######## block 1 ########
Fig. 1: block 1, sequential cells coloured by netlist name
The bar under the picture is 20 um long.
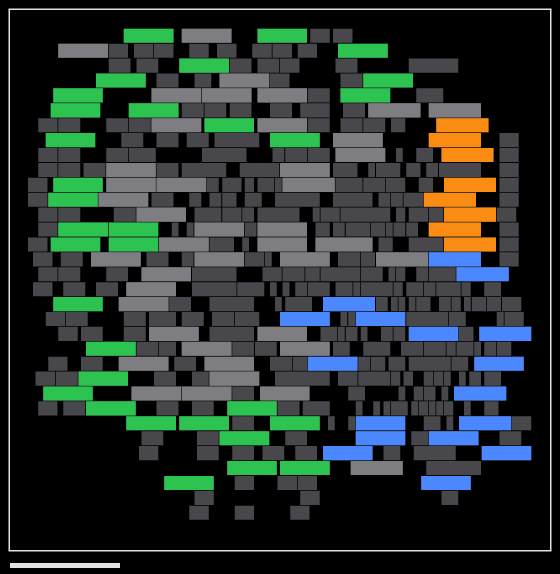
### config.mk
export PLATFORM = sky130hd
export DESIGN_NAME = hex_display_scanner
export DESIGN_NICKNAME = d
export VERILOG_FILES = /design/src/rtl/hex_display_scanner.sv
export SDC_FILE = /design/constraint.sdc
export NUM_CORES = 1
export LEC_CHECK = 0
export CAP_MARGIN = 15
export CORE_MARGIN = 3
export CORE_UTILIZATION = 50
export CTS_CLUSTER_SIZE = 40
export DETAILED_ROUTE_END_ITERATION = 10
export GPL_TIMING_DRIVEN = 0
export PLACE_DENSITY = 0.79
export REMOVE_ABC_BUFFERS = 1
export SLEW_MARGIN = 20
export SYNTH_ARGS = -nofsm -noshare
export SYNTH_HDL_FRONTEND = slang
export SYNTH_SLANG_ARGS = --single-unit
### constraint.sdc
create_clock -name clk -period 1.9 [get_ports clk]
set_clock_uncertainty 0.05 [all_clocks]
set_input_delay 0.38 -clock clk [delete_from_list [all_inputs] [get_ports clk]]
set_output_delay 0.38 -clock clk [all_outputs]
set_load 0.005 [all_outputs]
### src/rtl/hex_display_scanner.sv
// hex_display_scanner: holds a hex word and scans it nibble by nibble onto a 7-segment decoder
module hex_display_scanner #(
   parameter int DIGITS   = 8,
   parameter int DWELL    = 50000,
   parameter int GAP      = 2,
   parameter bit LZ_BLANK = 1
) (
   input  logic                  clk,
   input  logic                  rst_n,
   input  logic                  in_valid,
   output logic                  in_ready,
   input  logic [4*DIGITS-1:0]   in_data,
   output logic [3:0]            digit_nibble,
   output logic [DIGITS-1:0]     digit_sel,
   output logic                  blank,
   output logic                  frame_done
);
   localparam int CW = $clog2(DWELL > GAP ? DWELL : GAP) + 1;
   localparam int IW = DIGITS > 1 ? $clog2(DIGITS) : 1;
   typedef enum logic {S_SCAN, S_GAP} state_t;
   state_t              state;
   logic [IW-1:0]       idx;
   logic [CW-1:0]       cnt;
   logic [4*DIGITS-1:0] shown;
   logic [4*DIGITS-1:0] pending;
   logic                pending_full;
   logic [DIGITS-1:0]   hi_zero;
   logic                lit;
   logic                last_cnt;
   // hi_zero[i] is set when digit i and every digit above it are zero
   always_comb begin
      hi_zero = '0;
      for (int i = 0; i < DIGITS; i++) hi_zero[i] = (shown >> (4*i)) == '0;
   end
   assign lit        = state == S_SCAN && !(LZ_BLANK && idx != '0 && hi_zero[idx]);
   assign last_cnt   = cnt == CW'(state == S_SCAN ? DWELL - 1 : GAP - 1);
   assign frame_done = state == S_GAP && last_cnt && idx == IW'(DIGITS - 1);
   assign in_ready   = !pending_full;
   // slot sequencer, registered display outputs and the one-entry word buffer
   always_ff @(posedge clk or negedge rst_n) begin
      if (!rst_n) begin
         state        <= S_SCAN;
         idx          <= '0;
         cnt          <= '0;
         shown        <= '0;
         pending      <= '0;
         pending_full <= 1'b0;
         digit_sel    <= '1;
         digit_nibble <= '0;
         blank        <= 1'b1;
      end else begin
         digit_sel <= lit ? ~(DIGITS'(1) << idx) : '1;
         blank     <= !lit;
         if (state == S_SCAN) digit_nibble <= shown[4*idx +: 4];
         cnt <= last_cnt ? '0 : cnt + 1'b1;
         if (last_cnt) state <= state == S_SCAN ? S_GAP : S_SCAN;
         if (last_cnt && state == S_GAP) idx <= idx == IW'(DIGITS - 1) ? '0 : idx + 1'b1;
         if (in_valid && !pending_full) begin
            pending      <= in_data;
            pending_full <= 1'b1;
         end else if (frame_done && pending_full) begin
            shown        <= pending;
            pending_full <= 1'b0;
         end
      end
   end
endmodule

==> impl_metrics.yaml <==
# yosys + openroad results
status:
  violations: "setup timing"
  outcome: "complete, but fails checks"
detailed_routing:
  avgViaCountPerCell: 5.574
cells_and_area:
  stdcell_area_um2: 5477
  nClkBuffers: 9
  antennaDiodeCount: 0
timing:
  setup_ws_ns: -0.2967
  rsz0062_at_grt: "true"
  timing.final.setup_violations: 27
critical_path:
  rr_endpoint: "shown[12]"
  slowest_stage: "dfrtp_2"
  critPathArrivalTime_ns: 1.77
global_route:
  antenna_found_initial: 0
  gr-usage-met1: 0.2384
place:
  place_hpwl_um: 5712
synthesis:
  ys_warn_count: 0
  synth_adder_area_share: 0.02045
  yosysUniqueCellTypes: 38
  synth.cells.most_frequent: "90 x dfrtp_1, 61 x mux2_2, 18 x nor2_1"
floorplan:
  dieHeight_um: 98.55
power_and_ir_drop:
  totalPowerFinal_mw: 3.763
## Picture notes: Fig. 1
cnt: marked blue, sequential cells 17. pending: marked green, sequential cells 32. digit_sel: marked orange, sequential cells 8.
utilization of the core after routing: 0.6632
register area: 2505 um2


######## block 2 ########
$ cat src/rtl/icache_refill_pkg.sv
// ============================================================================
// Module   : icache_refill_pkg
// Brief    : Shared state encoding and line geometry for the I-side refill.
// Revision : 1.0
// ============================================================================
`default_nettype none

package icache_refill_pkg;

  typedef enum logic [1:0] {
    ST_IDLE  = 2'd0,
    ST_REQ   = 2'd1,
    ST_FETCH = 2'd2,
    ST_DONE  = 2'd3
  } state_t;

  localparam int c_ADDR_WIDTH       = 17;
  localparam int c_BLOCK_WIDTH      = 4;
  localparam int c_BLOCK_SIZE       = 2 ** c_BLOCK_WIDTH;
  // Tag/index width seen by the instruction cache for a fill
  localparam int c_BLOCK_ADDR_WIDTH = c_ADDR_WIDTH - c_BLOCK_WIDTH;

endpackage

`default_nettype wire

$ cat src/rtl/icache_refill_line_buffer.sv
// ============================================================================
// Module   : refill_line_buffer
// Brief    : BLOCK_SIZE-byte line register, one byte written per cycle.
// Revision : 1.0
// ============================================================================
`default_nettype none

module refill_line_buffer #(
  parameter int BLOCK_WIDTH = 4,
  parameter int BLOCK_SIZE  = 2 ** BLOCK_WIDTH
) (
  input  logic                    i_clk,
  input  logic                    i_rst,
  input  logic                    i_clr,
  input  logic                    i_we,
  input  logic [BLOCK_WIDTH-1:0]  i_off,
  input  logic [7:0]              i_data,
  output logic [BLOCK_SIZE*8-1:0] o_line
);

  logic [BLOCK_SIZE*8-1:0] r_line;

  for (genvar gi = 0; gi < BLOCK_SIZE; gi++) begin : g_byte
    always_ff @(posedge i_clk) begin
      if (i_rst || i_clr) begin
        r_line[gi*8 +: 8] <= 8'h00;
      end else if (i_we && (i_off == BLOCK_WIDTH'(gi))) begin
        r_line[gi*8 +: 8] <= i_data;
      end
    end
  end

  assign o_line = r_line;

endmodule

`default_nettype wire

$ cat src/rtl/icache_refill.sv
// ============================================================================
// Module   : icache_refill
// Brief    : I-cache miss service: byte-serial line fetch, single-cycle fill.
//            Optional critical-word-first issue: ICACHE_REFILL_CRITICAL_FIRST_EN
// Revision : 1.0
// ============================================================================
`default_nettype none

module icache_refill
  import icache_refill_pkg::*;
#(
  parameter int ADDR_WIDTH  = c_ADDR_WIDTH,
  parameter int BLOCK_WIDTH = c_BLOCK_WIDTH,
  parameter int BLOCK_SIZE  = 2 ** BLOCK_WIDTH
) (
  input  logic                        clkIn,
  input  logic                        resetIn,
  input  logic                        readyIn,
  input  logic                        flushIn,
  input  logic                        missIn,
  input  logic [ADDR_WIDTH-1:0]       missAddrIn,
  output logic                        ramReqOut,
  input  logic                        ramGrantIn,
  output logic [ADDR_WIDTH-1:0]       ramAddrOut,
  input  logic [7:0]                  ramDataIn,
  output logic                        memDataValid,
  output logic [ADDR_WIDTH-BLOCK_WIDTH-1:0] memAddr,
  output logic [BLOCK_SIZE*8-1:0]     memDataOut
);

  localparam int CW = BLOCK_WIDTH + 1;

`ifdef ICACHE_REFILL_CRITICAL_FIRST_EN
  localparam logic [BLOCK_WIDTH-1:0] c_START_MASK = {{(BLOCK_WIDTH-2){1'b1}}, 2'b00};
`else
  localparam logic [BLOCK_WIDTH-1:0] c_START_MASK = '0;
`endif

  state_t                           r_state;
  state_t                           w_next;
  logic [ADDR_WIDTH-BLOCK_WIDTH-1:0] r_block;
  logic [ADDR_WIDTH-BLOCK_WIDTH-1:0] r_mem_addr;
  logic [BLOCK_WIDTH-1:0]           r_start;
  logic [CW-1:0]                    r_issue_cnt;
  logic [CW-1:0]                    r_cap_cnt;
  logic                             r_cap_pend;
  logic                             r_mem_valid;

  logic                             w_fetch;
  logic                             w_latch;
  logic                             w_issue;
  logic                             w_cap;
  logic                             w_cap_done;
  logic [BLOCK_WIDTH-1:0]           w_issue_idx;
  logic [BLOCK_WIDTH-1:0]           w_issue_off;
  logic [BLOCK_WIDTH-1:0]           w_cap_off;

  assign w_fetch     = (r_state == ST_FETCH);
  assign w_latch     = (r_state == ST_IDLE) && missIn && readyIn && !flushIn;
  assign w_issue     = w_fetch && readyIn && (r_issue_cnt < CW'(BLOCK_SIZE));
  // A byte issued last cycle is on ramDataIn now; capture regardless of readyIn
  assign w_cap       = w_fetch && r_cap_pend;
  assign w_cap_done  = (r_cap_cnt == CW'(BLOCK_SIZE)) ||
                       (w_cap && (r_cap_cnt == CW'(BLOCK_SIZE - 1)));
  assign w_issue_idx = (r_issue_cnt == CW'(BLOCK_SIZE)) ? BLOCK_WIDTH'(BLOCK_SIZE - 1)
                                                        : r_issue_cnt[BLOCK_WIDTH-1:0];
  assign w_issue_off = r_start + w_issue_idx;
  assign w_cap_off   = r_start + r_cap_cnt[BLOCK_WIDTH-1:0];

  always_ff @(posedge clkIn) begin
    if (resetIn) r_state <= ST_IDLE;
    else         r_state <= w_next;
  end

  always_comb begin
    w_next = r_state;
    case (r_state)
      ST_IDLE:  if (w_latch)                  w_next = ST_REQ;
      ST_REQ:   if (ramGrantIn && readyIn)    w_next = ST_FETCH;
      ST_FETCH: if (w_cap_done && readyIn)    w_next = ST_DONE;
      ST_DONE:                                w_next = ST_IDLE;
      default:                                w_next = ST_IDLE;
    endcase
    if (flushIn) w_next = ST_IDLE;
  end

  always_comb begin
    ramReqOut  = (r_state == ST_REQ) || (r_state == ST_FETCH);
    ramAddrOut = w_fetch ? {r_block, w_issue_off} : '0;
  end

  always_ff @(posedge clkIn) begin
    if (resetIn) begin
      r_block     <= '0;
      r_start     <= '0;
      r_issue_cnt <= '0;
      r_cap_cnt   <= '0;
      r_cap_pend  <= 1'b0;
      r_mem_valid <= 1'b0;
      r_mem_addr  <= '0;
    end else begin
      if (w_latch) begin
        r_block <= missAddrIn[ADDR_WIDTH-1:BLOCK_WIDTH];
        r_start <= missAddrIn[BLOCK_WIDTH-1:0] & c_START_MASK;
      end
      if (w_fetch && (w_next == ST_FETCH)) begin
        r_issue_cnt <= r_issue_cnt + CW'(w_issue);
        r_cap_cnt   <= r_cap_cnt + CW'(w_cap);
        r_cap_pend  <= w_issue;
      end else begin
        r_issue_cnt <= '0;
        r_cap_cnt   <= '0;
        r_cap_pend  <= 1'b0;
      end
      r_mem_valid <= (w_next == ST_DONE);
      if (w_next == ST_DONE) r_mem_addr <= r_block;
    end
  end

  refill_line_buffer #(
    .BLOCK_WIDTH (BLOCK_WIDTH),
    .BLOCK_SIZE  (BLOCK_SIZE)
  ) u_line (
    .i_clk  (clkIn),
    .i_rst  (resetIn),
    .i_clr  (flushIn && w_fetch),
    .i_we   (w_cap),
    .i_off  (w_cap_off),
    .i_data (ramDataIn),
    .o_line (memDataOut)
  );

  assign memDataValid = r_mem_valid;
  assign memAddr      = r_mem_addr;

endmodule

`default_nettype wire

$ cat config.mk
export PLATFORM = sky130hd
export DESIGN_NAME = icache_refill
export DESIGN_NICKNAME = d
export VERILOG_FILES = /design/src/rtl/icache_refill_pkg.sv /design/src/rtl/icache_refill_line_buffer.sv /design/src/rtl/icache_refill.sv
export SDC_FILE = /design/constraint.sdc
export NUM_CORES = 1
export LEC_CHECK = 0
export CAP_MARGIN = 10
export CORE_MARGIN = 1.5
export CORE_UTILIZATION = 35
export DETAILED_ROUTE_END_ITERATION = 8
export GPL_TIMING_DRIVEN = 0
export PLACE_DENSITY = 0.64
export SLEW_MARGIN = 20
export SYNTH_ARGS = -nofsm -noshare
export SYNTH_HDL_FRONTEND = slang
export SYNTH_SLANG_ARGS = --single-unit
$ cat constraint.sdc
create_clock -name clkIn -period 1.7 [get_ports clkIn]
set_input_delay 0.255 -clock clkIn [delete_from_list [all_inputs] [get_ports clkIn]]
set_output_delay 0.255 -clock clkIn [all_outputs]
set_load 0.02 [all_outputs]
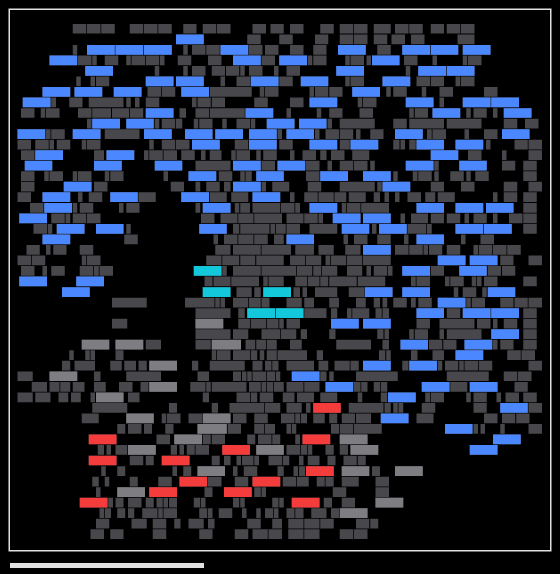
Fig. 2. Sequential cells coloured by netlist name (block 2).
The bar under the picture is 50 um long.
u_line.o_line: marked blue, sequential cells 128. r_block: marked red, sequential cells 13. r_cap_cnt: marked cyan, sequential cells 5, where middle.

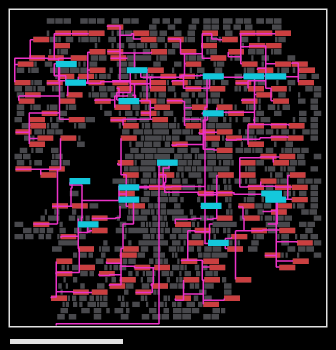
Fig. 3. Clock distribution (block 2).
The bar under the picture is 50 um long.
flip-flops: marked red, count 168. clock-net drivers: marked cyan, count 17. clock wires: marked magenta, length 2,040 um.
Position of the flops: all over the die. There are 18 routed clock nets.

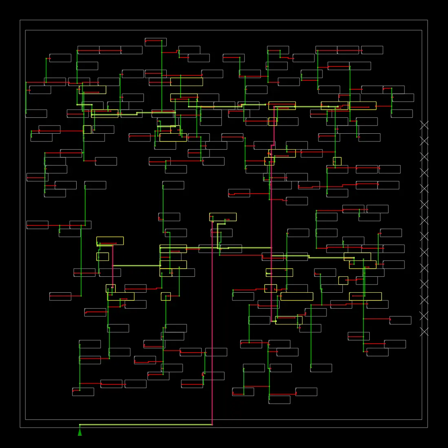
Fig. 4. Clock routing (block 2).
CTS buffer count: 17
worst clock skew: 0.01065 ns
Clock group: 4.04 mW
TritonCTS sink count: 168

==> impl_metrics.yaml <==
# yosys + openroad results
status:
  outcome: "complete, but fails checks"
  violations: "DRC, setup timing"
power_and_ir_drop:
  seq_cell_power_mw: 3.95
  ir_drop_mv: 0.7037
  power.density_cell_area_nw_per_um2: 832.9
  p_int_mw: 6.420
cells_and_area:
  logic_gates: 437
  seq-cell-share: 0.3369
  layout-area-overhead-vs-synth_pct: 53.21
  fillerInstances: 1585
  layout.area.comb_um2: 3138
critical_path:
  crit_path_start: "r_state[0]"
  reg2reg_depth: 9
  timing.critical_path.mode_cell: "buf_12"
worst_hold_path:
  holdCritStartpoint: "missAddrIn[5]"
detailed_routing:
  drcViolationCount: 14
timing:
  setup_ws_ns: -0.2083
  maxSlewViolCount: 0
  maxClockFrequency_mhz: 524.0
  timing.final.setup_violations: 45
synthesis:
  post_synth_main_area_contributors: "dfxtp_1 52%, mux2i_1 20%, nor2_1 7.8%"
  synth.top_cell.area_share: 0.5158
  yosysTopAreaCell: "dfxtp_1"
clocking:
  post_cts_resized: 155
  cts.repair_timing.setup_buffer_count: 26
floorplan:
  dieHeight_um: 139.5
  boundaryPins: 191

######## block 3 ########
Fig. 5: block 3, sequential cells coloured by netlist name
The bar under the picture is 50 um long.
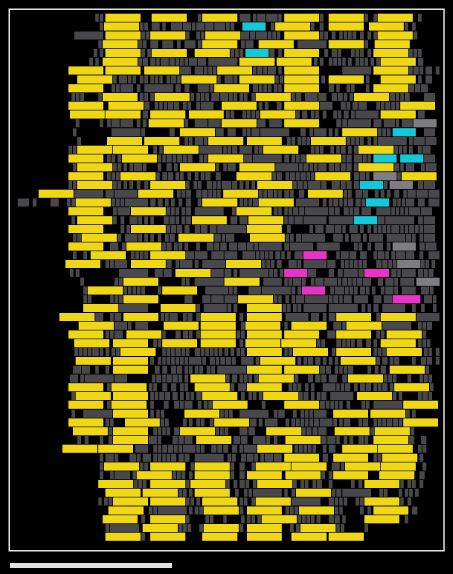
Fig. 6: block 3, signal wires by layer
The bar under the picture is 50 um long. Two of the layers only.
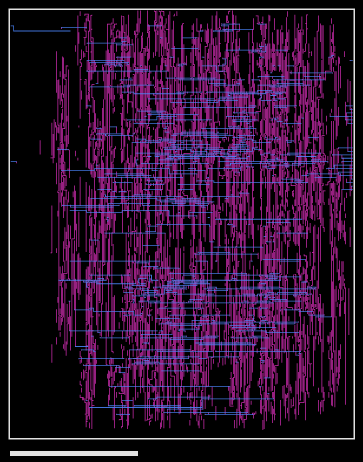
`src/rtl/burst_memory.sv`:
```
// Single-port synchronous memory with a valid/ready command handshake and multi-beat bursts.
// Overrun handling is chosen at elaboration time: wrap modulo DEPTH, or reject with an error pulse.
module burst_memory #(
    parameter int WIDTH       = 8,
    parameter int DEPTH       = 32,
    parameter int ADDR_WIDTH  = $clog2(DEPTH),
    parameter int MAX_BURST   = 8,
    parameter int BURST_WIDTH = $clog2(MAX_BURST),
    parameter int WRAP        = 1
) (
    input  logic                   clk,
    input  logic                   rst,
    input  logic                   valid,
    output logic                   ready,
    input  logic                   wr_rd,
    input  logic [ADDR_WIDTH-1:0]  addr,
    input  logic [BURST_WIDTH-1:0] burst_len,
    input  logic [WIDTH-1:0]       wdata,
    output logic [WIDTH-1:0]       rdata,
    output logic                   rvalid,
    output logic                   error
);

    typedef enum logic [1:0] {IDLE, WRITE, READ} state_t;

    logic [WIDTH-1:0] mem [DEPTH];

    state_t                 state, state_nxt;
    logic [ADDR_WIDTH-1:0]  cur;
    logic [BURST_WIDTH-1:0] cnt;
    logic [ADDR_WIDTH:0]    end_addr;
    logic                   overrun, accept, reject, do_wr;
    logic [ADDR_WIDTH-1:0]  wr_addr;

    // Explicit compare keeps wrapping correct for non-power-of-2 DEPTH.
    function automatic logic [ADDR_WIDTH-1:0] next_addr(input logic [ADDR_WIDTH-1:0] a);
        if (a == ADDR_WIDTH'(DEPTH - 1))
            return '0;
        return a + ADDR_WIDTH'(1);
    endfunction

    always_ff @(posedge clk) begin
        if (rst)
            state <= IDLE;
        else
            state <= state_nxt;
    end

    always_comb begin
        state_nxt = state;
        ready     = (state != READ);
        accept    = 1'b0;
        reject    = 1'b0;
        do_wr     = 1'b0;
        wr_addr   = cur;
        end_addr  = {1'b0, addr} + (ADDR_WIDTH + 1)'(burst_len);
        overrun   = (WRAP == 0) && (end_addr > (ADDR_WIDTH + 1)'(DEPTH - 1));
        case (state)
            IDLE: begin
                if (valid && overrun) begin
                    reject = 1'b1;
                end else if (valid) begin
                    accept = 1'b1;
                    if (wr_rd) begin
                        // The command cycle carries write beat 0.
                        do_wr   = 1'b1;
                        wr_addr = addr;
                        if (burst_len != '0)
                            state_nxt = WRITE;
                    end else begin
                        state_nxt = READ;
                    end
                end
            end
            WRITE: begin
                if (valid) begin
                    do_wr = 1'b1;
                    if (cnt == BURST_WIDTH'(1))
                        state_nxt = IDLE;
                end
            end
            READ: begin
                if (cnt == '0)
                    state_nxt = IDLE;
            end
            default: state_nxt = IDLE;
        endcase
    end

    always_ff @(posedge clk) begin
        if (rst) begin
            for (int i = 0; i < DEPTH; i++)
                mem[i] <= '0;
        end else if (do_wr) begin
            mem[wr_addr] <= wdata;
        end
    end

    always_ff @(posedge clk) begin
        if (rst) begin
            cur    <= '0;
            cnt    <= '0;
            rdata  <= '0;
            rvalid <= 1'b0;
            error  <= 1'b0;
        end else begin
            error  <= reject;
            rvalid <= (state == READ);
            if (state == READ)
                rdata <= mem[cur];
            // Writes already consumed beat 0, so they start one address ahead.
            if (accept) begin
                cur <= wr_rd ? next_addr(addr) : addr;
                cnt <= burst_len;
            end else if (do_wr || state == READ) begin
                cur <= next_addr(cur);
                cnt <= cnt - BURST_WIDTH'(1);
            end
        end
    end

endmodule

```
`config.mk`:
```
export PLATFORM = sky130hd
export DESIGN_NAME = burst_memory
export DESIGN_NICKNAME = d
export VERILOG_FILES = /design/src/rtl/burst_memory.sv
export SDC_FILE = /design/constraint.sdc
export NUM_CORES = 1
export LEC_CHECK = 0
export ABC_AREA = 1
export CAP_MARGIN = 20
export CORE_ASPECT_RATIO = 1.25
export CORE_UTILIZATION = 62
export CTS_CLUSTER_SIZE = 10
export DETAILED_ROUTE_END_ITERATION = 7
export GPL_TIMING_DRIVEN = 1
export PLACE_DENSITY = 0.85
export SYNTH_ARGS = -nofsm -noshare
export SYNTH_HDL_FRONTEND = slang
export SYNTH_SLANG_ARGS = --single-unit
```
`constraint.sdc`:
```
create_clock -name clk -period 2.36 [get_ports clk]
set_input_delay 0.236 -clock clk [delete_from_list [all_inputs] [get_ports clk]]
set_output_delay 0.236 -clock clk [all_outputs]
set_load 0.01 [all_outputs]
```
==> impl_metrics.yaml <==
# yosys + openroad results
power_and_ir_drop:
  pwr-share-comb: 0.198
floorplan:
  tapcell.inserted: 279
  boundaryPins: 31
timing:
  maxClockFrequency_mhz: 450.3
  final-hold-violation-count: 0
  timing.final.setup_violations: 0
  setup-tns-final_ns: 0
status:
  outcome: "completed"
critical_path:
  timing.critical_path.required_ns: 2.59
  worstSetupStartpointType: "register"
  worst-path-stages: 9
global_route:
  grt_max_degree: 62
synthesis:
  synth_adder_area_share: 0.006488
  synthXorXnorAreaFrac: 0.001946
  ys_sh_mux: 0
  mappedNetlistNets: 1526
cells_and_area:
  finish.cell_count_without_fillers: 1880
  comb_area_share: 0.2953
  layout.non_clock_buffers: 132
clocking:
  cts_made_buffers: 31
Notes on Fig. 5 above:
rdata: marked cyan, sequential cells 8. cur: marked magenta, sequential cells 5. mem: marked yellow, sequential cells 256, where all over the die.
Another 6 sequential cells are not coloured.

Notes on Fig. 6 above:
M2: marked magenta, wire length 17,900 um. M3: marked blue, wire length 3,830 um.
number of vias in the routed layout: 11.11k
global router's overall resource usage: 0.3346
detailed-route wire length per cell: 19.30 um
wire length reported by the detailed router: 36,290 um


######## block 4 ########
**src/rtl/shift_pkg.sv**
```systemverilog
// Shared types for the universal shift register: operation codes, FSM states, burst-mode test.
package shift_pkg;

  localparam int unsigned MODE_W = 3;

  typedef enum logic [MODE_W-1:0] {
    MODE_HOLD  = 3'b000,
    MODE_SHR   = 3'b001,
    MODE_SHL   = 3'b010,
    MODE_LOAD  = 3'b011,
    MODE_ROR   = 3'b100,
    MODE_ROL   = 3'b101,
    MODE_ASR   = 3'b110,
    MODE_CLEAR = 3'b111
  } mode_e;

  typedef enum logic {
    IDLE = 1'b0,
    RUN  = 1'b1
  } state_e;

  // Only the shift/rotate family can be repeated by the burst engine.
  function automatic logic is_burst_mode(mode_e m);
    return (m == MODE_SHR) || (m == MODE_SHL) || (m == MODE_ROR) ||
           (m == MODE_ROL) || (m == MODE_ASR);
  endfunction

endpackage

```
**src/rtl/shift_step.sv**
```systemverilog
// One combinational step of the shift register: selected operation applied to the current value.
module shift_step
  import shift_pkg::*;
#(
  parameter int unsigned WIDTH = 8
) (
  input  mode_e            i_mode,
  input  logic [WIDTH-1:0] i_q,
  input  logic [WIDTH-1:0] i_d,
  input  logic             i_sin_l,
  input  logic             i_sin_r,
  output logic [WIDTH-1:0] o_q_c
);

  // Next-value mux over the eight operations.
  always_comb begin
    o_q_c = i_q;
    case (i_mode)
      MODE_HOLD:  o_q_c = i_q;
      MODE_SHR:   o_q_c = {i_sin_l, i_q[WIDTH-1:1]};
      MODE_SHL:   o_q_c = {i_q[WIDTH-2:0], i_sin_r};
      MODE_LOAD:  o_q_c = i_d;
      MODE_ROR:   o_q_c = {i_q[0], i_q[WIDTH-1:1]};
      MODE_ROL:   o_q_c = {i_q[WIDTH-2:0], i_q[WIDTH-1]};
      MODE_ASR:   o_q_c = {i_q[WIDTH-1], i_q[WIDTH-1:1]};
      MODE_CLEAR: o_q_c = '0;
      default:    o_q_c = i_q;
    endcase
  end

endmodule

```
**src/rtl/univ_shift_reg.sv**
```systemverilog
// Universal shift register with manual per-cycle operations and an N-step auto-shift burst engine.
module univ_shift_reg
  import shift_pkg::*;
#(
  parameter  int unsigned WIDTH = 8,
  localparam int unsigned CNT_W = $clog2(WIDTH + 1)
) (
  input  logic             clk,
  input  logic             reset,
  input  logic             en,
  input  logic [2:0]       mode,
  input  logic [WIDTH-1:0] d,
  input  logic             sin_l,
  input  logic             sin_r,
  input  logic             start,
  input  logic [CNT_W-1:0] nshift,
  output logic [WIDTH-1:0] q,
  output logic             sout_r,
  output logic             sout_l,
  output logic             busy,
  output logic             done
);

  state_e           r_state;
  state_e           w_state_nxt;
  mode_e            r_mode;
  mode_e            w_mode_nxt;
  logic [CNT_W-1:0] r_cnt;
  logic [CNT_W-1:0] w_cnt_nxt;
  logic [WIDTH-1:0] r_q;
  logic [WIDTH-1:0] w_q_nxt;
  logic             r_busy;
  logic             r_done;
  logic             w_done_nxt;
  mode_e            w_live_mode;
  mode_e            w_step_mode;
  logic [WIDTH-1:0] w_step_q;

  assign w_live_mode = mode_e'(mode);

  // While bursting the captured mode drives the step; otherwise the live mode does.
  assign w_step_mode = (r_state == RUN) ? r_mode : w_live_mode;

  shift_step #(
    .WIDTH(WIDTH)
  ) u_step (
    .i_mode (w_step_mode),
    .i_q    (r_q),
    .i_d    (d),
    .i_sin_l(sin_l),
    .i_sin_r(sin_r),
    .o_q_c  (w_step_q)
  );

  // State, counter, captured mode, data and status registers.
  always_ff @(posedge clk or posedge reset) begin
    if (reset) begin
      r_state <= IDLE;
      r_mode  <= MODE_HOLD;
      r_cnt   <= '0;
      r_q     <= '0;
      r_busy  <= 1'b0;
      r_done  <= 1'b0;
    end else begin
      r_state <= w_state_nxt;
      r_mode  <= w_mode_nxt;
      r_cnt   <= w_cnt_nxt;
      r_q     <= w_q_nxt;
      r_busy  <= (w_state_nxt == RUN);
      r_done  <= w_done_nxt;
    end
  end

  // Next-state logic: burst acceptance in IDLE, step countdown in RUN.
  always_comb begin
    w_state_nxt = r_state;
    w_mode_nxt  = r_mode;
    w_cnt_nxt   = r_cnt;
    w_q_nxt     = r_q;
    w_done_nxt  = 1'b0;
    case (r_state)
      IDLE: begin
        if (start && is_burst_mode(w_live_mode)) begin
          // Accepting edge never shifts; a zero-length burst completes immediately.
          if (nshift != '0) begin
            w_state_nxt = RUN;
            w_mode_nxt  = w_live_mode;
            w_cnt_nxt   = nshift;
          end else begin
            w_done_nxt = 1'b1;
          end
        end else if (en) begin
          w_q_nxt = w_step_q;
        end
      end
      RUN: begin
        if (en) begin
          w_q_nxt   = w_step_q;
          w_cnt_nxt = r_cnt - CNT_W'(1);
          if (r_cnt == CNT_W'(1)) begin
            w_state_nxt = IDLE;
            w_done_nxt  = 1'b1;
          end
        end
      end
      default: w_state_nxt = IDLE;
    endcase
  end

  assign q      = r_q;
  assign sout_r = r_q[0];
  assign sout_l = r_q[WIDTH-1];
  assign busy   = r_busy;
  assign done   = r_done;

endmodule

```
**config.mk**
```make
export PLATFORM = sky130hd
export DESIGN_NAME = univ_shift_reg
export DESIGN_NICKNAME = d
export VERILOG_FILES = /design/src/rtl/shift_pkg.sv /design/src/rtl/shift_step.sv /design/src/rtl/univ_shift_reg.sv
export SDC_FILE = /design/constraint.sdc
export NUM_CORES = 1
export LEC_CHECK = 0
export CORE_UTILIZATION = 24
export DETAILED_ROUTE_END_ITERATION = 8
export HOLD_SLACK_MARGIN = 0.12
export SLEW_MARGIN = 30
export SYNTH_ARGS = -nofsm -noshare
export SYNTH_HDL_FRONTEND = slang
export SYNTH_SLANG_ARGS = --single-unit
```
**constraint.sdc**
```tcl
create_clock -name clk -period 2.7 [get_ports clk]
set_clock_uncertainty 0.15 [all_clocks]
set_input_delay 0.405 -clock clk [delete_from_list [all_inputs] [get_ports clk]]
set_output_delay 0.405 -clock clk [all_outputs]
set_load 0.05 [all_outputs]
```
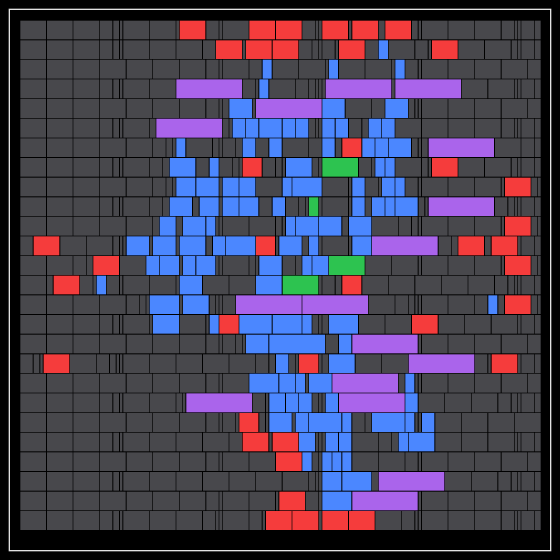
Fig. 7. Cell classes on the final placement (block 4).
Fill, decap, tap and diode cells in grey.
remaining logic cells: marked blue, cells 115, share of their area 48%. clock drivers and dummy loads: marked green, cells 4, share of their area 2.8%. remaining buffers and delay cells: marked red, cells 39, share of their area 23%. registers: marked purple, cells 17, share of their area 26%.

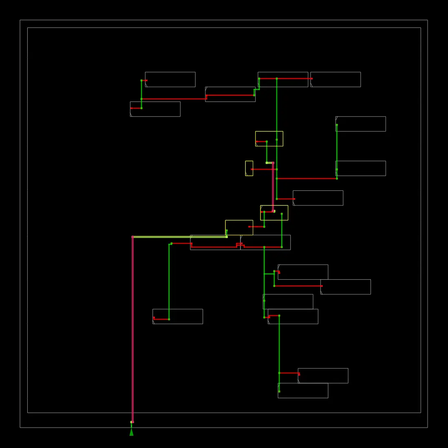
Fig. 8. Clock routing (block 4).
Clock group: 0.194 mW
TritonCTS sink count: 17

==> impl_metrics.yaml <==
# yosys + openroad results
detailed_routing:
  wl_um: 3304
  drt_pre_antenna_iters: 4
status:
  outcome: "completed"
cells_and_area:
  comb_area_share: 0.4375
  fillerInstances: 539
timing:
  rsz0062_at_grt: "false"
job:
  drv_cap: 0
global_route:
  antenna_found_initial: 0
  global_route_met3_usage: 0.01339
  grt_util_met2: 0.2052
critical_path:
  slowest_stage: "or4_1"
  worstSetupPathType: "in -> reg"
  cp_max_fo: 11
synthesis:
  simple_gate_area_frac: 0.1906
  async_flop_share: 1.000
floorplan:
  boundaryPins: 33
  die_outline_area_um2: 5603
power_and_ir_drop:
  clock_network_fraction_of_total_power: 0.097

######## block 5 ########
Fig. 9: block 5, sequential cells coloured by netlist name
The bar under the picture is 20 um long.
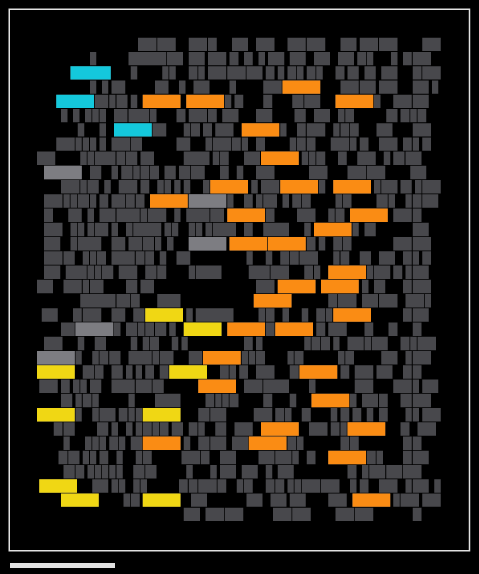
Fig. 10: block 5, clock distribution
The bar under the picture is 20 um long.
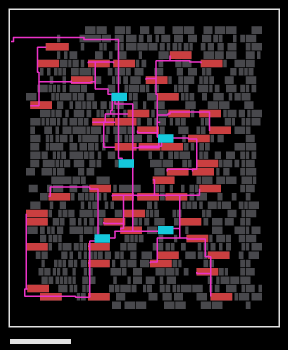
===== config.mk =====
export PLATFORM = sky130hd
export DESIGN_NAME = eth_tx_framer_flat
export DESIGN_NICKNAME = d
export VERILOG_FILES = /design/src/rtl/eth_pkg.sv /design/src/rtl/eth_tx_framer_if.sv /design/src/rtl/eth_tx_framer.sv /design/src/flat_wrapper.sv
export SDC_FILE = /design/constraint.sdc
export NUM_CORES = 1
export LEC_CHECK = 0
export ABC_AREA = 1
export CORE_ASPECT_RATIO = 1.2
export CORE_MARGIN = 5
export CORE_UTILIZATION = 43
export CTS_BUF_LIST = sky130_fd_sc_hd__clkbuf_2 sky130_fd_sc_hd__clkbuf_4 sky130_fd_sc_hd__clkbuf_8
export CTS_CLUSTER_DIAMETER = 150
export DETAILED_ROUTE_END_ITERATION = 8
export PLACE_DENSITY_LB_ADDON = 0.05
export SYNTH_ARGS = -nofsm -noshare
export SYNTH_HDL_FRONTEND = slang
export SYNTH_SLANG_ARGS = --single-unit

===== constraint.sdc =====
create_clock -name clk -period 2.3 [get_ports clk]
set_input_delay 0.46 -clock clk [delete_from_list [all_inputs] [get_ports clk]]
set_output_delay 0.46 -clock clk [all_outputs]
set_load 0.01 [all_outputs]

===== src/rtl/eth_pkg.sv =====
// Shared Ethernet framing constants and the framer state encoding.
// Frame-size limits are held in bytes; the word counts are derived from them.
package eth_pkg;

  typedef enum logic [2:0] {
    IDLE,
    PRE0,
    PRE1,
    DATA,
    PAD,
    CRC_WAIT,
    FCS,
    IFG
  } state_e;

  localparam int          WORD_W          = 32;
  localparam int          BYTES_PER_WORD  = WORD_W / 8;
  localparam logic [31:0] PREAMBLE_WORD   = 32'h5555_5555;
  localparam logic [31:0] SFD_WORD        = 32'h5555_55D5;
  localparam int          MIN_FRAME_BYTES = 60;
  localparam int          MAX_FRAME_BYTES = 1514;
  localparam int          MIN_WORDS_DEF   = MIN_FRAME_BYTES / BYTES_PER_WORD;
  // 1514 / 4 truncates to 378 whole words.
  localparam int          MAX_WORDS_DEF   = MAX_FRAME_BYTES / BYTES_PER_WORD;
  localparam int          CNT_W           = 9;

endpackage


===== src/rtl/eth_tx_framer_if.sv =====
// Payload stream, line stream, CRC-engine side channel and status of the framer.
// master = the framer itself, slave = everything around it.
interface eth_tx_framer_if;
  import eth_pkg::*;

  logic [WORD_W-1:0] s_data;
  logic              s_valid;
  logic              s_last;
  logic              s_ready;

  logic [WORD_W-1:0] tx_data;
  logic              tx_valid;
  logic              tx_ready;
  logic              tx_sof;
  logic              tx_eof;

  logic              crc_init;
  logic [WORD_W-1:0] crc_data;
  logic              crc_valid;
  logic              crc_en;
  logic [WORD_W-1:0] crc_in;

  logic              busy;
  logic              frame_err;

  modport master (
    input  s_data, s_valid, s_last, tx_ready, crc_in,
    output s_ready, tx_data, tx_valid, tx_sof, tx_eof,
           crc_init, crc_data, crc_valid, crc_en, busy, frame_err
  );

  modport slave (
    output s_data, s_valid, s_last, tx_ready, crc_in,
    input  s_ready, tx_data, tx_valid, tx_sof, tx_eof,
           crc_init, crc_data, crc_valid, crc_en, busy, frame_err
  );

endinterface


===== src/rtl/eth_tx_framer.sv =====
// Wraps a payload word stream with preamble/SFD, zero padding and an FCS word.
// The CRC engine lives outside; this block only feeds it and samples its result.
module eth_tx_framer
  import eth_pkg::*;
#(
  parameter int MIN_WORDS   = MIN_WORDS_DEF,
  parameter int MAX_WORDS   = MAX_WORDS_DEF,
  parameter int CRC_LATENCY = 2,
  parameter int IFG_CYCLES  = 3
) (
  input  logic            clk,
  input  logic            rst_n,
  eth_tx_framer_if.master bus
);

  localparam int WAIT_MAX = (CRC_LATENCY > IFG_CYCLES) ? CRC_LATENCY : IFG_CYCLES;
  localparam int WAIT_W   = $clog2(WAIT_MAX + 1);

  localparam logic [CNT_W-1:0]  MIN_CNT  = CNT_W'(MIN_WORDS);
  localparam logic [CNT_W-1:0]  MAX_CNT  = CNT_W'(MAX_WORDS);
  localparam logic [WAIT_W-1:0] CRC_LAST = WAIT_W'(CRC_LATENCY - 1);
  localparam logic [WAIT_W-1:0] IFG_LAST = WAIT_W'(IFG_CYCLES - 1);

  state_e              state_q, state_d;
  logic [CNT_W-1:0]    cnt_q, cnt_d;
  logic [WAIT_W-1:0]   wait_q, wait_d;
  logic [WORD_W-1:0]   fcs_q, fcs_d;
  logic                drop_q, drop_d;
  logic                crc_init_q, crc_init_d;
  logic                frame_err_q, frame_err_d;

  logic                s_ready_c;
  logic [WORD_W-1:0]   tx_data_c;
  logic                tx_valid_c;
  logic                tx_sof_c;
  logic                tx_eof_c;
  logic [WORD_W-1:0]   crc_data_c;
  logic                crc_valid_c;

  always_comb begin
    state_d     = state_q;
    cnt_d       = cnt_q;
    wait_d      = wait_q;
    fcs_d       = fcs_q;
    drop_d      = drop_q;
    crc_init_d  = 1'b0;
    frame_err_d = 1'b0;
    s_ready_c   = 1'b0;
    tx_data_c   = '0;
    tx_valid_c  = 1'b0;
    tx_sof_c    = 1'b0;
    tx_eof_c    = 1'b0;
    crc_data_c  = '0;
    crc_valid_c = 1'b0;

    unique case (state_q)
      IDLE: begin
        if (bus.s_valid) begin
          state_d    = PRE0;
          cnt_d      = '0;
          drop_d     = 1'b0;
          crc_init_d = 1'b1;
        end
      end
      PRE0: begin
        tx_valid_c = 1'b1;
        tx_data_c  = PREAMBLE_WORD;
        tx_sof_c   = 1'b1;
        if (bus.tx_ready) state_d = PRE1;
      end
      PRE1: begin
        tx_valid_c = 1'b1;
        tx_data_c  = SFD_WORD;
        if (bus.tx_ready) state_d = DATA;
      end
      DATA: begin
        if (drop_q) begin
          // Oversize tail: swallow input words until the frame's last word.
          s_ready_c = 1'b1;
          if (bus.s_valid && bus.s_last) begin
            state_d = CRC_WAIT;
            wait_d  = '0;
          end
        end else begin
          s_ready_c  = bus.tx_ready;
          tx_valid_c = bus.s_valid;
          tx_data_c  = bus.s_data;
          if (bus.s_valid && bus.tx_ready) begin
            crc_valid_c = 1'b1;
            crc_data_c  = bus.s_data;
            cnt_d       = cnt_q + 1'b1;
            if (bus.s_last) begin
              state_d = (cnt_d < MIN_CNT) ? PAD : CRC_WAIT;
              wait_d  = '0;
            end else if (cnt_d == MAX_CNT) begin
              drop_d      = 1'b1;
              frame_err_d = 1'b1;
            end
          end
        end
      end
      PAD: begin
        tx_valid_c = 1'b1;
        if (bus.tx_ready) begin
          crc_valid_c = 1'b1;
          cnt_d       = cnt_q + 1'b1;
          if (cnt_d == MIN_CNT) begin
            state_d = CRC_WAIT;
            wait_d  = '0;
          end
        end
      end
      CRC_WAIT: begin
        if (wait_q == CRC_LAST) begin
          fcs_d   = ~bus.crc_in;
          state_d = FCS;
        end else begin
          wait_d = wait_q + 1'b1;
        end
      end
      FCS: begin
        tx_valid_c = 1'b1;
        tx_data_c  = fcs_q;
        tx_eof_c   = 1'b1;
        if (bus.tx_ready) begin
          state_d = IFG;
          wait_d  = '0;
        end
      end
      IFG: begin
        if (wait_q == IFG_LAST) state_d = IDLE;
        else                    wait_d  = wait_q + 1'b1;
      end
      default: state_d = IDLE;
    endcase
  end

  always_ff @(posedge clk) begin
    if (!rst_n) begin
      state_q     <= IDLE;
      cnt_q       <= '0;
      wait_q      <= '0;
      fcs_q       <= '0;
      drop_q      <= 1'b0;
      crc_init_q  <= 1'b0;
      frame_err_q <= 1'b0;
    end else begin
      state_q     <= state_d;
      cnt_q       <= cnt_d;
      wait_q      <= wait_d;
      fcs_q       <= fcs_d;
      drop_q      <= drop_d;
      crc_init_q  <= crc_init_d;
      frame_err_q <= frame_err_d;
    end
  end

  assign bus.s_ready   = s_ready_c;
  assign bus.tx_data   = tx_data_c;
  assign bus.tx_valid  = tx_valid_c;
  assign bus.tx_sof    = tx_sof_c;
  assign bus.tx_eof    = tx_eof_c;
  assign bus.crc_init  = crc_init_q;
  assign bus.crc_data  = crc_data_c;
  assign bus.crc_valid = crc_valid_c;
  assign bus.crc_en    = crc_valid_c;
  assign bus.busy      = (state_q != IDLE);
  assign bus.frame_err = frame_err_q;

endmodule


===== src/flat_wrapper.sv =====
// flat-port wrapper written by rule: the top's interface ports become plain ports
module eth_tx_framer_flat import eth_pkg::*;
#(
  parameter int MIN_WORDS   = MIN_WORDS_DEF,
  parameter int MAX_WORDS   = MAX_WORDS_DEF,
  parameter int CRC_LATENCY = 2,
  parameter int IFG_CYCLES  = 3
)
  (clk, rst_n, bus_s_data, bus_s_valid, bus_s_last, bus_tx_ready, bus_crc_in, bus_s_ready, bus_tx_data, bus_tx_valid, bus_tx_sof, bus_tx_eof, bus_crc_init, bus_crc_data, bus_crc_valid, bus_crc_en, bus_busy, bus_frame_err);
  eth_tx_framer_if bus_i ();
  input  logic clk;
  input  logic rst_n;
  input wire logic [$bits(bus_i.s_data)-1:0] bus_s_data;
  input wire logic [$bits(bus_i.s_valid)-1:0] bus_s_valid;
  input wire logic [$bits(bus_i.s_last)-1:0] bus_s_last;
  input wire logic [$bits(bus_i.tx_ready)-1:0] bus_tx_ready;
  input wire logic [$bits(bus_i.crc_in)-1:0] bus_crc_in;
  output wire logic [$bits(bus_i.s_ready)-1:0] bus_s_ready;
  output wire logic [$bits(bus_i.tx_data)-1:0] bus_tx_data;
  output wire logic [$bits(bus_i.tx_valid)-1:0] bus_tx_valid;
  output wire logic [$bits(bus_i.tx_sof)-1:0] bus_tx_sof;
  output wire logic [$bits(bus_i.tx_eof)-1:0] bus_tx_eof;
  output wire logic [$bits(bus_i.crc_init)-1:0] bus_crc_init;
  output wire logic [$bits(bus_i.crc_data)-1:0] bus_crc_data;
  output wire logic [$bits(bus_i.crc_valid)-1:0] bus_crc_valid;
  output wire logic [$bits(bus_i.crc_en)-1:0] bus_crc_en;
  output wire logic [$bits(bus_i.busy)-1:0] bus_busy;
  output wire logic [$bits(bus_i.frame_err)-1:0] bus_frame_err;
  assign bus_i.s_data = bus_s_data;
  assign bus_i.s_valid = bus_s_valid;
  assign bus_i.s_last = bus_s_last;
  assign bus_i.tx_ready = bus_tx_ready;
  assign bus_i.crc_in = bus_crc_in;
  assign bus_s_ready = bus_i.s_ready;
  assign bus_tx_data = bus_i.tx_data;
  assign bus_tx_valid = bus_i.tx_valid;
  assign bus_tx_sof = bus_i.tx_sof;
  assign bus_tx_eof = bus_i.tx_eof;
  assign bus_crc_init = bus_i.crc_init;
  assign bus_crc_data = bus_i.crc_data;
  assign bus_crc_valid = bus_i.crc_valid;
  assign bus_crc_en = bus_i.crc_en;
  assign bus_busy = bus_i.busy;
  assign bus_frame_err = bus_i.frame_err;
  eth_tx_framer #(.MIN_WORDS(MIN_WORDS), .MAX_WORDS(MAX_WORDS), .CRC_LATENCY(CRC_LATENCY), .IFG_CYCLES(IFG_CYCLES)) u_core (.clk(clk), .rst_n(rst_n), .bus(bus_i));
endmodule

==> impl_metrics.yaml <==
# yosys + openroad results
detailed_routing:
  amount_of_wire_on_met2_after_detailed_routing_um: 5093
  detailroute.wirelength.met3_um: 789
  wl_um: 10350
power_and_ir_drop:
  ir_drop_mv: 0.5929
  p_int_mw: 1.855
cells_and_area:
  layout-area-overhead-vs-synth_pct: 50.56
  final_core_util: 0.6548
  signal_buffer_area_fraction: 0.3155
clocking:
  holdBufCountCts: 0
  clock_path_buffers: 2
  cts_made_buffers: 5
  late_pin_clk_latency_ns: 0.30
critical_path:
  worstSetupPathType: "reg -> out"
  cp_max_fo: 51
  timing.critical_path.mode_cell: "inv_2"
  reg2reg_depth: 10
  crit_path_start: "u_core.state_q[1]"
  path_delay_family: "buffers and inverters"
  timing.critical_path.required_ns: 1.84
synthesis:
  synth.avg_cell_area_um2: 6.435
  enable_flop_cells: 0
  ys_warn_count: 0
  synth.top_cell.area_share: 0.3156
timing:
  maxSlewViolCount: 0
  setup-tns-final_ns: 0
floorplan:
  chipWidth_um: 87.61
worst_hold_path:
  min-delay-path-class: "reg -> reg"
status:
  outcome: "completed"
job:
  log.warning_count: 30
About Fig. 9:
u_core.fcs_q: marked orange, sequential cells 32. u_core.cnt_q: marked yellow, sequential cells 9. u_core.state_q: marked cyan, sequential cells 3.
register area: 982.2 um2
share of the final layout cell area in sequential cells: 0.2099

About Fig. 10:
clock-net drivers: marked cyan, count 5. clock wires: marked magenta, length 635 um. flip-flops: marked red, count 49.
There are 6 routed clock nets.


######## block 6 ########
### src/rtl/fwd_hazard_pipe.sv
// Purpose: ID-stage hazard detection with per-source forwarding select for EXE; optional FWD_HAZARD_STALL_CNT_EN adds stall_count.
// Latency: stall is combinational from ID and tracking state; exe_sel is registered one advance after ID evaluation.
// Backpressure: advance=0 freezes all state; stall holds IF/ID and inserts a bubble into T[0].
module fwd_hazard_pipe #(
  parameter int REG_AW    = 4,
  parameter int NUM_SRC   = 3,
  parameter int FWD_DEPTH = 2,
  localparam int SEL_W    = $clog2(FWD_DEPTH + 1)
) (
  input  logic                        clk,
  input  logic                        rst,
  input  logic                        advance,
  input  logic                        flush,
  input  logic                        forward_en,
  input  logic                        id_valid,
  input  logic                        id_wb_en,
  input  logic                        id_mem_read,
  input  logic [REG_AW-1:0]           id_dest,
  input  logic [NUM_SRC*REG_AW-1:0]   id_src,
  input  logic [NUM_SRC-1:0]          id_src_used,
  output logic                        stall,
  output logic [NUM_SRC*SEL_W-1:0]    exe_sel
`ifdef FWD_HAZARD_STALL_CNT_EN
  ,
  output logic [15:0]                 stall_count
`endif
);

  typedef struct packed {
    logic              valid;
    logic              wb_en;
    logic              mem_read;
    logic [REG_AW-1:0] dest;
  } trk_t;

  // trk[0] is EXE; trk[FWD_DEPTH] is writing the register file and is never checked.
  trk_t trk [FWD_DEPTH+1];

  logic [NUM_SRC-1:0]       lu_hit;
  logic [NUM_SRC-1:0]       any_hit;
  logic [NUM_SRC*SEL_W-1:0] sel_nxt;
  logic                     accept;

  always_comb begin
    lu_hit  = '0;
    any_hit = '0;
    sel_nxt = '0;
    for (int i = 0; i < NUM_SRC; i++) begin
      // Walk oldest to youngest so the youngest hit overwrites the select.
      for (int j = FWD_DEPTH - 1; j >= 0; j--) begin
        if (id_valid && id_src_used[i] && trk[j].valid && trk[j].wb_en &&
            trk[j].dest == id_src[i*REG_AW +: REG_AW]) begin
          any_hit[i] = 1'b1;
          if (j == 0 && trk[0].mem_read)
            lu_hit[i] = 1'b1;
          sel_nxt[i*SEL_W +: SEL_W] = SEL_W'(j + 1);
        end
      end
    end
  end

  assign stall  = id_valid && !flush && (forward_en ? |lu_hit : |any_hit);
  assign accept = !stall && !flush;

  always_ff @(posedge clk) begin
    if (rst) begin
      for (int j = 0; j <= FWD_DEPTH; j++)
        trk[j] <= '0;
      exe_sel <= '0;
    end else if (advance) begin
      for (int j = 0; j < FWD_DEPTH; j++)
        trk[j+1] <= trk[j];
      if (accept) begin
        trk[0]  <= '{valid: id_valid, wb_en: id_wb_en, mem_read: id_mem_read, dest: id_dest};
        exe_sel <= forward_en ? sel_nxt : '0;
      end else begin
        trk[0]  <= '0;
        exe_sel <= '0;
      end
    end
  end

`ifdef FWD_HAZARD_STALL_CNT_EN
  always_ff @(posedge clk) begin
    if (rst)
      stall_count <= '0;
    else if (advance && stall && stall_count != 16'hFFFF)
      stall_count <= stall_count + 16'd1;
  end
`endif

endmodule
### config.mk
export PLATFORM = sky130hd
export DESIGN_NAME = fwd_hazard_pipe
export DESIGN_NICKNAME = d
export VERILOG_FILES = /design/src/rtl/fwd_hazard_pipe.sv
export SDC_FILE = /design/constraint.sdc
export NUM_CORES = 1
export LEC_CHECK = 0
export ABC_AREA = 1
export CORE_UTILIZATION = 40
export DETAILED_ROUTE_END_ITERATION = 12
export HOLD_SLACK_MARGIN = 0.08
export PLACE_DENSITY = 0.68
export SETUP_SLACK_MARGIN = 0.1
export SYNTH_ARGS = -nofsm -noshare
export SYNTH_HDL_FRONTEND = slang
export SYNTH_SLANG_ARGS = --single-unit
### constraint.sdc
create_clock -name clk -period 2.44 [get_ports clk]
set_input_delay 0.61 -clock clk [delete_from_list [all_inputs] [get_ports clk]]
set_output_delay 0.61 -clock clk [all_outputs]
set_load 0.03 [all_outputs]
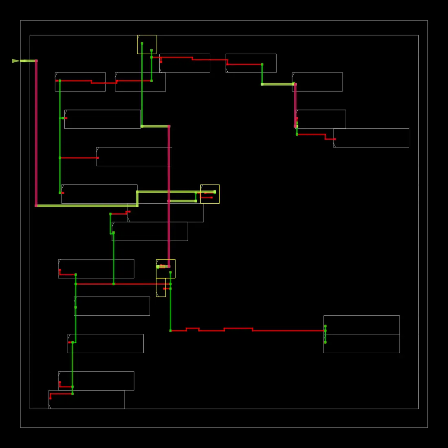
Fig. 11. Clock routing (block 6).
Late-Pin Clk Latency: 0.31 ns
TritonCTS sink count: 19
clkbuf count: 4
Flops: 19

==> impl_metrics.yaml <==
# yosys + openroad results
status:
  outcome: "completed"
power_and_ir_drop:
  ir_drop_mv: 0.2252
  power_top_consumer: "registers"
timing:
  setup_ws_ns: 0.09418
  setup-tns-final_ns: 0
  timing.final.setup_violations: 0
job:
  log.warning_count: 27
clocking:
  holdBufCountCts: 0
floorplan:
  boundaryPins: 34
cells_and_area:
  clkCellAreaFrac: 0.01265
  largest_registers: "trk (13), exe_sel (6)"
  lay_top_cells: "74 x nand2_1, 41 x buf_4, 27 x inv_1, 22 x nor2_1, 16 x nor2_2"
detailed_routing:
  ant_nets: 0
global_route:
  global_route_met3_usage: 0.03712
place:
  finalWeightedCongestion: 0.8244
worst_hold_path:
  timing.hold.worst_path_depth: 2

######## block 7 ########
[src/rtl/vga_timing_ctrl_if.sv]
// Pixel FIFO link between the frame reader's show-ahead FIFO and the raster
// timing controller.
//
// Handshake: fifo_data is valid whenever fifo_empty is low (show-ahead). The
// controller pops by raising fifo_rd for one cycle. It only does so while
// fifo_empty is low. The word on fifo_data at that clock edge is consumed, and
// the FIFO presents the next word (or raises fifo_empty) after the edge.
interface vga_timing_ctrl_if;
    logic [23:0] fifo_data;
    logic        fifo_empty;
    logic        fifo_rd;

    // Controller side: consumes words and issues pops.
    modport master (
        input  fifo_data,
        input  fifo_empty,
        output fifo_rd
    );

    // FIFO side: presents words and receives pops.
    modport slave (
        output fifo_data,
        output fifo_empty,
        input  fifo_rd
    );
endinterface

[src/rtl/vga_timing_ctrl.sv]
// Programmable raster timing generator and pixel-fetch sequencer.
// It produces hs/vs/blank_n/data for the VGA serializer, all mutually aligned
// one cycle after the counters. Pixels are popped from a show-ahead FIFO during
// active video. An empty FIFO substitutes UNDERFLOW_RGB and raises a sticky
// flag without disturbing timing. Start and stop are frame-aligned.
module vga_timing_ctrl #(
    parameter int          H_ACTIVE      = 640,
    parameter int          H_FP          = 16,
    parameter int          H_SYNC        = 96,
    parameter int          H_BP          = 48,
    parameter int          V_ACTIVE      = 480,
    parameter int          V_FP          = 10,
    parameter int          V_SYNC        = 2,
    parameter int          V_BP          = 33,
    parameter int          HS_POL        = 0,
    parameter int          VS_POL        = 0,
    parameter logic [23:0] UNDERFLOW_RGB = 24'h0000FF
) (
    input  logic              clk,
    input  logic              reset,
    input  logic              i_enable,
    input  logic              i_underflow_clr,
    vga_timing_ctrl_if.master fifo,
    output logic [23:0]       o_data,
    output logic              o_blank_n,
    output logic              o_hs,
    output logic              o_vs,
    output logic              o_sof,
    output logic              o_busy,
    output logic              o_underflow,
    output logic [1:0]        o_state
);

    localparam logic [11:0] H_ACT    = 12'(H_ACTIVE);
    localparam logic [11:0] H_TOTAL  = 12'(H_ACTIVE + H_FP + H_SYNC + H_BP);
    localparam logic [11:0] H_LAST   = H_TOTAL - 12'd1;
    localparam logic [11:0] HS_START = 12'(H_ACTIVE + H_FP);
    localparam logic [11:0] HS_END   = 12'(H_ACTIVE + H_FP + H_SYNC);

    localparam logic [11:0] V_ACT    = 12'(V_ACTIVE);
    localparam logic [11:0] V_TOTAL  = 12'(V_ACTIVE + V_FP + V_SYNC + V_BP);
    localparam logic [11:0] V_LAST   = V_TOTAL - 12'd1;
    localparam logic [11:0] VS_START = 12'(V_ACTIVE + V_FP);
    localparam logic [11:0] VS_END   = 12'(V_ACTIVE + V_FP + V_SYNC);

    localparam logic HS_ON = (HS_POL != 0);
    localparam logic VS_ON = (VS_POL != 0);

    typedef enum logic [1:0] {
        ST_IDLE = 2'd0,
        ST_RUN  = 2'd1,
        ST_STOP = 2'd2
    } state_t;

    state_t      r_state;
    state_t      w_state_nxt;
    logic [11:0] r_h_cnt;
    logic [11:0] r_v_cnt;
    logic [11:0] w_h_nxt;
    logic [11:0] w_v_nxt;

    logic w_running;
    logic w_active;
    logic w_hsync;
    logic w_vsync;
    logic w_h_last;
    logic w_v_last;
    logic w_frame_end;
    logic w_underrun;

    // Region decodes from the current counters. Nothing is active while idle.
    assign w_running   = (r_state != ST_IDLE);
    assign w_active    = w_running && (r_h_cnt < H_ACT) && (r_v_cnt < V_ACT);
    assign w_hsync     = w_running && (r_h_cnt >= HS_START) && (r_h_cnt < HS_END);
    assign w_vsync     = w_running && (r_v_cnt >= VS_START) && (r_v_cnt < VS_END);
    assign w_h_last    = (r_h_cnt == H_LAST);
    assign w_v_last    = (r_v_cnt == V_LAST);
    assign w_frame_end = w_h_last && w_v_last;
    assign w_underrun  = w_active && fifo.fifo_empty;

    assign fifo.fifo_rd = w_active && !fifo.fifo_empty;
    assign o_busy       = w_running;
    assign o_state      = r_state;

    // State and counter registers; counters only move while running.
    always_ff @(posedge clk) begin
        if (reset) begin
            r_state <= ST_IDLE;
            r_h_cnt <= 12'd0;
            r_v_cnt <= 12'd0;
        end else begin
            r_state <= w_state_nxt;
            r_h_cnt <= w_h_nxt;
            r_v_cnt <= w_v_nxt;
        end
    end

    // Next state and next counter values. A stop request lets the frame finish;
    // re-enabling before the last pixel resumes with no timing discontinuity.
    always_comb begin
        w_state_nxt = r_state;
        w_h_nxt     = r_h_cnt;
        w_v_nxt     = r_v_cnt;

        if (w_running) begin
            if (w_h_last) begin
                w_h_nxt = 12'd0;
                w_v_nxt = w_v_last ? 12'd0 : (r_v_cnt + 12'd1);
            end else begin
                w_h_nxt = r_h_cnt + 12'd1;
            end
        end

        case (r_state)
            ST_IDLE: begin
                w_h_nxt = 12'd0;
                w_v_nxt = 12'd0;
                if (i_enable) begin
                    w_state_nxt = ST_RUN;
                end
            end
            ST_RUN: begin
                if (!i_enable) begin
                    w_state_nxt = ST_STOP;
                end
            end
            ST_STOP: begin
                if (i_enable) begin
                    w_state_nxt = ST_RUN;
                end else if (w_frame_end) begin
                    w_state_nxt = ST_IDLE;
                end
            end
            default: begin
                w_state_nxt = ST_IDLE;
            end
        endcase
    end

    // Video outputs registered together so hs, vs, blank_n and data stay aligned.
    always_ff @(posedge clk) begin
        if (reset) begin
            o_data    <= 24'h0;
            o_blank_n <= 1'b0;
            o_hs      <= !HS_ON;
            o_vs      <= !VS_ON;
            o_sof     <= 1'b0;
        end else begin
            o_blank_n <= w_active;
            o_hs      <= w_hsync ? HS_ON : !HS_ON;
            o_vs      <= w_vsync ? VS_ON : !VS_ON;
            o_sof     <= w_active && (r_h_cnt == 12'd0) && (r_v_cnt == 12'd0);
            if (w_active) begin
                o_data <= fifo.fifo_empty ? UNDERFLOW_RGB : fifo.fifo_data;
            end else begin
                o_data <= 24'h0;
            end
        end
    end

    // Sticky underflow flag; a new underflow beats a simultaneous clear.
    always_ff @(posedge clk) begin
        if (reset) begin
            o_underflow <= 1'b0;
        end else if (w_underrun) begin
            o_underflow <= 1'b1;
        end else if (i_underflow_clr) begin
            o_underflow <= 1'b0;
        end
    end

endmodule

[src/flat_wrapper.sv]
// flat-port wrapper written by rule: the top's interface ports become plain ports
module vga_timing_ctrl_flat 
#(
    parameter int          H_ACTIVE      = 640,
    parameter int          H_FP          = 16,
    parameter int          H_SYNC        = 96,
    parameter int          H_BP          = 48,
    parameter int          V_ACTIVE      = 480,
    parameter int          V_FP          = 10,
    parameter int          V_SYNC        = 2,
    parameter int          V_BP          = 33,
    parameter int          HS_POL        = 0,
    parameter int          VS_POL        = 0,
    parameter logic [23:0] UNDERFLOW_RGB = 24'h0000FF
)
  (clk, reset, i_enable, i_underflow_clr, o_data, o_blank_n, o_hs, o_vs, o_sof, o_busy, o_underflow, o_state, fifo_fifo_data, fifo_fifo_empty, fifo_fifo_rd);
  vga_timing_ctrl_if fifo_i ();
  input  logic clk;
  input  logic reset;
  input  logic i_enable;
  input  logic i_underflow_clr;
  output logic [23:0] o_data;
  output logic o_blank_n;
  output logic o_hs;
  output logic o_vs;
  output logic o_sof;
  output logic o_busy;
  output logic o_underflow;
  output logic [1:0] o_state;
  input wire logic [$bits(fifo_i.fifo_data)-1:0] fifo_fifo_data;
  input wire logic [$bits(fifo_i.fifo_empty)-1:0] fifo_fifo_empty;
  output wire logic [$bits(fifo_i.fifo_rd)-1:0] fifo_fifo_rd;
  assign fifo_i.fifo_data = fifo_fifo_data;
  assign fifo_i.fifo_empty = fifo_fifo_empty;
  assign fifo_fifo_rd = fifo_i.fifo_rd;
  vga_timing_ctrl #(.H_ACTIVE(H_ACTIVE), .H_FP(H_FP), .H_SYNC(H_SYNC), .H_BP(H_BP), .V_ACTIVE(V_ACTIVE), .V_FP(V_FP), .V_SYNC(V_SYNC), .V_BP(V_BP), .HS_POL(HS_POL), .VS_POL(VS_POL), .UNDERFLOW_RGB(UNDERFLOW_RGB)) u_core (.clk(clk), .reset(reset), .i_enable(i_enable), .i_underflow_clr(i_underflow_clr), .fifo(fifo_i), .o_data(o_data), .o_blank_n(o_blank_n), .o_hs(o_hs), .o_vs(o_vs), .o_sof(o_sof), .o_busy(o_busy), .o_underflow(o_underflow), .o_state(o_state));
endmodule
[config.mk]
export PLATFORM = sky130hd
export DESIGN_NAME = vga_timing_ctrl_flat
export DESIGN_NICKNAME = d
export VERILOG_FILES = /design/src/rtl/vga_timing_ctrl_if.sv /design/src/rtl/vga_timing_ctrl.sv /design/src/flat_wrapper.sv
export SDC_FILE = /design/constraint.sdc
export NUM_CORES = 1
export LEC_CHECK = 0
export CAP_MARGIN = 15
export CORE_MARGIN = 10
export CORE_UTILIZATION = 47
export DETAILED_ROUTE_END_ITERATION = 10
export PLACE_DENSITY = 0.89
export SLEW_MARGIN = 5
export SYNTH_ARGS = -nofsm -noshare
export SYNTH_HDL_FRONTEND = slang
export SYNTH_SLANG_ARGS = --single-unit
export TNS_END_PERCENT = 5
[constraint.sdc]
create_clock -name clk -period 2.1 [get_ports clk]
set_clock_uncertainty 0.1 [all_clocks]
set_input_delay 0.21 -clock clk [delete_from_list [all_inputs] [get_ports clk]]
set_output_delay 0.21 -clock clk [all_outputs]
set_load 0.01 [all_outputs]
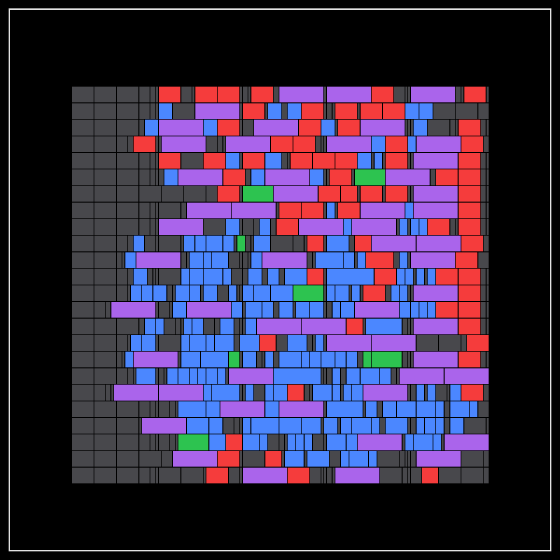
Fig. 12. Cell classes on the final placement (block 7).
Fill, decap, tap and diode cells in grey.
clock drivers and dummy loads: marked green, cells 8, share of their area 2.8%. remaining buffers and delay cells: marked red, cells 71, share of their area 23%. remaining logic cells: marked blue, cells 176, share of their area 37%. registers: marked purple, cells 55, share of their area 37%.

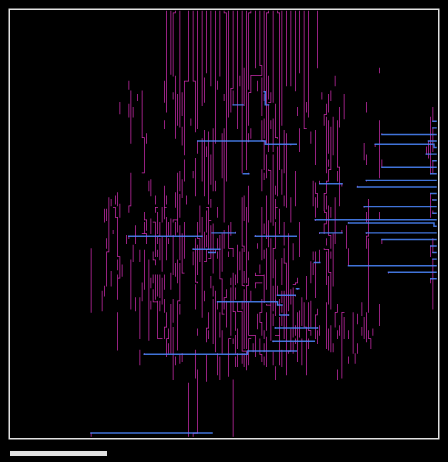
Fig. 13. Signal wires by layer (block 7).
The bar under the picture is 20 um long. Two of the layers only.
M2: marked magenta, wire length 2,720 um. M3: marked blue, wire length 360 um.
wire length reported by the detailed router: 5495 um
global router's overall resource usage: 0.1398
number of vias in the routed layout: 1,936
detailed-route wire length per cell: 15.18 um

==> impl_metrics.yaml <==
# yosys + openroad results
timing:
  final-hold-violation-count: 0
  post_layout_period_usage: 0.9279
cells_and_area:
  layout.area.comb_um2: 1032
  layout.cells.largest_class: "registers"
synthesis:
  post_synth_main_area_contributors: "dfxtp_1 50%, nor2_1 5.8%, and2_1 4.8%"
  mappedNetlistNets: 272
  synth.avg_cell_area_um2: 9.277
critical_path:
  slowest_stage: "or4_1"
worst_hold_path:
  min-delay-path-class: "in -> reg"
floorplan:
  chipWidth_um: 88.68
  boundaryPins: 62
clocking:
  holdBufCountCts: 0
detailed_routing:
  avgViaCountPerCell: 5.348
power_and_ir_drop:
  p_leak_nw: 1.117
status:
  outcome: "completed"
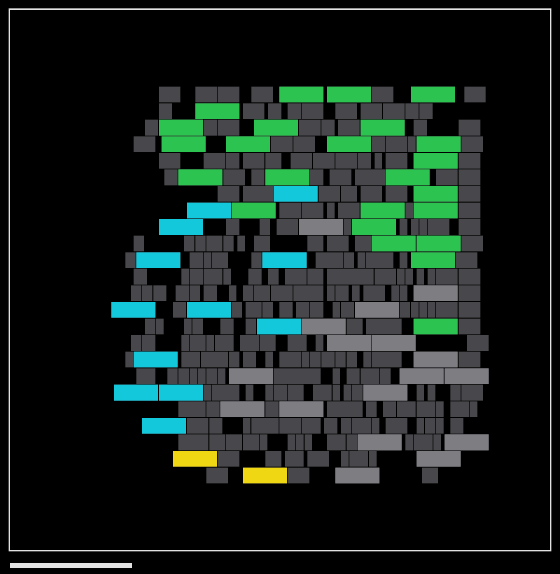
Fig. 14. Sequential cells coloured by netlist name (block 7).
The bar under the picture is 20 um long.
u_core.o_data: marked green, sequential cells 24. u_core.r_v_cnt: marked cyan, sequential cells 12. u_core.o_state: marked yellow, sequential cells 2.


######## block 8 ########
[src/rtl/ctrl_pkg.sv]
// Shared types for the control sequencer: opcodes, ALUOp codes, FSM states and the control bus.
// S_TRAP exists only when ILLEGAL_TRAP_EN is defined.
package ctrl_pkg;

   typedef enum logic [3:0] {
      OP_LI  = 4'b0000,
      OP_LD  = 4'b0001,
      OP_ST  = 4'b0010,
      OP_ADD = 4'b0011,
      OP_SUB = 4'b0100,
      OP_XOR = 4'b0101,
      OP_OR  = 4'b0110,
      OP_AND = 4'b0111,
      OP_JMP = 4'b1000,
      OP_BEQ = 4'b1001,
      OP_BLT = 4'b1010,
      OP_BGT = 4'b1011,
      OP_SHL = 4'b1100,
      OP_SHR = 4'b1101,
      OP_X14 = 4'b1110,
      OP_X15 = 4'b1111
   } opcode_t;

   localparam logic [3:0] ALU_AND  = 4'b0000;
   localparam logic [3:0] ALU_XOR  = 4'b0001;
   localparam logic [3:0] ALU_OR   = 4'b0010;
   localparam logic [3:0] ALU_SHL  = 4'b0011;
   localparam logic [3:0] ALU_SHR  = 4'b0100;
   localparam logic [3:0] ALU_ADD  = 4'b0101;
   localparam logic [3:0] ALU_SUB  = 4'b0110;
   localparam logic [3:0] ALU_NONE = 4'b0111;

   typedef enum logic [1:0] {
      S_RUN,
      S_MEM,
      S_FLUSH
`ifdef ILLEGAL_TRAP_EN
      , S_TRAP
`endif
   } state_t;

   typedef struct packed {
      logic       branch;
      logic       mem_to_reg;
      logic       mem_write;
      logic       reg_write;
      logic       put;
      logic       imm_to_reg;
      logic [3:0] alu_op;
   } ctrl_bus_t;

   localparam ctrl_bus_t CTRL_IDLE = '{alu_op: ALU_NONE, default: '0};

endpackage

[src/rtl/ctrl_decode_comb.sv]
// Pure combinational decode of the run/put instruction encoding into a control bus.
// Opcodes 1110/1111 (and any unlisted code) are flagged on illegal_o with an idle bus.
module ctrl_decode_comb
   import ctrl_pkg::*;
#(
   parameter int unsigned OPC_W = 4
)(
   input  logic [OPC_W:0] instr_i,
   output ctrl_bus_t      ctrl_o,
   output logic           illegal_o
);

   opcode_t opc;

   always_comb begin
      opc       = opcode_t'(instr_i[OPC_W:1]);
      ctrl_o    = CTRL_IDLE;
      illegal_o = 1'b0;
      if (instr_i[0]) begin
         ctrl_o.put = 1'b1;
      end else begin
         case (opc)
            OP_LI:  begin ctrl_o.imm_to_reg = 1'b1; ctrl_o.reg_write = 1'b1; end
            OP_LD:  begin ctrl_o.mem_to_reg = 1'b1; ctrl_o.reg_write = 1'b1; end
            OP_ST:  ctrl_o.mem_write = 1'b1;
            OP_ADD: begin ctrl_o.reg_write = 1'b1; ctrl_o.alu_op = ALU_ADD; end
            OP_SUB: begin ctrl_o.reg_write = 1'b1; ctrl_o.alu_op = ALU_SUB; end
            OP_XOR: begin ctrl_o.reg_write = 1'b1; ctrl_o.alu_op = ALU_XOR; end
            OP_OR:  begin ctrl_o.reg_write = 1'b1; ctrl_o.alu_op = ALU_OR;  end
            OP_AND: begin ctrl_o.reg_write = 1'b1; ctrl_o.alu_op = ALU_AND; end
            OP_SHL: begin ctrl_o.reg_write = 1'b1; ctrl_o.alu_op = ALU_SHL; end
            OP_SHR: begin ctrl_o.reg_write = 1'b1; ctrl_o.alu_op = ALU_SHR; end
            OP_JMP, OP_BEQ, OP_BLT, OP_BGT: ctrl_o.branch = 1'b1;
            default: illegal_o = 1'b1;
         endcase
      end
   end

endmodule

[src/rtl/ctrl_sequencer.sv]
// Registered control sequencer: valid/ready intake, multi-cycle memory ops, post-branch squash, retire counter.
// Define ILLEGAL_TRAP_EN to trap on opcodes 1110/1111 (adds illegal_op port and S_TRAP).
module ctrl_sequencer
   import ctrl_pkg::*;
#(
   parameter int unsigned IW           = 9,
   parameter int unsigned OPC_W        = 4,
   parameter int unsigned ALUOP_W      = 4,
   parameter int unsigned MEM_LAT      = 2,
   parameter int unsigned FLUSH_CYCLES = 1,
   parameter int unsigned CNT_W        = 16
)(
   input  logic               Clk,
   input  logic               Reset,
   input  logic [IW-1:0]      instruction,
   input  logic               instr_valid,
   output logic               instr_ready,
   output logic               out_valid,
   output logic               branchFlag,
   output logic               memToRegFlag,
   output logic               memWriteFlag,
   output logic               regWriteFlag,
   output logic               putFlag,
   output logic               immtoRegFlag,
   output logic [ALUOP_W-1:0] ALUOp,
   output logic               mem_last,
   output logic [CNT_W-1:0]   retired
`ifdef ILLEGAL_TRAP_EN
   ,
   output logic               illegal_op
`endif
);

   localparam int unsigned MW = (MEM_LAT > 1) ? $clog2(MEM_LAT) : 1;
   localparam int unsigned FW = (FLUSH_CYCLES > 0) ? $clog2(FLUSH_CYCLES + 1) : 1;

   state_t           state_q, state_d;
   logic [MW-1:0]    mem_cnt_q, mem_cnt_d;
   logic [FW-1:0]    flush_cnt_q, flush_cnt_d;
   ctrl_bus_t        bus_q, bus_d;
   logic             valid_q, valid_d;
   logic             last_q, last_d;
   logic [CNT_W-1:0] ret_q, ret_d;
   ctrl_bus_t        dec_bus;
   logic             dec_ill;
`ifdef ILLEGAL_TRAP_EN
   logic             ill_q, ill_d;
`endif

   ctrl_decode_comb #(.OPC_W(OPC_W)) u_decode (
      .instr_i   (instruction[OPC_W:0]),
      .ctrl_o    (dec_bus),
      .illegal_o (dec_ill)
   );

   if (IW > OPC_W + 1) begin : g_spare
      logic unused_hi;
      assign unused_hi = ^instruction[IW-1:OPC_W+1];
   end

   always_comb begin
      state_d     = state_q;
      mem_cnt_d   = mem_cnt_q;
      flush_cnt_d = flush_cnt_q;
      bus_d       = CTRL_IDLE;
      valid_d     = 1'b0;
      last_d      = 1'b0;
      ret_d       = ret_q;
`ifdef ILLEGAL_TRAP_EN
      ill_d       = 1'b0;
`endif
      case (state_q)
         S_RUN: begin
            if (instr_valid) begin
               if (dec_ill) begin
`ifdef ILLEGAL_TRAP_EN
                  ill_d   = 1'b1;
                  state_d = S_TRAP;
`else
                  valid_d = 1'b1;
                  ret_d   = ret_q + 1'b1;
`endif
               end else begin
                  bus_d   = dec_bus;
                  valid_d = 1'b1;
                  if (dec_bus.mem_to_reg || dec_bus.mem_write) begin
                     if (MEM_LAT > 1) begin
                        // Load write-back is withheld until the final memory cycle.
                        bus_d.reg_write = 1'b0;
                        state_d         = S_MEM;
                        mem_cnt_d       = MW'(MEM_LAT - 1);
                     end else begin
                        last_d = 1'b1;
                        ret_d  = ret_q + 1'b1;
                     end
                  end else begin
                     ret_d = ret_q + 1'b1;
                     if (dec_bus.branch && (FLUSH_CYCLES > 0)) begin
                        state_d     = S_FLUSH;
                        flush_cnt_d = FW'(FLUSH_CYCLES);
                     end
                  end
               end
            end
         end
         S_MEM: begin
            if (mem_cnt_q != '0) begin
               bus_d     = bus_q;
               valid_d   = 1'b1;
               mem_cnt_d = mem_cnt_q - 1'b1;
               if (mem_cnt_q == MW'(1)) begin
                  last_d          = 1'b1;
                  bus_d.reg_write = bus_q.mem_to_reg;
                  ret_d           = ret_q + 1'b1;
               end
            end else begin
               state_d = S_RUN;
            end
         end
         S_FLUSH: begin
            if (instr_valid) begin
               flush_cnt_d = flush_cnt_q - 1'b1;
               if (flush_cnt_q <= FW'(1)) state_d = S_RUN;
            end
         end
`ifdef ILLEGAL_TRAP_EN
         S_TRAP: state_d = S_TRAP;
`endif
         default: state_d = S_RUN;
      endcase
   end

   always_ff @(posedge Clk) begin
      if (Reset) begin
         state_q     <= S_RUN;
         mem_cnt_q   <= '0;
         flush_cnt_q <= '0;
         bus_q       <= CTRL_IDLE;
         valid_q     <= 1'b0;
         last_q      <= 1'b0;
         ret_q       <= '0;
`ifdef ILLEGAL_TRAP_EN
         ill_q       <= 1'b0;
`endif
      end else begin
         state_q     <= state_d;
         mem_cnt_q   <= mem_cnt_d;
         flush_cnt_q <= flush_cnt_d;
         bus_q       <= bus_d;
         valid_q     <= valid_d;
         last_q      <= last_d;
         ret_q       <= ret_d;
`ifdef ILLEGAL_TRAP_EN
         ill_q       <= ill_d;
`endif
      end
   end

   assign instr_ready  = !Reset && ((state_q == S_RUN) || (state_q == S_FLUSH));
   assign out_valid    = valid_q;
   assign branchFlag   = bus_q.branch;
   assign memToRegFlag = bus_q.mem_to_reg;
   assign memWriteFlag = bus_q.mem_write;
   assign regWriteFlag = bus_q.reg_write;
   assign putFlag      = bus_q.put;
   assign immtoRegFlag = bus_q.imm_to_reg;
   assign ALUOp        = ALUOP_W'(bus_q.alu_op);
   assign mem_last     = last_q;
   assign retired      = ret_q;
`ifdef ILLEGAL_TRAP_EN
   assign illegal_op   = ill_q;
`endif

endmodule

[config.mk]
export PLATFORM = sky130hd
export DESIGN_NAME = ctrl_sequencer
export DESIGN_NICKNAME = d
export VERILOG_FILES = /design/src/rtl/ctrl_pkg.sv /design/src/rtl/ctrl_decode_comb.sv /design/src/rtl/ctrl_sequencer.sv
export SDC_FILE = /design/constraint.sdc
export NUM_CORES = 1
export LEC_CHECK = 0
export CAP_MARGIN = 20
export CORE_MARGIN = 3
export CORE_UTILIZATION = 32
export DETAILED_ROUTE_END_ITERATION = 10
export PLACE_DENSITY_LB_ADDON = 0.05
export SYNTH_ARGS = -nofsm -noshare
export SYNTH_HDL_FRONTEND = slang
export SYNTH_HIERARCHICAL = 1
export SYNTH_SLANG_ARGS = --single-unit
[constraint.sdc]
create_clock -name Clk -period 4 [get_ports Clk]
set_input_delay 0.6 -clock Clk [delete_from_list [all_inputs] [get_ports Clk]]
set_output_delay 0.6 -clock Clk [all_outputs]
set_load 0.02 [all_outputs]
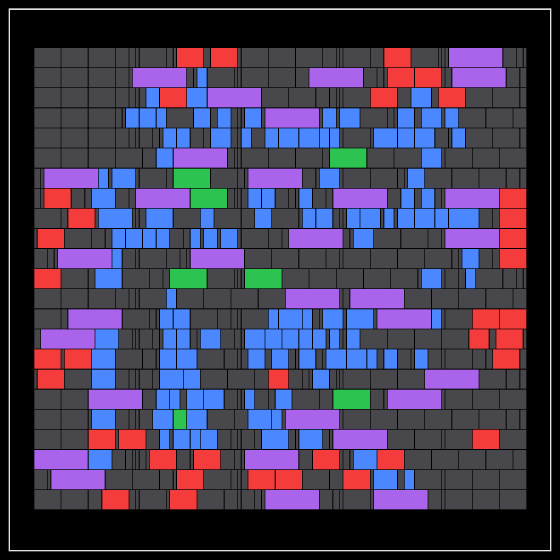
Fig. 15. Cell classes on the final placement (block 8).
Fill, decap, tap and diode cells in grey.
clock drivers and dummy loads: marked green, cells 7, share of their area 4.8%. remaining buffers and delay cells: marked red, cells 38, share of their area 20%. registers: marked purple, cells 31, share of their area 34%. remaining logic cells: marked blue, cells 122, share of their area 41%.
placement row count: 23
Floorplan Core Area: 4173 um2
share of the final layout cell area in sequential cells: 0.3257
utilization of the core after routing: 0.4567

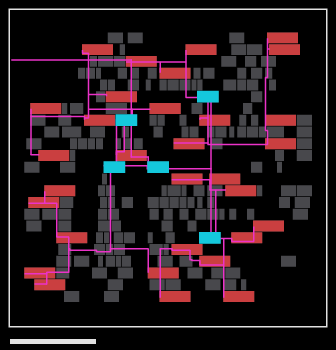
Fig. 16. Clock distribution (block 8).
The bar under the picture is 20 um long.
flip-flops: marked red, count 31. clock-net drivers: marked cyan, count 5. clock wires: marked magenta, length 476 um.
There are 6 routed clock nets.

==> impl_metrics.yaml <==
# yosys + openroad results
synthesis:
  synthXorXnorAreaFrac: 0.006082
  synth.top_cell.area_share: 0.4309
status:
  outcome: "completed"
critical_path:
  regToRegStartpoint: "state_q[0]"
  slowest_stage: "a211o_1"
detailed_routing:
  wl_um: 3411
  detailroute.wirelength.met3_um: 133
  drt_pre_antenna_iters: 4
floorplan:
  chipWidth_um: 73.09
global_route:
  grt_usage: 0.1355
  grt_pass1_vias: 1265
clocking:
  worst_setup_hold_path_clk_slew_ns: 0.07
  late_pin_clk_latency_ns: 0.28
power_and_ir_drop:
  clock_group_mw: 0.252
worst_hold_path:
  timing.hold.worst_endpoint: "ALUOp[0]"

######## block 9 ########
Fig. 17: block 9, signal wires by layer
The bar under the picture is 20 um long. Two of the layers only.
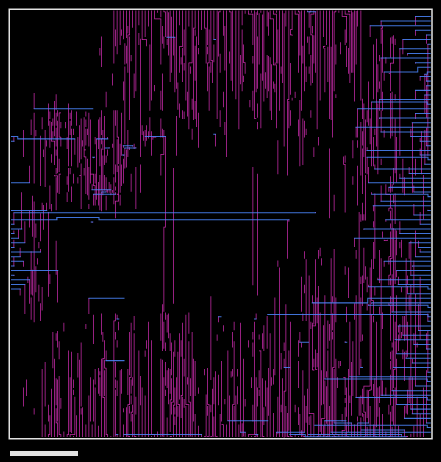
File: src/rtl/vrb_pkg.sv
// vrb_pkg -- definitions shared by the two-master vrb arbiter.
//   state_e    : arbiter state (IDLE, BUSY)
//   mst_idx_t  : master index, MST_IFU (instruction fetch) / MST_LSU (load-store)
//   TIMEOUT_DEF: default number of BUSY cycles before an error completion
//   rr_pick    : two-way round-robin winner selection
package vrb_pkg;

   typedef enum logic {
      ST_IDLE = 1'b0,
      ST_BUSY = 1'b1
   } state_e;

   typedef logic mst_idx_t;

   localparam mst_idx_t MST_IFU = 1'b0;
   localparam mst_idx_t MST_LSU = 1'b1;

   localparam int unsigned TIMEOUT_DEF = 32'd255;

   // A lone requester always wins; on a tie the master that did not win last time goes.
   function automatic mst_idx_t rr_pick(input logic [1:0] req, input mst_idx_t last);
      mst_idx_t win;
      case (req)
         2'b01:   win = MST_IFU;
         2'b10:   win = MST_LSU;
         2'b11:   win = ~last;
         default: win = MST_IFU;
      endcase
      return win;
   endfunction

endpackage

File: src/rtl/vrb_rr_arb.sv
// vrb_rr_arb -- purely combinational 2-way round-robin picker.
//   req_i        : request vector, bit 0 = IFU, bit 1 = LSU
//   last_grant_i : master granted most recently
//   winner_o     : selected master (only meaningful when any_o is high)
//   any_o        : at least one request is present
module vrb_rr_arb
   import vrb_pkg::*;
(
   input  logic [1:0] req_i,
   input  mst_idx_t   last_grant_i,
   output mst_idx_t   winner_o,
   output logic       any_o
);

   assign any_o    = |req_i;
   assign winner_o = rr_pick(req_i, last_grant_i);

endmodule

File: src/rtl/vrb_arbiter.sv
// vrb_arbiter -- shares one vrb slave port between an instruction-fetch
// master (m0) and a load-store master (m1). One transaction is outstanding
// at a time; ties are broken round-robin.
//   clk, rst_n           : clock, asynchronous active-low reset
//   i_mN_cmd_*           : command from master N (valid/addr/read/wdata/wmask)
//   o_mN_rsp_*           : one-cycle response pulse to master N (valid/err/rdata)
//   o_vrb_cmd_*          : command presented to the shared slave
//   i_vrb_rsp_*          : response from the shared slave
// A transaction that sees no slave response completes with err=1 after
// TIMEOUT BUSY cycles. A granted master that drops its request aborts the
// transaction silently.
module vrb_arbiter
   import vrb_pkg::*;
#(
   parameter int unsigned AW      = 32,
   parameter int unsigned DW      = 32,
   parameter int unsigned TIMEOUT = TIMEOUT_DEF
) (
   input  logic            clk,
   input  logic            rst_n,

   input  logic            i_m0_cmd_valid,
   input  logic [AW-1:0]   i_m0_cmd_addr,
   input  logic            i_m0_cmd_read,
   input  logic [DW-1:0]   i_m0_cmd_wdata,
   input  logic [DW/8-1:0] i_m0_cmd_wmask,

   input  logic            i_m1_cmd_valid,
   input  logic [AW-1:0]   i_m1_cmd_addr,
   input  logic            i_m1_cmd_read,
   input  logic [DW-1:0]   i_m1_cmd_wdata,
   input  logic [DW/8-1:0] i_m1_cmd_wmask,

   output logic            o_m0_rsp_valid,
   output logic            o_m0_rsp_err,
   output logic [DW-1:0]   o_m0_rsp_rdata,

   output logic            o_m1_rsp_valid,
   output logic            o_m1_rsp_err,
   output logic [DW-1:0]   o_m1_rsp_rdata,

   output logic            o_vrb_cmd_valid,
   output logic [AW-1:0]   o_vrb_cmd_addr,
   output logic            o_vrb_cmd_read,
   output logic [DW-1:0]   o_vrb_cmd_wdata,
   output logic [DW/8-1:0] o_vrb_cmd_wmask,

   input  logic            i_vrb_rsp_valid,
   input  logic            i_vrb_rsp_err,
   input  logic [DW-1:0]   i_vrb_rsp_rdata
);

   // Counter value on which the transaction is given up.
   localparam logic [7:0] CNT_LAST = 8'(TIMEOUT - 32'd1);

   state_e        state_q, state_d;
   mst_idx_t      grant_q, grant_d;
   mst_idx_t      last_grant_q, last_grant_d;
   logic [7:0]    cnt_q, cnt_d;

   mst_idx_t      arb_winner_s;
   logic          arb_any_s;
   logic          g_valid_s;
   logic          expire_s;
   logic          rsp_valid_s;
   logic          rsp_err_s;
   logic [DW-1:0] rsp_rdata_s;

   vrb_rr_arb u_rr_arb (
      .req_i        ({i_m1_cmd_valid, i_m0_cmd_valid}),
      .last_grant_i (last_grant_q),
      .winner_o     (arb_winner_s),
      .any_o        (arb_any_s)
   );

   assign g_valid_s = (grant_q == MST_LSU) ? i_m1_cmd_valid : i_m0_cmd_valid;
   assign expire_s  = (cnt_q == CNT_LAST);

   // State register; reset drops any transaction in flight.
   always_ff @(posedge clk or negedge rst_n) begin
      if (!rst_n) begin
         state_q      <= ST_IDLE;
         grant_q      <= MST_IFU;
         last_grant_q <= MST_IFU;
         cnt_q        <= 8'd0;
      end else begin
         state_q      <= state_d;
         grant_q      <= grant_d;
         last_grant_q <= last_grant_d;
         cnt_q        <= cnt_d;
      end
   end

   // Next-state logic and slave-side command/response selection.
   always_comb begin
      state_d         = state_q;
      grant_d         = grant_q;
      last_grant_d    = last_grant_q;
      cnt_d           = cnt_q;
      o_vrb_cmd_valid = 1'b0;
      o_vrb_cmd_addr  = {AW{1'b0}};
      o_vrb_cmd_read  = 1'b0;
      o_vrb_cmd_wdata = {DW{1'b0}};
      o_vrb_cmd_wmask = {(DW/8){1'b0}};
      rsp_valid_s     = 1'b0;
      rsp_err_s       = 1'b0;
      rsp_rdata_s     = {DW{1'b0}};
      case (state_q)
         ST_IDLE: begin
            if (arb_any_s) begin
               state_d      = ST_BUSY;
               grant_d      = arb_winner_s;
               last_grant_d = arb_winner_s;
               cnt_d        = 8'd0;
            end else begin
               state_d = ST_IDLE;
            end
         end
         ST_BUSY: begin
            if (grant_q == MST_LSU) begin
               o_vrb_cmd_addr  = i_m1_cmd_addr;
               o_vrb_cmd_read  = i_m1_cmd_read;
               o_vrb_cmd_wdata = i_m1_cmd_wdata;
               o_vrb_cmd_wmask = i_m1_cmd_wmask;
            end else begin
               o_vrb_cmd_addr  = i_m0_cmd_addr;
               o_vrb_cmd_read  = i_m0_cmd_read;
               o_vrb_cmd_wdata = i_m0_cmd_wdata;
               o_vrb_cmd_wmask = i_m0_cmd_wmask;
            end
            // The command is withdrawn from the slave on the expiry cycle.
            o_vrb_cmd_valid = g_valid_s & ~expire_s;
            if (!g_valid_s) begin
               // Master abort: no response to anybody.
               state_d = ST_IDLE;
            end else if (i_vrb_rsp_valid) begin
               // A real slave response beats a simultaneous expiry.
               rsp_valid_s = 1'b1;
               rsp_err_s   = i_vrb_rsp_err;
               rsp_rdata_s = i_vrb_rsp_rdata;
               state_d     = ST_IDLE;
            end else if (expire_s) begin
               rsp_valid_s = 1'b1;
               rsp_err_s   = 1'b1;
               rsp_rdata_s = {DW{1'b0}};
               state_d     = ST_IDLE;
            end else begin
               cnt_d = cnt_q + 8'd1;
            end
         end
         default: begin
            state_d = ST_IDLE;
         end
      endcase
   end

   // Steer the completion to the granted master only.
   always_comb begin
      o_m0_rsp_valid = 1'b0;
      o_m0_rsp_err   = 1'b0;
      o_m0_rsp_rdata = {DW{1'b0}};
      o_m1_rsp_valid = 1'b0;
      o_m1_rsp_err   = 1'b0;
      o_m1_rsp_rdata = {DW{1'b0}};
      if (grant_q == MST_LSU) begin
         o_m1_rsp_valid = rsp_valid_s;
         o_m1_rsp_err   = rsp_err_s;
         o_m1_rsp_rdata = rsp_rdata_s;
      end else begin
         o_m0_rsp_valid = rsp_valid_s;
         o_m0_rsp_err   = rsp_err_s;
         o_m0_rsp_rdata = rsp_rdata_s;
      end
   end

endmodule

File: config.mk
export PLATFORM = sky130hd
export DESIGN_NAME = vrb_arbiter
export DESIGN_NICKNAME = d
export VERILOG_FILES = /design/src/rtl/vrb_pkg.sv /design/src/rtl/vrb_rr_arb.sv /design/src/rtl/vrb_arbiter.sv
export SDC_FILE = /design/constraint.sdc
export NUM_CORES = 1
export LEC_CHECK = 0
export CAP_MARGIN = 20
export CORE_AREA = 2 2 122 124
export CTS_CLUSTER_SIZE = 28
export DETAILED_ROUTE_END_ITERATION = 7
export DIE_AREA = 0 0 124 126
export GPL_TIMING_DRIVEN = 1
export PLACE_DENSITY = 0.61
export SLEW_MARGIN = 10
export SYNTH_ARGS = -nofsm -noshare
export SYNTH_HDL_FRONTEND = slang
export SYNTH_SLANG_ARGS = --single-unit
File: constraint.sdc
create_clock -name clk -period 2.1 [get_ports clk]
set_input_delay 0.21 -clock clk [delete_from_list [all_inputs] [get_ports clk]]
set_output_delay 0.21 -clock clk [all_outputs]
set_load 0.1 [all_outputs]
==> impl_metrics.yaml <==
# yosys + openroad results
status:
  outcome: "complete, but fails checks"
  violations: "setup timing"
cells_and_area:
  final_layout_top_logic_cell: "clkdlybuf4s50_1"
  comb_area_share: 0.2743
  antennaDiodeCount: 0
  nets: 792
  layout.area.comb_um2: 2038
  layout.cells.largest_class: "buffers"
synthesis:
  synth.cells.most_frequent: "76 x nor2_1, 70 x mux2i_1, 64 x and2_1"
  yosys_cells: 302
clocking:
  cts_tree: "done"
timing:
  slew_headroom: 0.6839
  setup_ws_ns: -0.009634
  timing.final.setup_violations: 8
critical_path:
  worstSetupStartpointType: "register"
  timing.critical_path.required_ns: 1.89
  crit_path_start: "last_grant_q"
  path_delay_family: "simple AND/OR/NAND/NOR gates"
detailed_routing:
  drcViolationCount: 0
  route.layer.met1.wl_um: 4883
global_route:
  grt-busiest-layer: "met2"
power_and_ir_drop:
  seq_power_share: 0.033
  pwr-share-comb: 0.932
worst_hold_path:
  min-delay-path-class: "in -> async"
place:
  io_buffer_count: 313
  pre_cts_ws_ns: 0.06687
## Picture notes: Fig. 17
M2: marked magenta, wire length 8,110 um. M3: marked blue, wire length 1,450 um.
global router's overall resource usage: 0.1702
wire length reported by the detailed router: 14,760 um
number of vias in the routed layout: 3,430
detailed-route wire length per cell: 18.52 um


######## block 10 ########
[src/rtl/uart_pkg.sv]
// ---------------------------------------------------------------------------
// uart_pkg
// Shared definitions for the UART blocks (receiver and transmitter).
//   UART_CLKS_PER_BIT : default sclk cycles per serial bit
//   rx_state_t        : receiver frame-tracking states
//   even_parity()     : parity bit that makes the total count of ones even
// ---------------------------------------------------------------------------
package uart_pkg;

  localparam int UART_CLKS_PER_BIT = 5209;

  typedef enum logic [2:0] {
    ST_IDLE,
    ST_START,
    ST_DATA,
    ST_PARITY,
    ST_STOP
  } rx_state_t;

  function automatic logic even_parity(input logic [7:0] b);
    return ^b;
  endfunction

endpackage

[src/rtl/uart_sync.sv]
// ---------------------------------------------------------------------------
// uart_sync
// Two-flop synchronizer for an asynchronous single-bit input. Both flops
// reset to 1, which is the idle level of a UART line.
// Ports:
//   sclk  : clock, rising edge
//   reset : synchronous, active-low reset
//   d     : asynchronous input
//   q     : synchronized output (2-cycle latency)
// ---------------------------------------------------------------------------
module uart_sync (
  input  logic sclk,
  input  logic reset,
  input  logic d,
  output logic q
);

  logic meta;

  always_ff @(posedge sclk) begin
    if (!reset) begin
      meta <= 1'b1;
      q    <= 1'b1;
    end else begin
      meta <= d;
      q    <= meta;
    end
  end

endmodule

[src/rtl/uart_rx.sv]
// ---------------------------------------------------------------------------
// uart_rx
// UART receiver: 8 data bits LSB first, one stop bit, optional even parity.
// The line is sampled near the middle of every bit by a down-counter that is
// started half a bit period after the falling edge of the start bit.
//
// Parameters:
//   CLKS_PER_BIT : sclk cycles per serial bit (minimum 8)
// Ports:
//   sclk       : clock, rising edge
//   reset      : synchronous, active-low reset
//   rxd        : asynchronous serial line, idles high
//   data       : last received byte
//   valid      : data holds an unread byte
//   rd         : consumer acknowledge, clears valid
//   busy       : frame reception in progress
//   frame_err  : one-cycle pulse on a bad stop bit
//   overrun    : one-cycle pulse when a completed byte is dropped
//   parity_err : one-cycle pulse on a parity mismatch
// Build option:
//   UART_RX_PARITY_EN : adds an even-parity bit between data and stop (8E1);
//                       when undefined the frame is 8N1 and parity_err is 0.
// ---------------------------------------------------------------------------
module uart_rx
  import uart_pkg::*;
#(
  parameter int CLKS_PER_BIT = UART_CLKS_PER_BIT
) (
  input  logic       sclk,
  input  logic       reset,
  input  logic       rxd,
  output logic [7:0] data,
  output logic       valid,
  input  logic       rd,
  output logic       busy,
  output logic       frame_err,
  output logic       overrun,
  output logic       parity_err
);

  localparam int               CTR_W    = $clog2(CLKS_PER_BIT);
  localparam logic [CTR_W-1:0] CNT_FULL = CTR_W'(CLKS_PER_BIT - 1);
  localparam logic [CTR_W-1:0] CNT_HALF = CTR_W'(CLKS_PER_BIT / 2 - 1);

  rx_state_t        state;
  rx_state_t        state_next;
  logic [CTR_W-1:0] cnt;
  logic [CTR_W-1:0] cnt_next;
  logic [2:0]       idx;
  logic [2:0]       idx_next;
  logic [7:0]       shift;
  logic [7:0]       shift_next;

  logic             rx_s;
  logic             rx_prev;
  logic [2:0]       arm_sr;
  logic             start_edge;

  logic             byte_done;
  logic             stop_bad;

`ifdef UART_RX_PARITY_EN
  logic             par_bit;
  logic             par_bit_next;
  logic             par_bad;
`endif

  uart_sync u_sync (
    .sclk  (sclk),
    .reset (reset),
    .d     (rxd),
    .q     (rx_s)
  );

  // After reset the synchronizer and rx_prev hold a forced 1 rather than a
  // real line sample. arm_sr delays edge detection until rx_prev and rx_s
  // both carry genuine samples, so a line that is already low when reset
  // releases (a frame in progress) is not mistaken for a new start bit.
  always_ff @(posedge sclk) begin
    if (!reset) begin
      rx_prev <= 1'b1;
      arm_sr  <= '0;
    end else begin
      rx_prev <= rx_s;
      arm_sr  <= {arm_sr[1:0], 1'b1};
    end
  end

  assign start_edge = arm_sr[2] & rx_prev & ~rx_s;

  always_ff @(posedge sclk) begin
    if (!reset) begin
      state <= ST_IDLE;
    end else begin
      state <= state_next;
    end
  end

  always_ff @(posedge sclk) begin
    if (!reset) begin
      cnt   <= '0;
      idx   <= '0;
      shift <= '0;
    end else begin
      cnt   <= cnt_next;
      idx   <= idx_next;
      shift <= shift_next;
    end
  end

`ifdef UART_RX_PARITY_EN
  always_ff @(posedge sclk) begin
    if (!reset) begin
      par_bit <= 1'b0;
    end else begin
      par_bit <= par_bit_next;
    end
  end
`endif

  // Every non-idle state counts down to 0 and acts on that cycle; the
  // counter is reloaded with a full bit period so the next action again
  // lands mid-bit.
  always_comb begin
    state_next = state;
    cnt_next   = cnt;
    idx_next   = idx;
    shift_next = shift;
    byte_done  = 1'b0;
    stop_bad   = 1'b0;
`ifdef UART_RX_PARITY_EN
    par_bit_next = par_bit;
    par_bad      = 1'b0;
`endif

    case (state)
      ST_IDLE: begin
        if (start_edge) begin
          state_next = ST_START;
          cnt_next   = CNT_HALF;
        end
      end

      ST_START: begin
        if (cnt == '0) begin
          if (!rx_s) begin
            state_next = ST_DATA;
            cnt_next   = CNT_FULL;
            idx_next   = 3'd0;
          end else begin
            state_next = ST_IDLE;
          end
        end else begin
          cnt_next = cnt - CTR_W'(1);
        end
      end

      ST_DATA: begin
        if (cnt == '0) begin
          shift_next[idx] = rx_s;
          cnt_next        = CNT_FULL;
          if (idx == 3'd7) begin
`ifdef UART_RX_PARITY_EN
            state_next = ST_PARITY;
`else
            state_next = ST_STOP;
`endif
          end else begin
            idx_next = idx + 3'd1;
          end
        end else begin
          cnt_next = cnt - CTR_W'(1);
        end
      end

      ST_PARITY: begin
`ifdef UART_RX_PARITY_EN
        if (cnt == '0) begin
          par_bit_next = rx_s;
          cnt_next     = CNT_FULL;
          state_next   = ST_STOP;
        end else begin
          cnt_next = cnt - CTR_W'(1);
        end
`else
        state_next = ST_IDLE;
`endif
      end

      ST_STOP: begin
        if (cnt == '0) begin
          state_next = ST_IDLE;
          if (!rx_s) begin
            stop_bad = 1'b1;
          end else begin
`ifdef UART_RX_PARITY_EN
            if (par_bit != even_parity(shift)) begin
              par_bad = 1'b1;
            end else begin
              byte_done = 1'b1;
            end
`else
            byte_done = 1'b1;
`endif
          end
        end else begin
          cnt_next = cnt - CTR_W'(1);
        end
      end

      default: begin
        state_next = ST_IDLE;
      end
    endcase
  end

  // A completed byte is accepted when the holding register is empty or is
  // being read in the same cycle; otherwise it is dropped and overrun pulses.
  always_ff @(posedge sclk) begin
    if (!reset) begin
      data      <= 8'h00;
      valid     <= 1'b0;
      frame_err <= 1'b0;
      overrun   <= 1'b0;
    end else begin
      frame_err <= stop_bad;
      overrun   <= 1'b0;
      if (byte_done) begin
        if (!valid || rd) begin
          data  <= shift;
          valid <= 1'b1;
        end else begin
          overrun <= 1'b1;
        end
      end else if (rd) begin
        valid <= 1'b0;
      end
    end
  end

`ifdef UART_RX_PARITY_EN
  always_ff @(posedge sclk) begin
    if (!reset) begin
      parity_err <= 1'b0;
    end else begin
      parity_err <= par_bad;
    end
  end
`else
  assign parity_err = 1'b0;
`endif

  assign busy = (state != ST_IDLE);

endmodule

[config.mk]
export PLATFORM = sky130hd
export DESIGN_NAME = uart_rx
export DESIGN_NICKNAME = d
export VERILOG_FILES = /design/src/rtl/uart_pkg.sv /design/src/rtl/uart_sync.sv /design/src/rtl/uart_rx.sv
export SDC_FILE = /design/constraint.sdc
export NUM_CORES = 1
export LEC_CHECK = 0
export ABC_CLOCK_PERIOD_IN_PS = 2300
export CAP_MARGIN = 20
export CORE_ASPECT_RATIO = 1.25
export CORE_MARGIN = 2
export CORE_UTILIZATION = 57
export DETAILED_ROUTE_END_ITERATION = 12
export PLACE_DENSITY = 0.78
export SLEW_MARGIN = 20
export SYNTH_ARGS = -nofsm -noshare
export SYNTH_HDL_FRONTEND = slang
export SYNTH_SLANG_ARGS = --single-unit
[constraint.sdc]
create_clock -name sclk -period 2.3 [get_ports sclk]
set_input_delay 0.46 -clock sclk [delete_from_list [all_inputs] [get_ports sclk]]
set_output_delay 0.46 -clock sclk [all_outputs]
set_load 0.02 [all_outputs]
==> impl_metrics.yaml <==
# yosys + openroad results
status:
  outcome: "completed"
clocking:
  clockRootBuffer: "clkbuf_8"
critical_path:
  worstSetupStartpointType: "register"
  timing.critical_path.cells: "nor3_1 -> inv_1 -> clkdlybuf4s50_1"
  cpPeakStageDelay_ns: 0.59
cells_and_area:
  layout.cells.largest_class: "multi-input combinational cells"
  signal_buffer_area_fraction: 0.08481
synthesis:
  async_flop_share: 0
  primary_ff_master_synth: "dfxtp_1"
  simple_gate_area_frac: 0.2943
  synthXorXnorAreaFrac: 0.004000
worst_hold_path:
  timing.hold.worst_endpoint: "u_sync.q"
global_route:
  grt_usage: 0.2242
  grt_first_pass_wirelength_um: 7438
power_and_ir_drop:
  pwr-share-comb: 0.098
  power.density_cell_area_nw_per_um2: 563.0
timing:
  timing.final.setup_violations: 0
  setup_ws_ns: 0.1804
  final-hold-violation-count: 0
place:
  io_buffer_count: 15
detailed_routing:
  drt_iter0_markers: 129
  ant_nets: 0
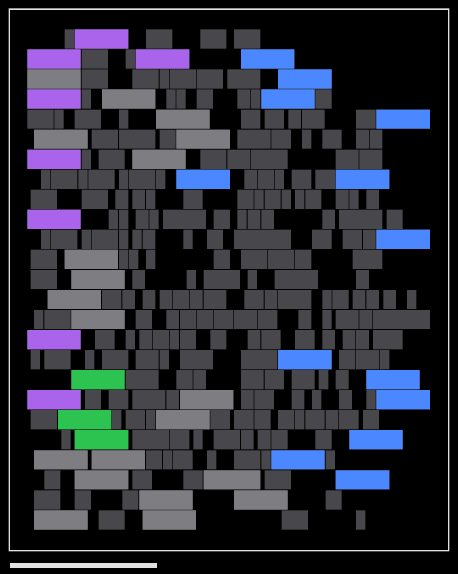
Fig. 18. Sequential cells coloured by netlist name (block 10).
The bar under the picture is 20 um long.
cnt: marked blue, sequential cells 13. data: marked purple, sequential cells 8. idx: marked green, sequential cells 3.
Another 20 sequential cells are not coloured.
sequential-cell power consumption: 0.777 mW
register area: 882.1 um2
share of the final layout cell area in sequential cells: 0.3559
utilization of the core after routing: 0.6659

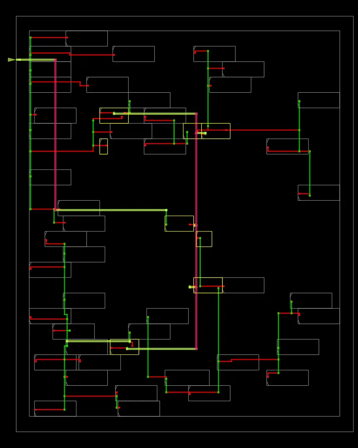
Fig. 19. Clock routing (block 10).
worst clock skew: 0.003675 ns
Flops: 44
Late-Pin Clk Latency: 0.30 ns


######## block 11 ########
[src/rtl/ex1_stage.sv]
// ---------------------------------------------------------------------------
// ex1_stage
// Operand-issue stage that sits between ID and the EX2 ALU. It takes a
// decoded instruction from ID and picks each operand from one of three
// places: the register file value, the EX2 result, or the WB write port.
// A load followed directly by a dependent instruction gets a one-cycle
// bubble. The ALU operands and opcode come straight from flops, so EX2
// starts its cycle with clean inputs.
//
// Ports
//   clk, rst            clock; synchronous active-low reset
//   id_*                decoded instruction fields and register read data
//   stall               downstream stall, holds every register
//   flush               kills the instruction being captured
//   ex2_result          ALU result of the instruction held here
//   wb_rd/_reg_write/_data  writeback port (also carries load data)
//   alu_in1/alu_in2/alu_op  registered ALU inputs for EX2
//   ex_valid/ex_rd/ex_reg_write/ex_is_load  held instruction info
//   hazard_stall        combinational load-use hold request to ID
//   bubble_cnt          saturating count of load-use bubbles
// ---------------------------------------------------------------------------
module ex1_stage #(
    parameter int DW = 16,
    parameter int RW = 3,
    parameter int CW = 8
) (
    input  logic          clk,
    input  logic          rst,
    input  logic          id_valid,
    input  logic [3:0]    id_alu_op,
    input  logic [RW-1:0] id_rs1,
    input  logic [RW-1:0] id_rs2,
    input  logic [DW-1:0] id_rs1_val,
    input  logic [DW-1:0] id_rs2_val,
    input  logic [DW-1:0] id_imm,
    input  logic          id_use_imm,
    input  logic [RW-1:0] id_rd,
    input  logic          id_reg_write,
    input  logic          id_is_load,
    input  logic          stall,
    input  logic          flush,
    input  logic [DW-1:0] ex2_result,
    input  logic [RW-1:0] wb_rd,
    input  logic          wb_reg_write,
    input  logic [DW-1:0] wb_data,
    output logic [DW-1:0] alu_in1,
    output logic [DW-1:0] alu_in2,
    output logic [3:0]    alu_op,
    output logic          ex_valid,
    output logic [RW-1:0] ex_rd,
    output logic          ex_reg_write,
    output logic          ex_is_load,
    output logic          hazard_stall,
    output logic [CW-1:0] bubble_cnt
);

    localparam logic [3:0]    ALU_ADD = 4'd0;
    localparam logic [CW-1:0] CNT_MAX = '1;

    logic          fwd1_ex;
    logic          fwd1_wb;
    logic          fwd2_ex;
    logic          fwd2_wb;
    logic [DW-1:0] op1_sel;
    logic [DW-1:0] op2_sel;

    // Operand selection. A held load cannot forward from EX2 because its
    // data only exists once it reaches WB, so it is excluded from the EX2
    // match. EX2 is younger than WB and therefore wins when both match.
    // Register r0 always reads as zero, whatever any forward source says.
    always_comb begin
        fwd1_ex = ex_valid && ex_reg_write && !ex_is_load &&
                  (ex_rd != '0) && (ex_rd == id_rs1);
        fwd1_wb = wb_reg_write && (wb_rd != '0) && (wb_rd == id_rs1);
        fwd2_ex = ex_valid && ex_reg_write && !ex_is_load &&
                  (ex_rd != '0) && (ex_rd == id_rs2);
        fwd2_wb = wb_reg_write && (wb_rd != '0) && (wb_rd == id_rs2);

        op1_sel = id_rs1_val;
        if (id_rs1 == '0) begin
            op1_sel = '0;
        end else if (fwd1_ex) begin
            op1_sel = ex2_result;
        end else if (fwd1_wb) begin
            op1_sel = wb_data;
        end

        op2_sel = id_rs2_val;
        if (id_use_imm) begin
            op2_sel = id_imm;
        end else if (id_rs2 == '0) begin
            op2_sel = '0;
        end else if (fwd2_ex) begin
            op2_sel = ex2_result;
        end else if (fwd2_wb) begin
            op2_sel = wb_data;
        end
    end

    // Load-use detection: the held load's data is not available until the
    // next cycle (via WB), so a dependent ID instruction must wait one
    // cycle. rs2 only matters when the immediate is not selected.
    assign hazard_stall = id_valid && ex_valid && ex_is_load && (ex_rd != '0) &&
                          ((ex_rd == id_rs1) || (!id_use_imm && (ex_rd == id_rs2)));

    // Pipeline register. Stall freezes everything. Otherwise a bubble is
    // loaded on flush, on a load-use hazard or when ID has nothing valid;
    // only hazard bubbles are counted, and the count saturates.
    always_ff @(posedge clk) begin
        if (!rst) begin
            alu_in1      <= '0;
            alu_in2      <= '0;
            alu_op       <= ALU_ADD;
            ex_valid     <= 1'b0;
            ex_rd        <= '0;
            ex_reg_write <= 1'b0;
            ex_is_load   <= 1'b0;
            bubble_cnt   <= '0;
        end else if (!stall) begin
            if (flush || hazard_stall || !id_valid) begin
                alu_in1      <= '0;
                alu_in2      <= '0;
                alu_op       <= ALU_ADD;
                ex_valid     <= 1'b0;
                ex_rd        <= '0;
                ex_reg_write <= 1'b0;
                ex_is_load   <= 1'b0;
                if (!flush && hazard_stall && (bubble_cnt != CNT_MAX)) begin
                    bubble_cnt <= bubble_cnt + CW'(1);
                end
            end else begin
                alu_in1      <= op1_sel;
                alu_in2      <= op2_sel;
                alu_op       <= id_alu_op;
                ex_valid     <= 1'b1;
                ex_rd        <= id_rd;
                ex_reg_write <= id_reg_write;
                ex_is_load   <= id_is_load;
            end
        end
    end

endmodule
[config.mk]
export PLATFORM = sky130hd
export DESIGN_NAME = ex1_stage
export DESIGN_NICKNAME = d
export VERILOG_FILES = /design/src/rtl/ex1_stage.sv
export SDC_FILE = /design/constraint.sdc
export NUM_CORES = 1
export LEC_CHECK = 0
export CORE_AREA = 2 2 93 95
export DETAILED_ROUTE_END_ITERATION = 12
export DIE_AREA = 0 0 95 97
export PLACE_DENSITY = 0.86
export SYNTH_ARGS = -nofsm -noshare
export SYNTH_HDL_FRONTEND = slang
export SYNTH_SLANG_ARGS = --single-unit
[constraint.sdc]
create_clock -name clk -period 2 [get_ports clk]
set_clock_uncertainty 0.15 [all_clocks]
set_input_delay 0.2 -clock clk [delete_from_list [all_inputs] [get_ports clk]]
set_output_delay 0.2 -clock clk [all_outputs]
set_load 0.01 [all_outputs]
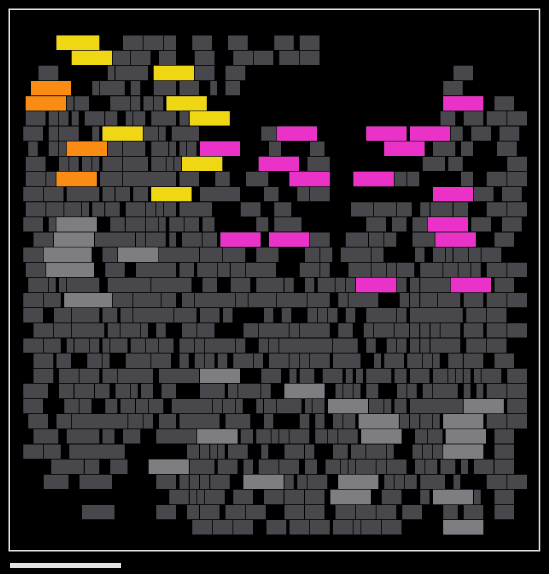
Fig. 20. Sequential cells coloured by netlist name (block 11).
The bar under the picture is 20 um long.
bubble_cnt: marked yellow, sequential cells 8. alu_in2: marked magenta, sequential cells 16. alu_op: marked orange, sequential cells 4, where top left.
Another 22 sequential cells are not coloured.

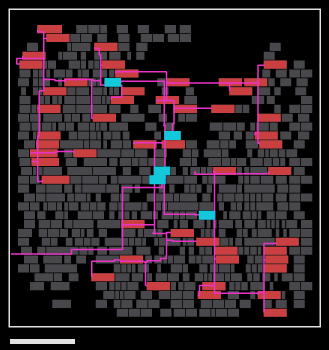
Fig. 21. Clock distribution (block 11).
The bar under the picture is 20 um long.
flip-flops: marked red, count 50. clock-net drivers: marked cyan, count 5. clock wires: marked magenta, length 630 um.
Position of the flops: all over the die. There are 6 routed clock nets.
Clock group: 0.646 mW
Late-Pin Clk Latency: 0.31 ns
clock network fraction of total power: 0.271

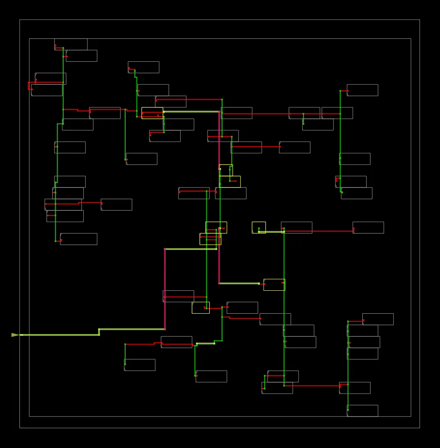
Fig. 22. Clock routing (block 11).
Flops: 50
CTS buffer count: 5
TritonCTS sink count: 50
clkbuf count: 5

==> impl_metrics.yaml <==
# yosys + openroad results
global_route:
  gr-total-overflow: 0
  grt_usage: 0.2688
synthesis:
  synth_flop_count: 50
  ys_sh_mux: 0.006272
  enable_flop_cells: 0
  synth_adder_area_share: 0.003920
timing:
  setup_ws_ns: -0.02334
  setup-tns-final_ns: -0.03772
  timing.final.setup_violations: 5
place:
  io_buffer_count: 155
  pre_cts_ws_ns: -0.3359
power_and_ir_drop:
  combinationalPower_mw: 0.715
  power_top_consumer: "registers"
cells_and_area:
  layout.non_clock_buffers: 207
status:
  violations: "setup timing"
  outcome: "complete, but fails checks"
critical_path:
  timing.critical_path.mode_cell: "buf_12"
  worstSetupStartpointType: "register"

######## block 12 ########
Fig. 23: block 12, signal wires by layer
The bar under the picture is 50 um long. Two of the layers only.
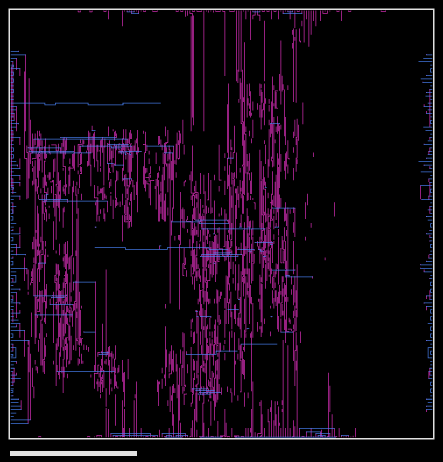
Fig. 24: block 12, clock distribution
The bar under the picture is 50 um long.
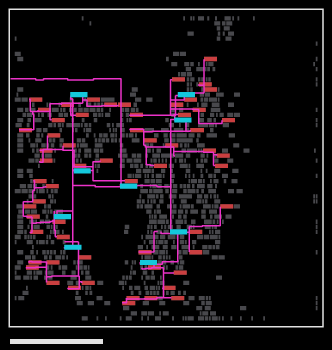
<file path="config.mk">
export PLATFORM = sky130hd
export DESIGN_NAME = acp_stream_writer_128
export DESIGN_NICKNAME = d
export VERILOG_FILES = /design/src/rtl/acp_stream_writer_128.sv
export SDC_FILE = /design/constraint.sdc
export NUM_CORES = 1
export LEC_CHECK = 0
export ABC_CLOCK_PERIOD_IN_PS = 5050
export CAP_MARGIN = 20
export CORE_AREA = 2 2 165 167
export CTS_CLUSTER_SIZE = 40
export DETAILED_ROUTE_END_ITERATION = 16
export DIE_AREA = 0 0 167 169
export PLACE_DENSITY = 0.67
export SYNTH_ARGS = -nofsm -noshare
export SYNTH_HDL_FRONTEND = slang
export SYNTH_SLANG_ARGS = --single-unit
</file>
<file path="constraint.sdc">
create_clock -name clk -period 5.05 [get_ports clk]
set_input_delay 1.01 -clock clk [delete_from_list [all_inputs] [get_ports clk]]
set_output_delay 1.01 -clock clk [all_outputs]
set_load 0.05 [all_outputs]
</file>
<file path="src/rtl/acp_stream_writer_128.sv">
// AXI3 write master: chops a 128-bit stream command into INCR bursts
// (<=MAX_BURST beats, never crossing 4 KB), one burst in flight at a time.
//
// Ports:
//   clk, reset                  clock, synchronous active-high reset
//   cmd_valid/cmd_ready         command handshake (ready only in IDLE)
//   cmd_addr, cmd_beats         start byte address, number of 16-byte beats
//   st_data/st_valid/st_ready   input stream, passed straight to W channel
//   busy, done, err             status: not idle, completion pulse, sticky error
//   axm_aw*, axm_w*, axm_b*     AXI3 write address / data / response channels

module acp_stream_writer_128 #(
  parameter logic [7:0] AXI_ID    = 8'h00,
  parameter int         MAX_BURST = 16,
  parameter int         CNT_W     = 20
) (
  input  logic             clk,
  input  logic             reset,
  input  logic             cmd_valid,
  output logic             cmd_ready,
  input  logic [31:0]      cmd_addr,
  input  logic [CNT_W-1:0] cmd_beats,
  input  logic [127:0]     st_data,
  input  logic             st_valid,
  output logic             st_ready,
  output logic             busy,
  output logic             done,
  output logic             err,
  output logic [31:0]      axm_awaddr,
  output logic [3:0]       axm_awlen,
  output logic [2:0]       axm_awsize,
  output logic [1:0]       axm_awburst,
  output logic [3:0]       axm_awcache,
  output logic [2:0]       axm_awprot,
  output logic [1:0]       axm_awlock,
  output logic [4:0]       axm_awuser,
  output logic [7:0]       axm_awid,
  output logic             axm_awvalid,
  input  logic             axm_awready,
  output logic [127:0]     axm_wdata,
  output logic [15:0]      axm_wstrb,
  output logic [7:0]       axm_wid,
  output logic             axm_wlast,
  output logic             axm_wvalid,
  input  logic             axm_wready,
  input  logic [7:0]       axm_bid,
  input  logic [1:0]       axm_bresp,
  input  logic             axm_bvalid,
  output logic             axm_bready
);

  typedef enum logic [1:0] {
    S_IDLE,
    S_AW,
    S_W,
    S_B
  } state_t;

  state_t           state_q, state_d;
  logic [31:0]      addr_q, addr_d;
  logic [CNT_W-1:0] rem_q, rem_d;
  logic [3:0]       lenm1_q, lenm1_d;
  logic [3:0]       beat_q, beat_d;
  logic             err_q, err_d;
  logic             done_q, done_d;

  logic             last_beat;
  logic [4:0]       len5;
  logic             unused_addr_lsb;

  assign unused_addr_lsb = ^cmd_addr[3:0];
  assign last_beat = (beat_q == lenm1_q);
  assign len5 = {1'b0, lenm1_q} + 5'd1;

  // Burst length minus one: min(MAX_BURST, remaining, beats left in 4 KB page).
  function automatic logic [3:0] calc_lenm1(
    input logic [31:0]      a,
    input logic [CNT_W-1:0] r
  );
    logic [31:0] l;
    logic [31:0] r32;
    logic [31:0] room;
    r32  = 32'(r);
    room = 32'd256 - {24'd0, a[11:4]};
    l    = 32'(MAX_BURST);
    if (r32 < l) l = r32;
    if (room < l) l = room;
    return l[3:0] - 4'd1;
  endfunction

  always_ff @(posedge clk) begin
    if (reset) begin
      state_q <= S_IDLE;
    end else begin
      state_q <= state_d;
    end
  end

  always_ff @(posedge clk) begin
    if (reset) begin
      addr_q  <= '0;
      rem_q   <= '0;
      lenm1_q <= '0;
      beat_q  <= '0;
      err_q   <= 1'b0;
      done_q  <= 1'b0;
    end else begin
      addr_q  <= addr_d;
      rem_q   <= rem_d;
      lenm1_q <= lenm1_d;
      beat_q  <= beat_d;
      err_q   <= err_d;
      done_q  <= done_d;
    end
  end

  always_comb begin
    state_d = state_q;
    addr_d  = addr_q;
    rem_d   = rem_q;
    lenm1_d = lenm1_q;
    beat_d  = beat_q;
    err_d   = err_q;
    done_d  = 1'b0;
    unique case (state_q)
      S_IDLE: begin
        if (cmd_valid) begin
          addr_d = {cmd_addr[31:4], 4'h0};
          rem_d  = cmd_beats;
          err_d  = 1'b0;
          if (cmd_beats == '0) begin
            done_d = 1'b1;
          end else begin
            lenm1_d = calc_lenm1(addr_d, rem_d);
            state_d = S_AW;
          end
        end
      end
      S_AW: begin
        if (axm_awready) begin
          beat_d  = '0;
          state_d = S_W;
        end
      end
      S_W: begin
        if (st_valid && axm_wready) begin
          beat_d = beat_q + 4'd1;
          if (last_beat) state_d = S_B;
        end
      end
      S_B: begin
        if (axm_bvalid) begin
          if (axm_bresp != 2'b00 || axm_bid != AXI_ID) err_d = 1'b1;
          rem_d  = rem_q - CNT_W'(len5);
          addr_d = addr_q + {23'd0, len5, 4'h0};
          if (rem_d == '0) begin
            done_d  = 1'b1;
            state_d = S_IDLE;
          end else begin
            lenm1_d = calc_lenm1(addr_d, rem_d);
            state_d = S_AW;
          end
        end
      end
    endcase
  end

  always_comb begin
    cmd_ready   = 1'b0;
    busy        = 1'b1;
    axm_awvalid = 1'b0;
    axm_wvalid  = 1'b0;
    axm_wlast   = 1'b0;
    st_ready    = 1'b0;
    axm_bready  = 1'b0;
    unique case (state_q)
      S_IDLE: begin
        cmd_ready = 1'b1;
        busy      = 1'b0;
      end
      S_AW: axm_awvalid = 1'b1;
      S_W: begin
        // Zero-latency pass-through between stream and W channel.
        axm_wvalid = st_valid;
        st_ready   = axm_wready;
        axm_wlast  = last_beat;
      end
      S_B: axm_bready = 1'b1;
    endcase
  end

  assign done        = done_q;
  assign err         = err_q;
  assign axm_awaddr  = addr_q;
  assign axm_awlen   = lenm1_q;
  assign axm_awsize  = 3'b100;
  assign axm_awburst = 2'b01;
  assign axm_awcache = 4'b0011;
  assign axm_awprot  = 3'b000;
  assign axm_awlock  = 2'b00;
  assign axm_awuser  = 5'b00001;
  assign axm_awid    = AXI_ID;
  assign axm_wdata   = st_data;
  assign axm_wstrb   = 16'hFFFF;
  assign axm_wid     = AXI_ID;

endmodule
</file>
==> impl_metrics.yaml <==
# yosys + openroad results
clocking:
  clockRootBuffer: "clkbuf_16"
  cts_made_buffers: 9
cells_and_area:
  finish.cell_count_without_fillers: 1182
  layout-area-overhead-vs-synth_pct: 12.13
synthesis:
  number_of_instances_in_the_synthesized_netlist: 847
  synth_flop_count: 60
  post_synth_main_area_contributors: "buf_4 22%, dfxtp_1 19%, ha_1 6.9%"
  topCombFamilyByArea: "buffers and inverters"
  synth.avg_cell_area_um2: 7.488
worst_hold_path:
  holdCritStartpoint: "rem_q[19]"
  min-delay-path-class: "reg -> reg"
  timing.hold.worst_endpoint: "rem_q[19]"
detailed_routing:
  wl_um: 18810
critical_path:
  cp_max_fo: 6
status:
  outcome: "completed"
floorplan:
  dieHeight_um: 169
## Picture notes: Fig. 23
M3: marked blue, wire length 1,210 um. M2: marked magenta, wire length 8,460 um.
number of vias in the routed layout: 5,812
detailed-route wire length per cell: 15.91 um

## Picture notes: Fig. 24
clock wires: marked magenta, length 1,140 um. flip-flops: marked red, count 60. clock-net drivers: marked cyan, count 9.
There are 10 routed clock nets.
Clock group: 0.599 mW
worst clock skew: 0.01032 ns
Late-Pin Clk Latency: 0.35 ns
clock network fraction of total power: 0.117



==> notes/layouts.md <==
Pictures saved along the way, in no particular order.

Cell classes on the final placement.
Fill, decap, tap and diode cells in grey.
(a)
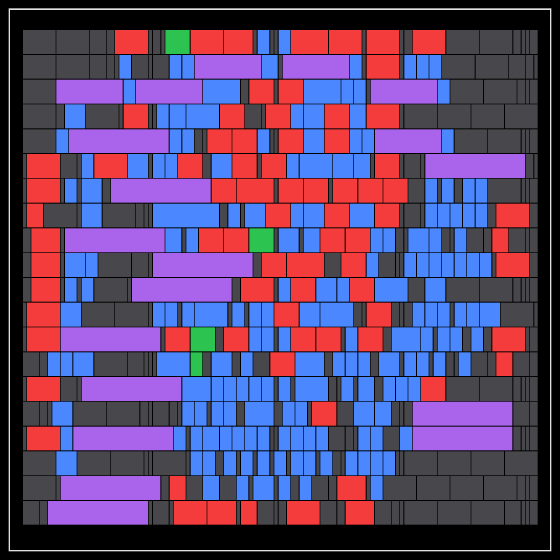
(b)
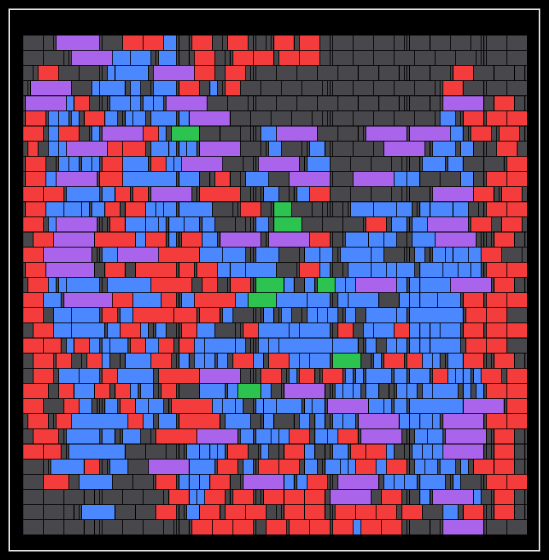
(c)
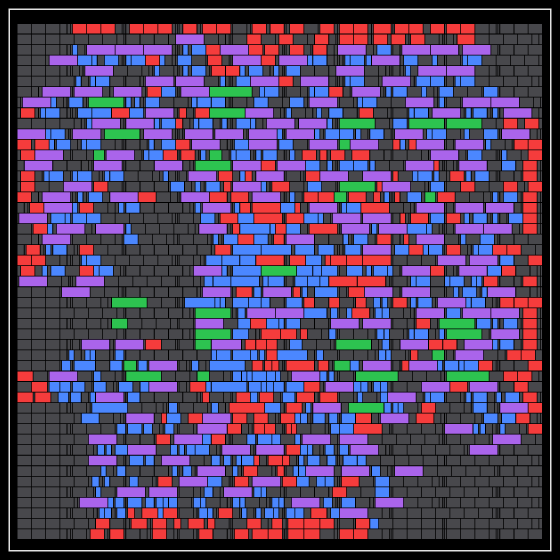
(d)
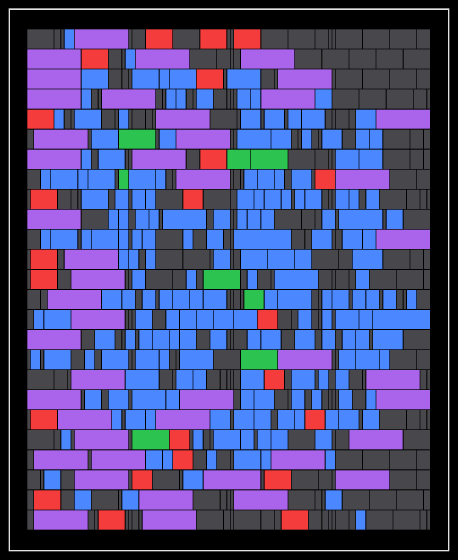
(e)
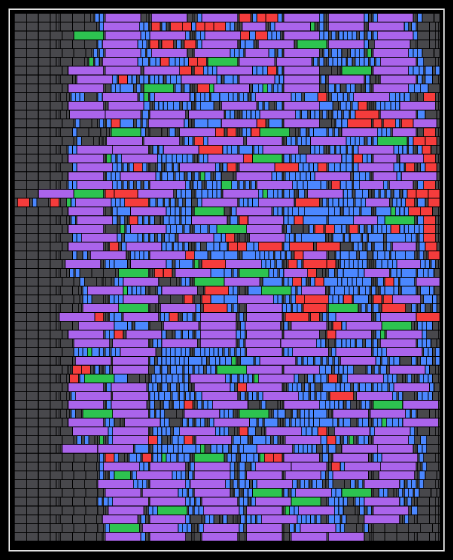
(f)
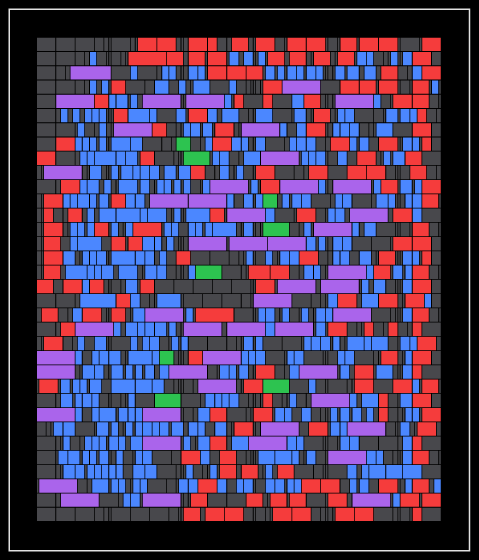
| picture | from |
|---|---|
| (e) | block 3 |
| (f) | block 5 |
| (a) | block 6 |
| (b) | block 11 |
| (d) | block 10 |
| (c) | block 2 |
Of these, fewest sequential cells: (a)
Of these, most sequential cells: (e)

Key to (a):
remaining logic cells: marked blue, cells 182, share of their area 42%. registers: marked purple, cells 19, share of their area 25%. remaining buffers and delay cells: marked red, cells 76, share of their area 31%. clock drivers and dummy loads: marked green, cells 4, share of their area 1.3%.


## Gallery

Cell classes on the final placement.
Fill, decap, tap and diode cells in grey.
picture 1
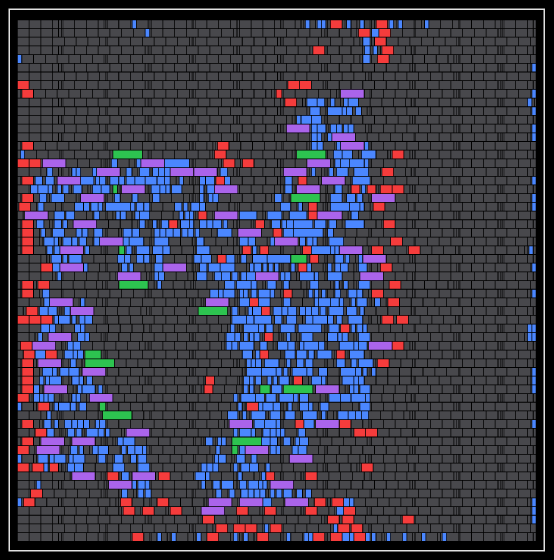
picture 2
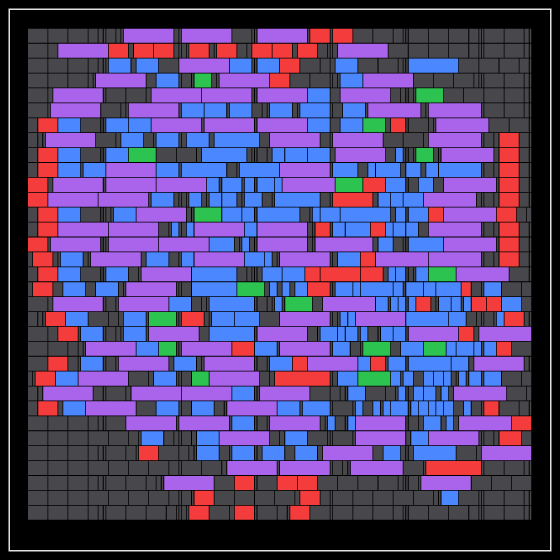
picture 3
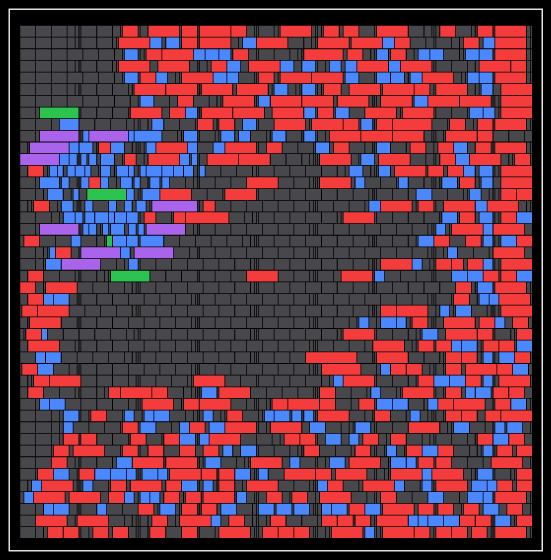
block 12: picture 1
block 1: picture 2
block 9: picture 3

Key to picture 1:
remaining logic cells: marked blue, cells 631, share of their area 59%. registers: marked purple, cells 60, share of their area 18%. clock drivers and dummy loads: marked green, cells 16, share of their area 4.2%. remaining buffers and delay cells: marked red, cells 134, share of their area 19%.

Power and IR drop assume default switching activity.
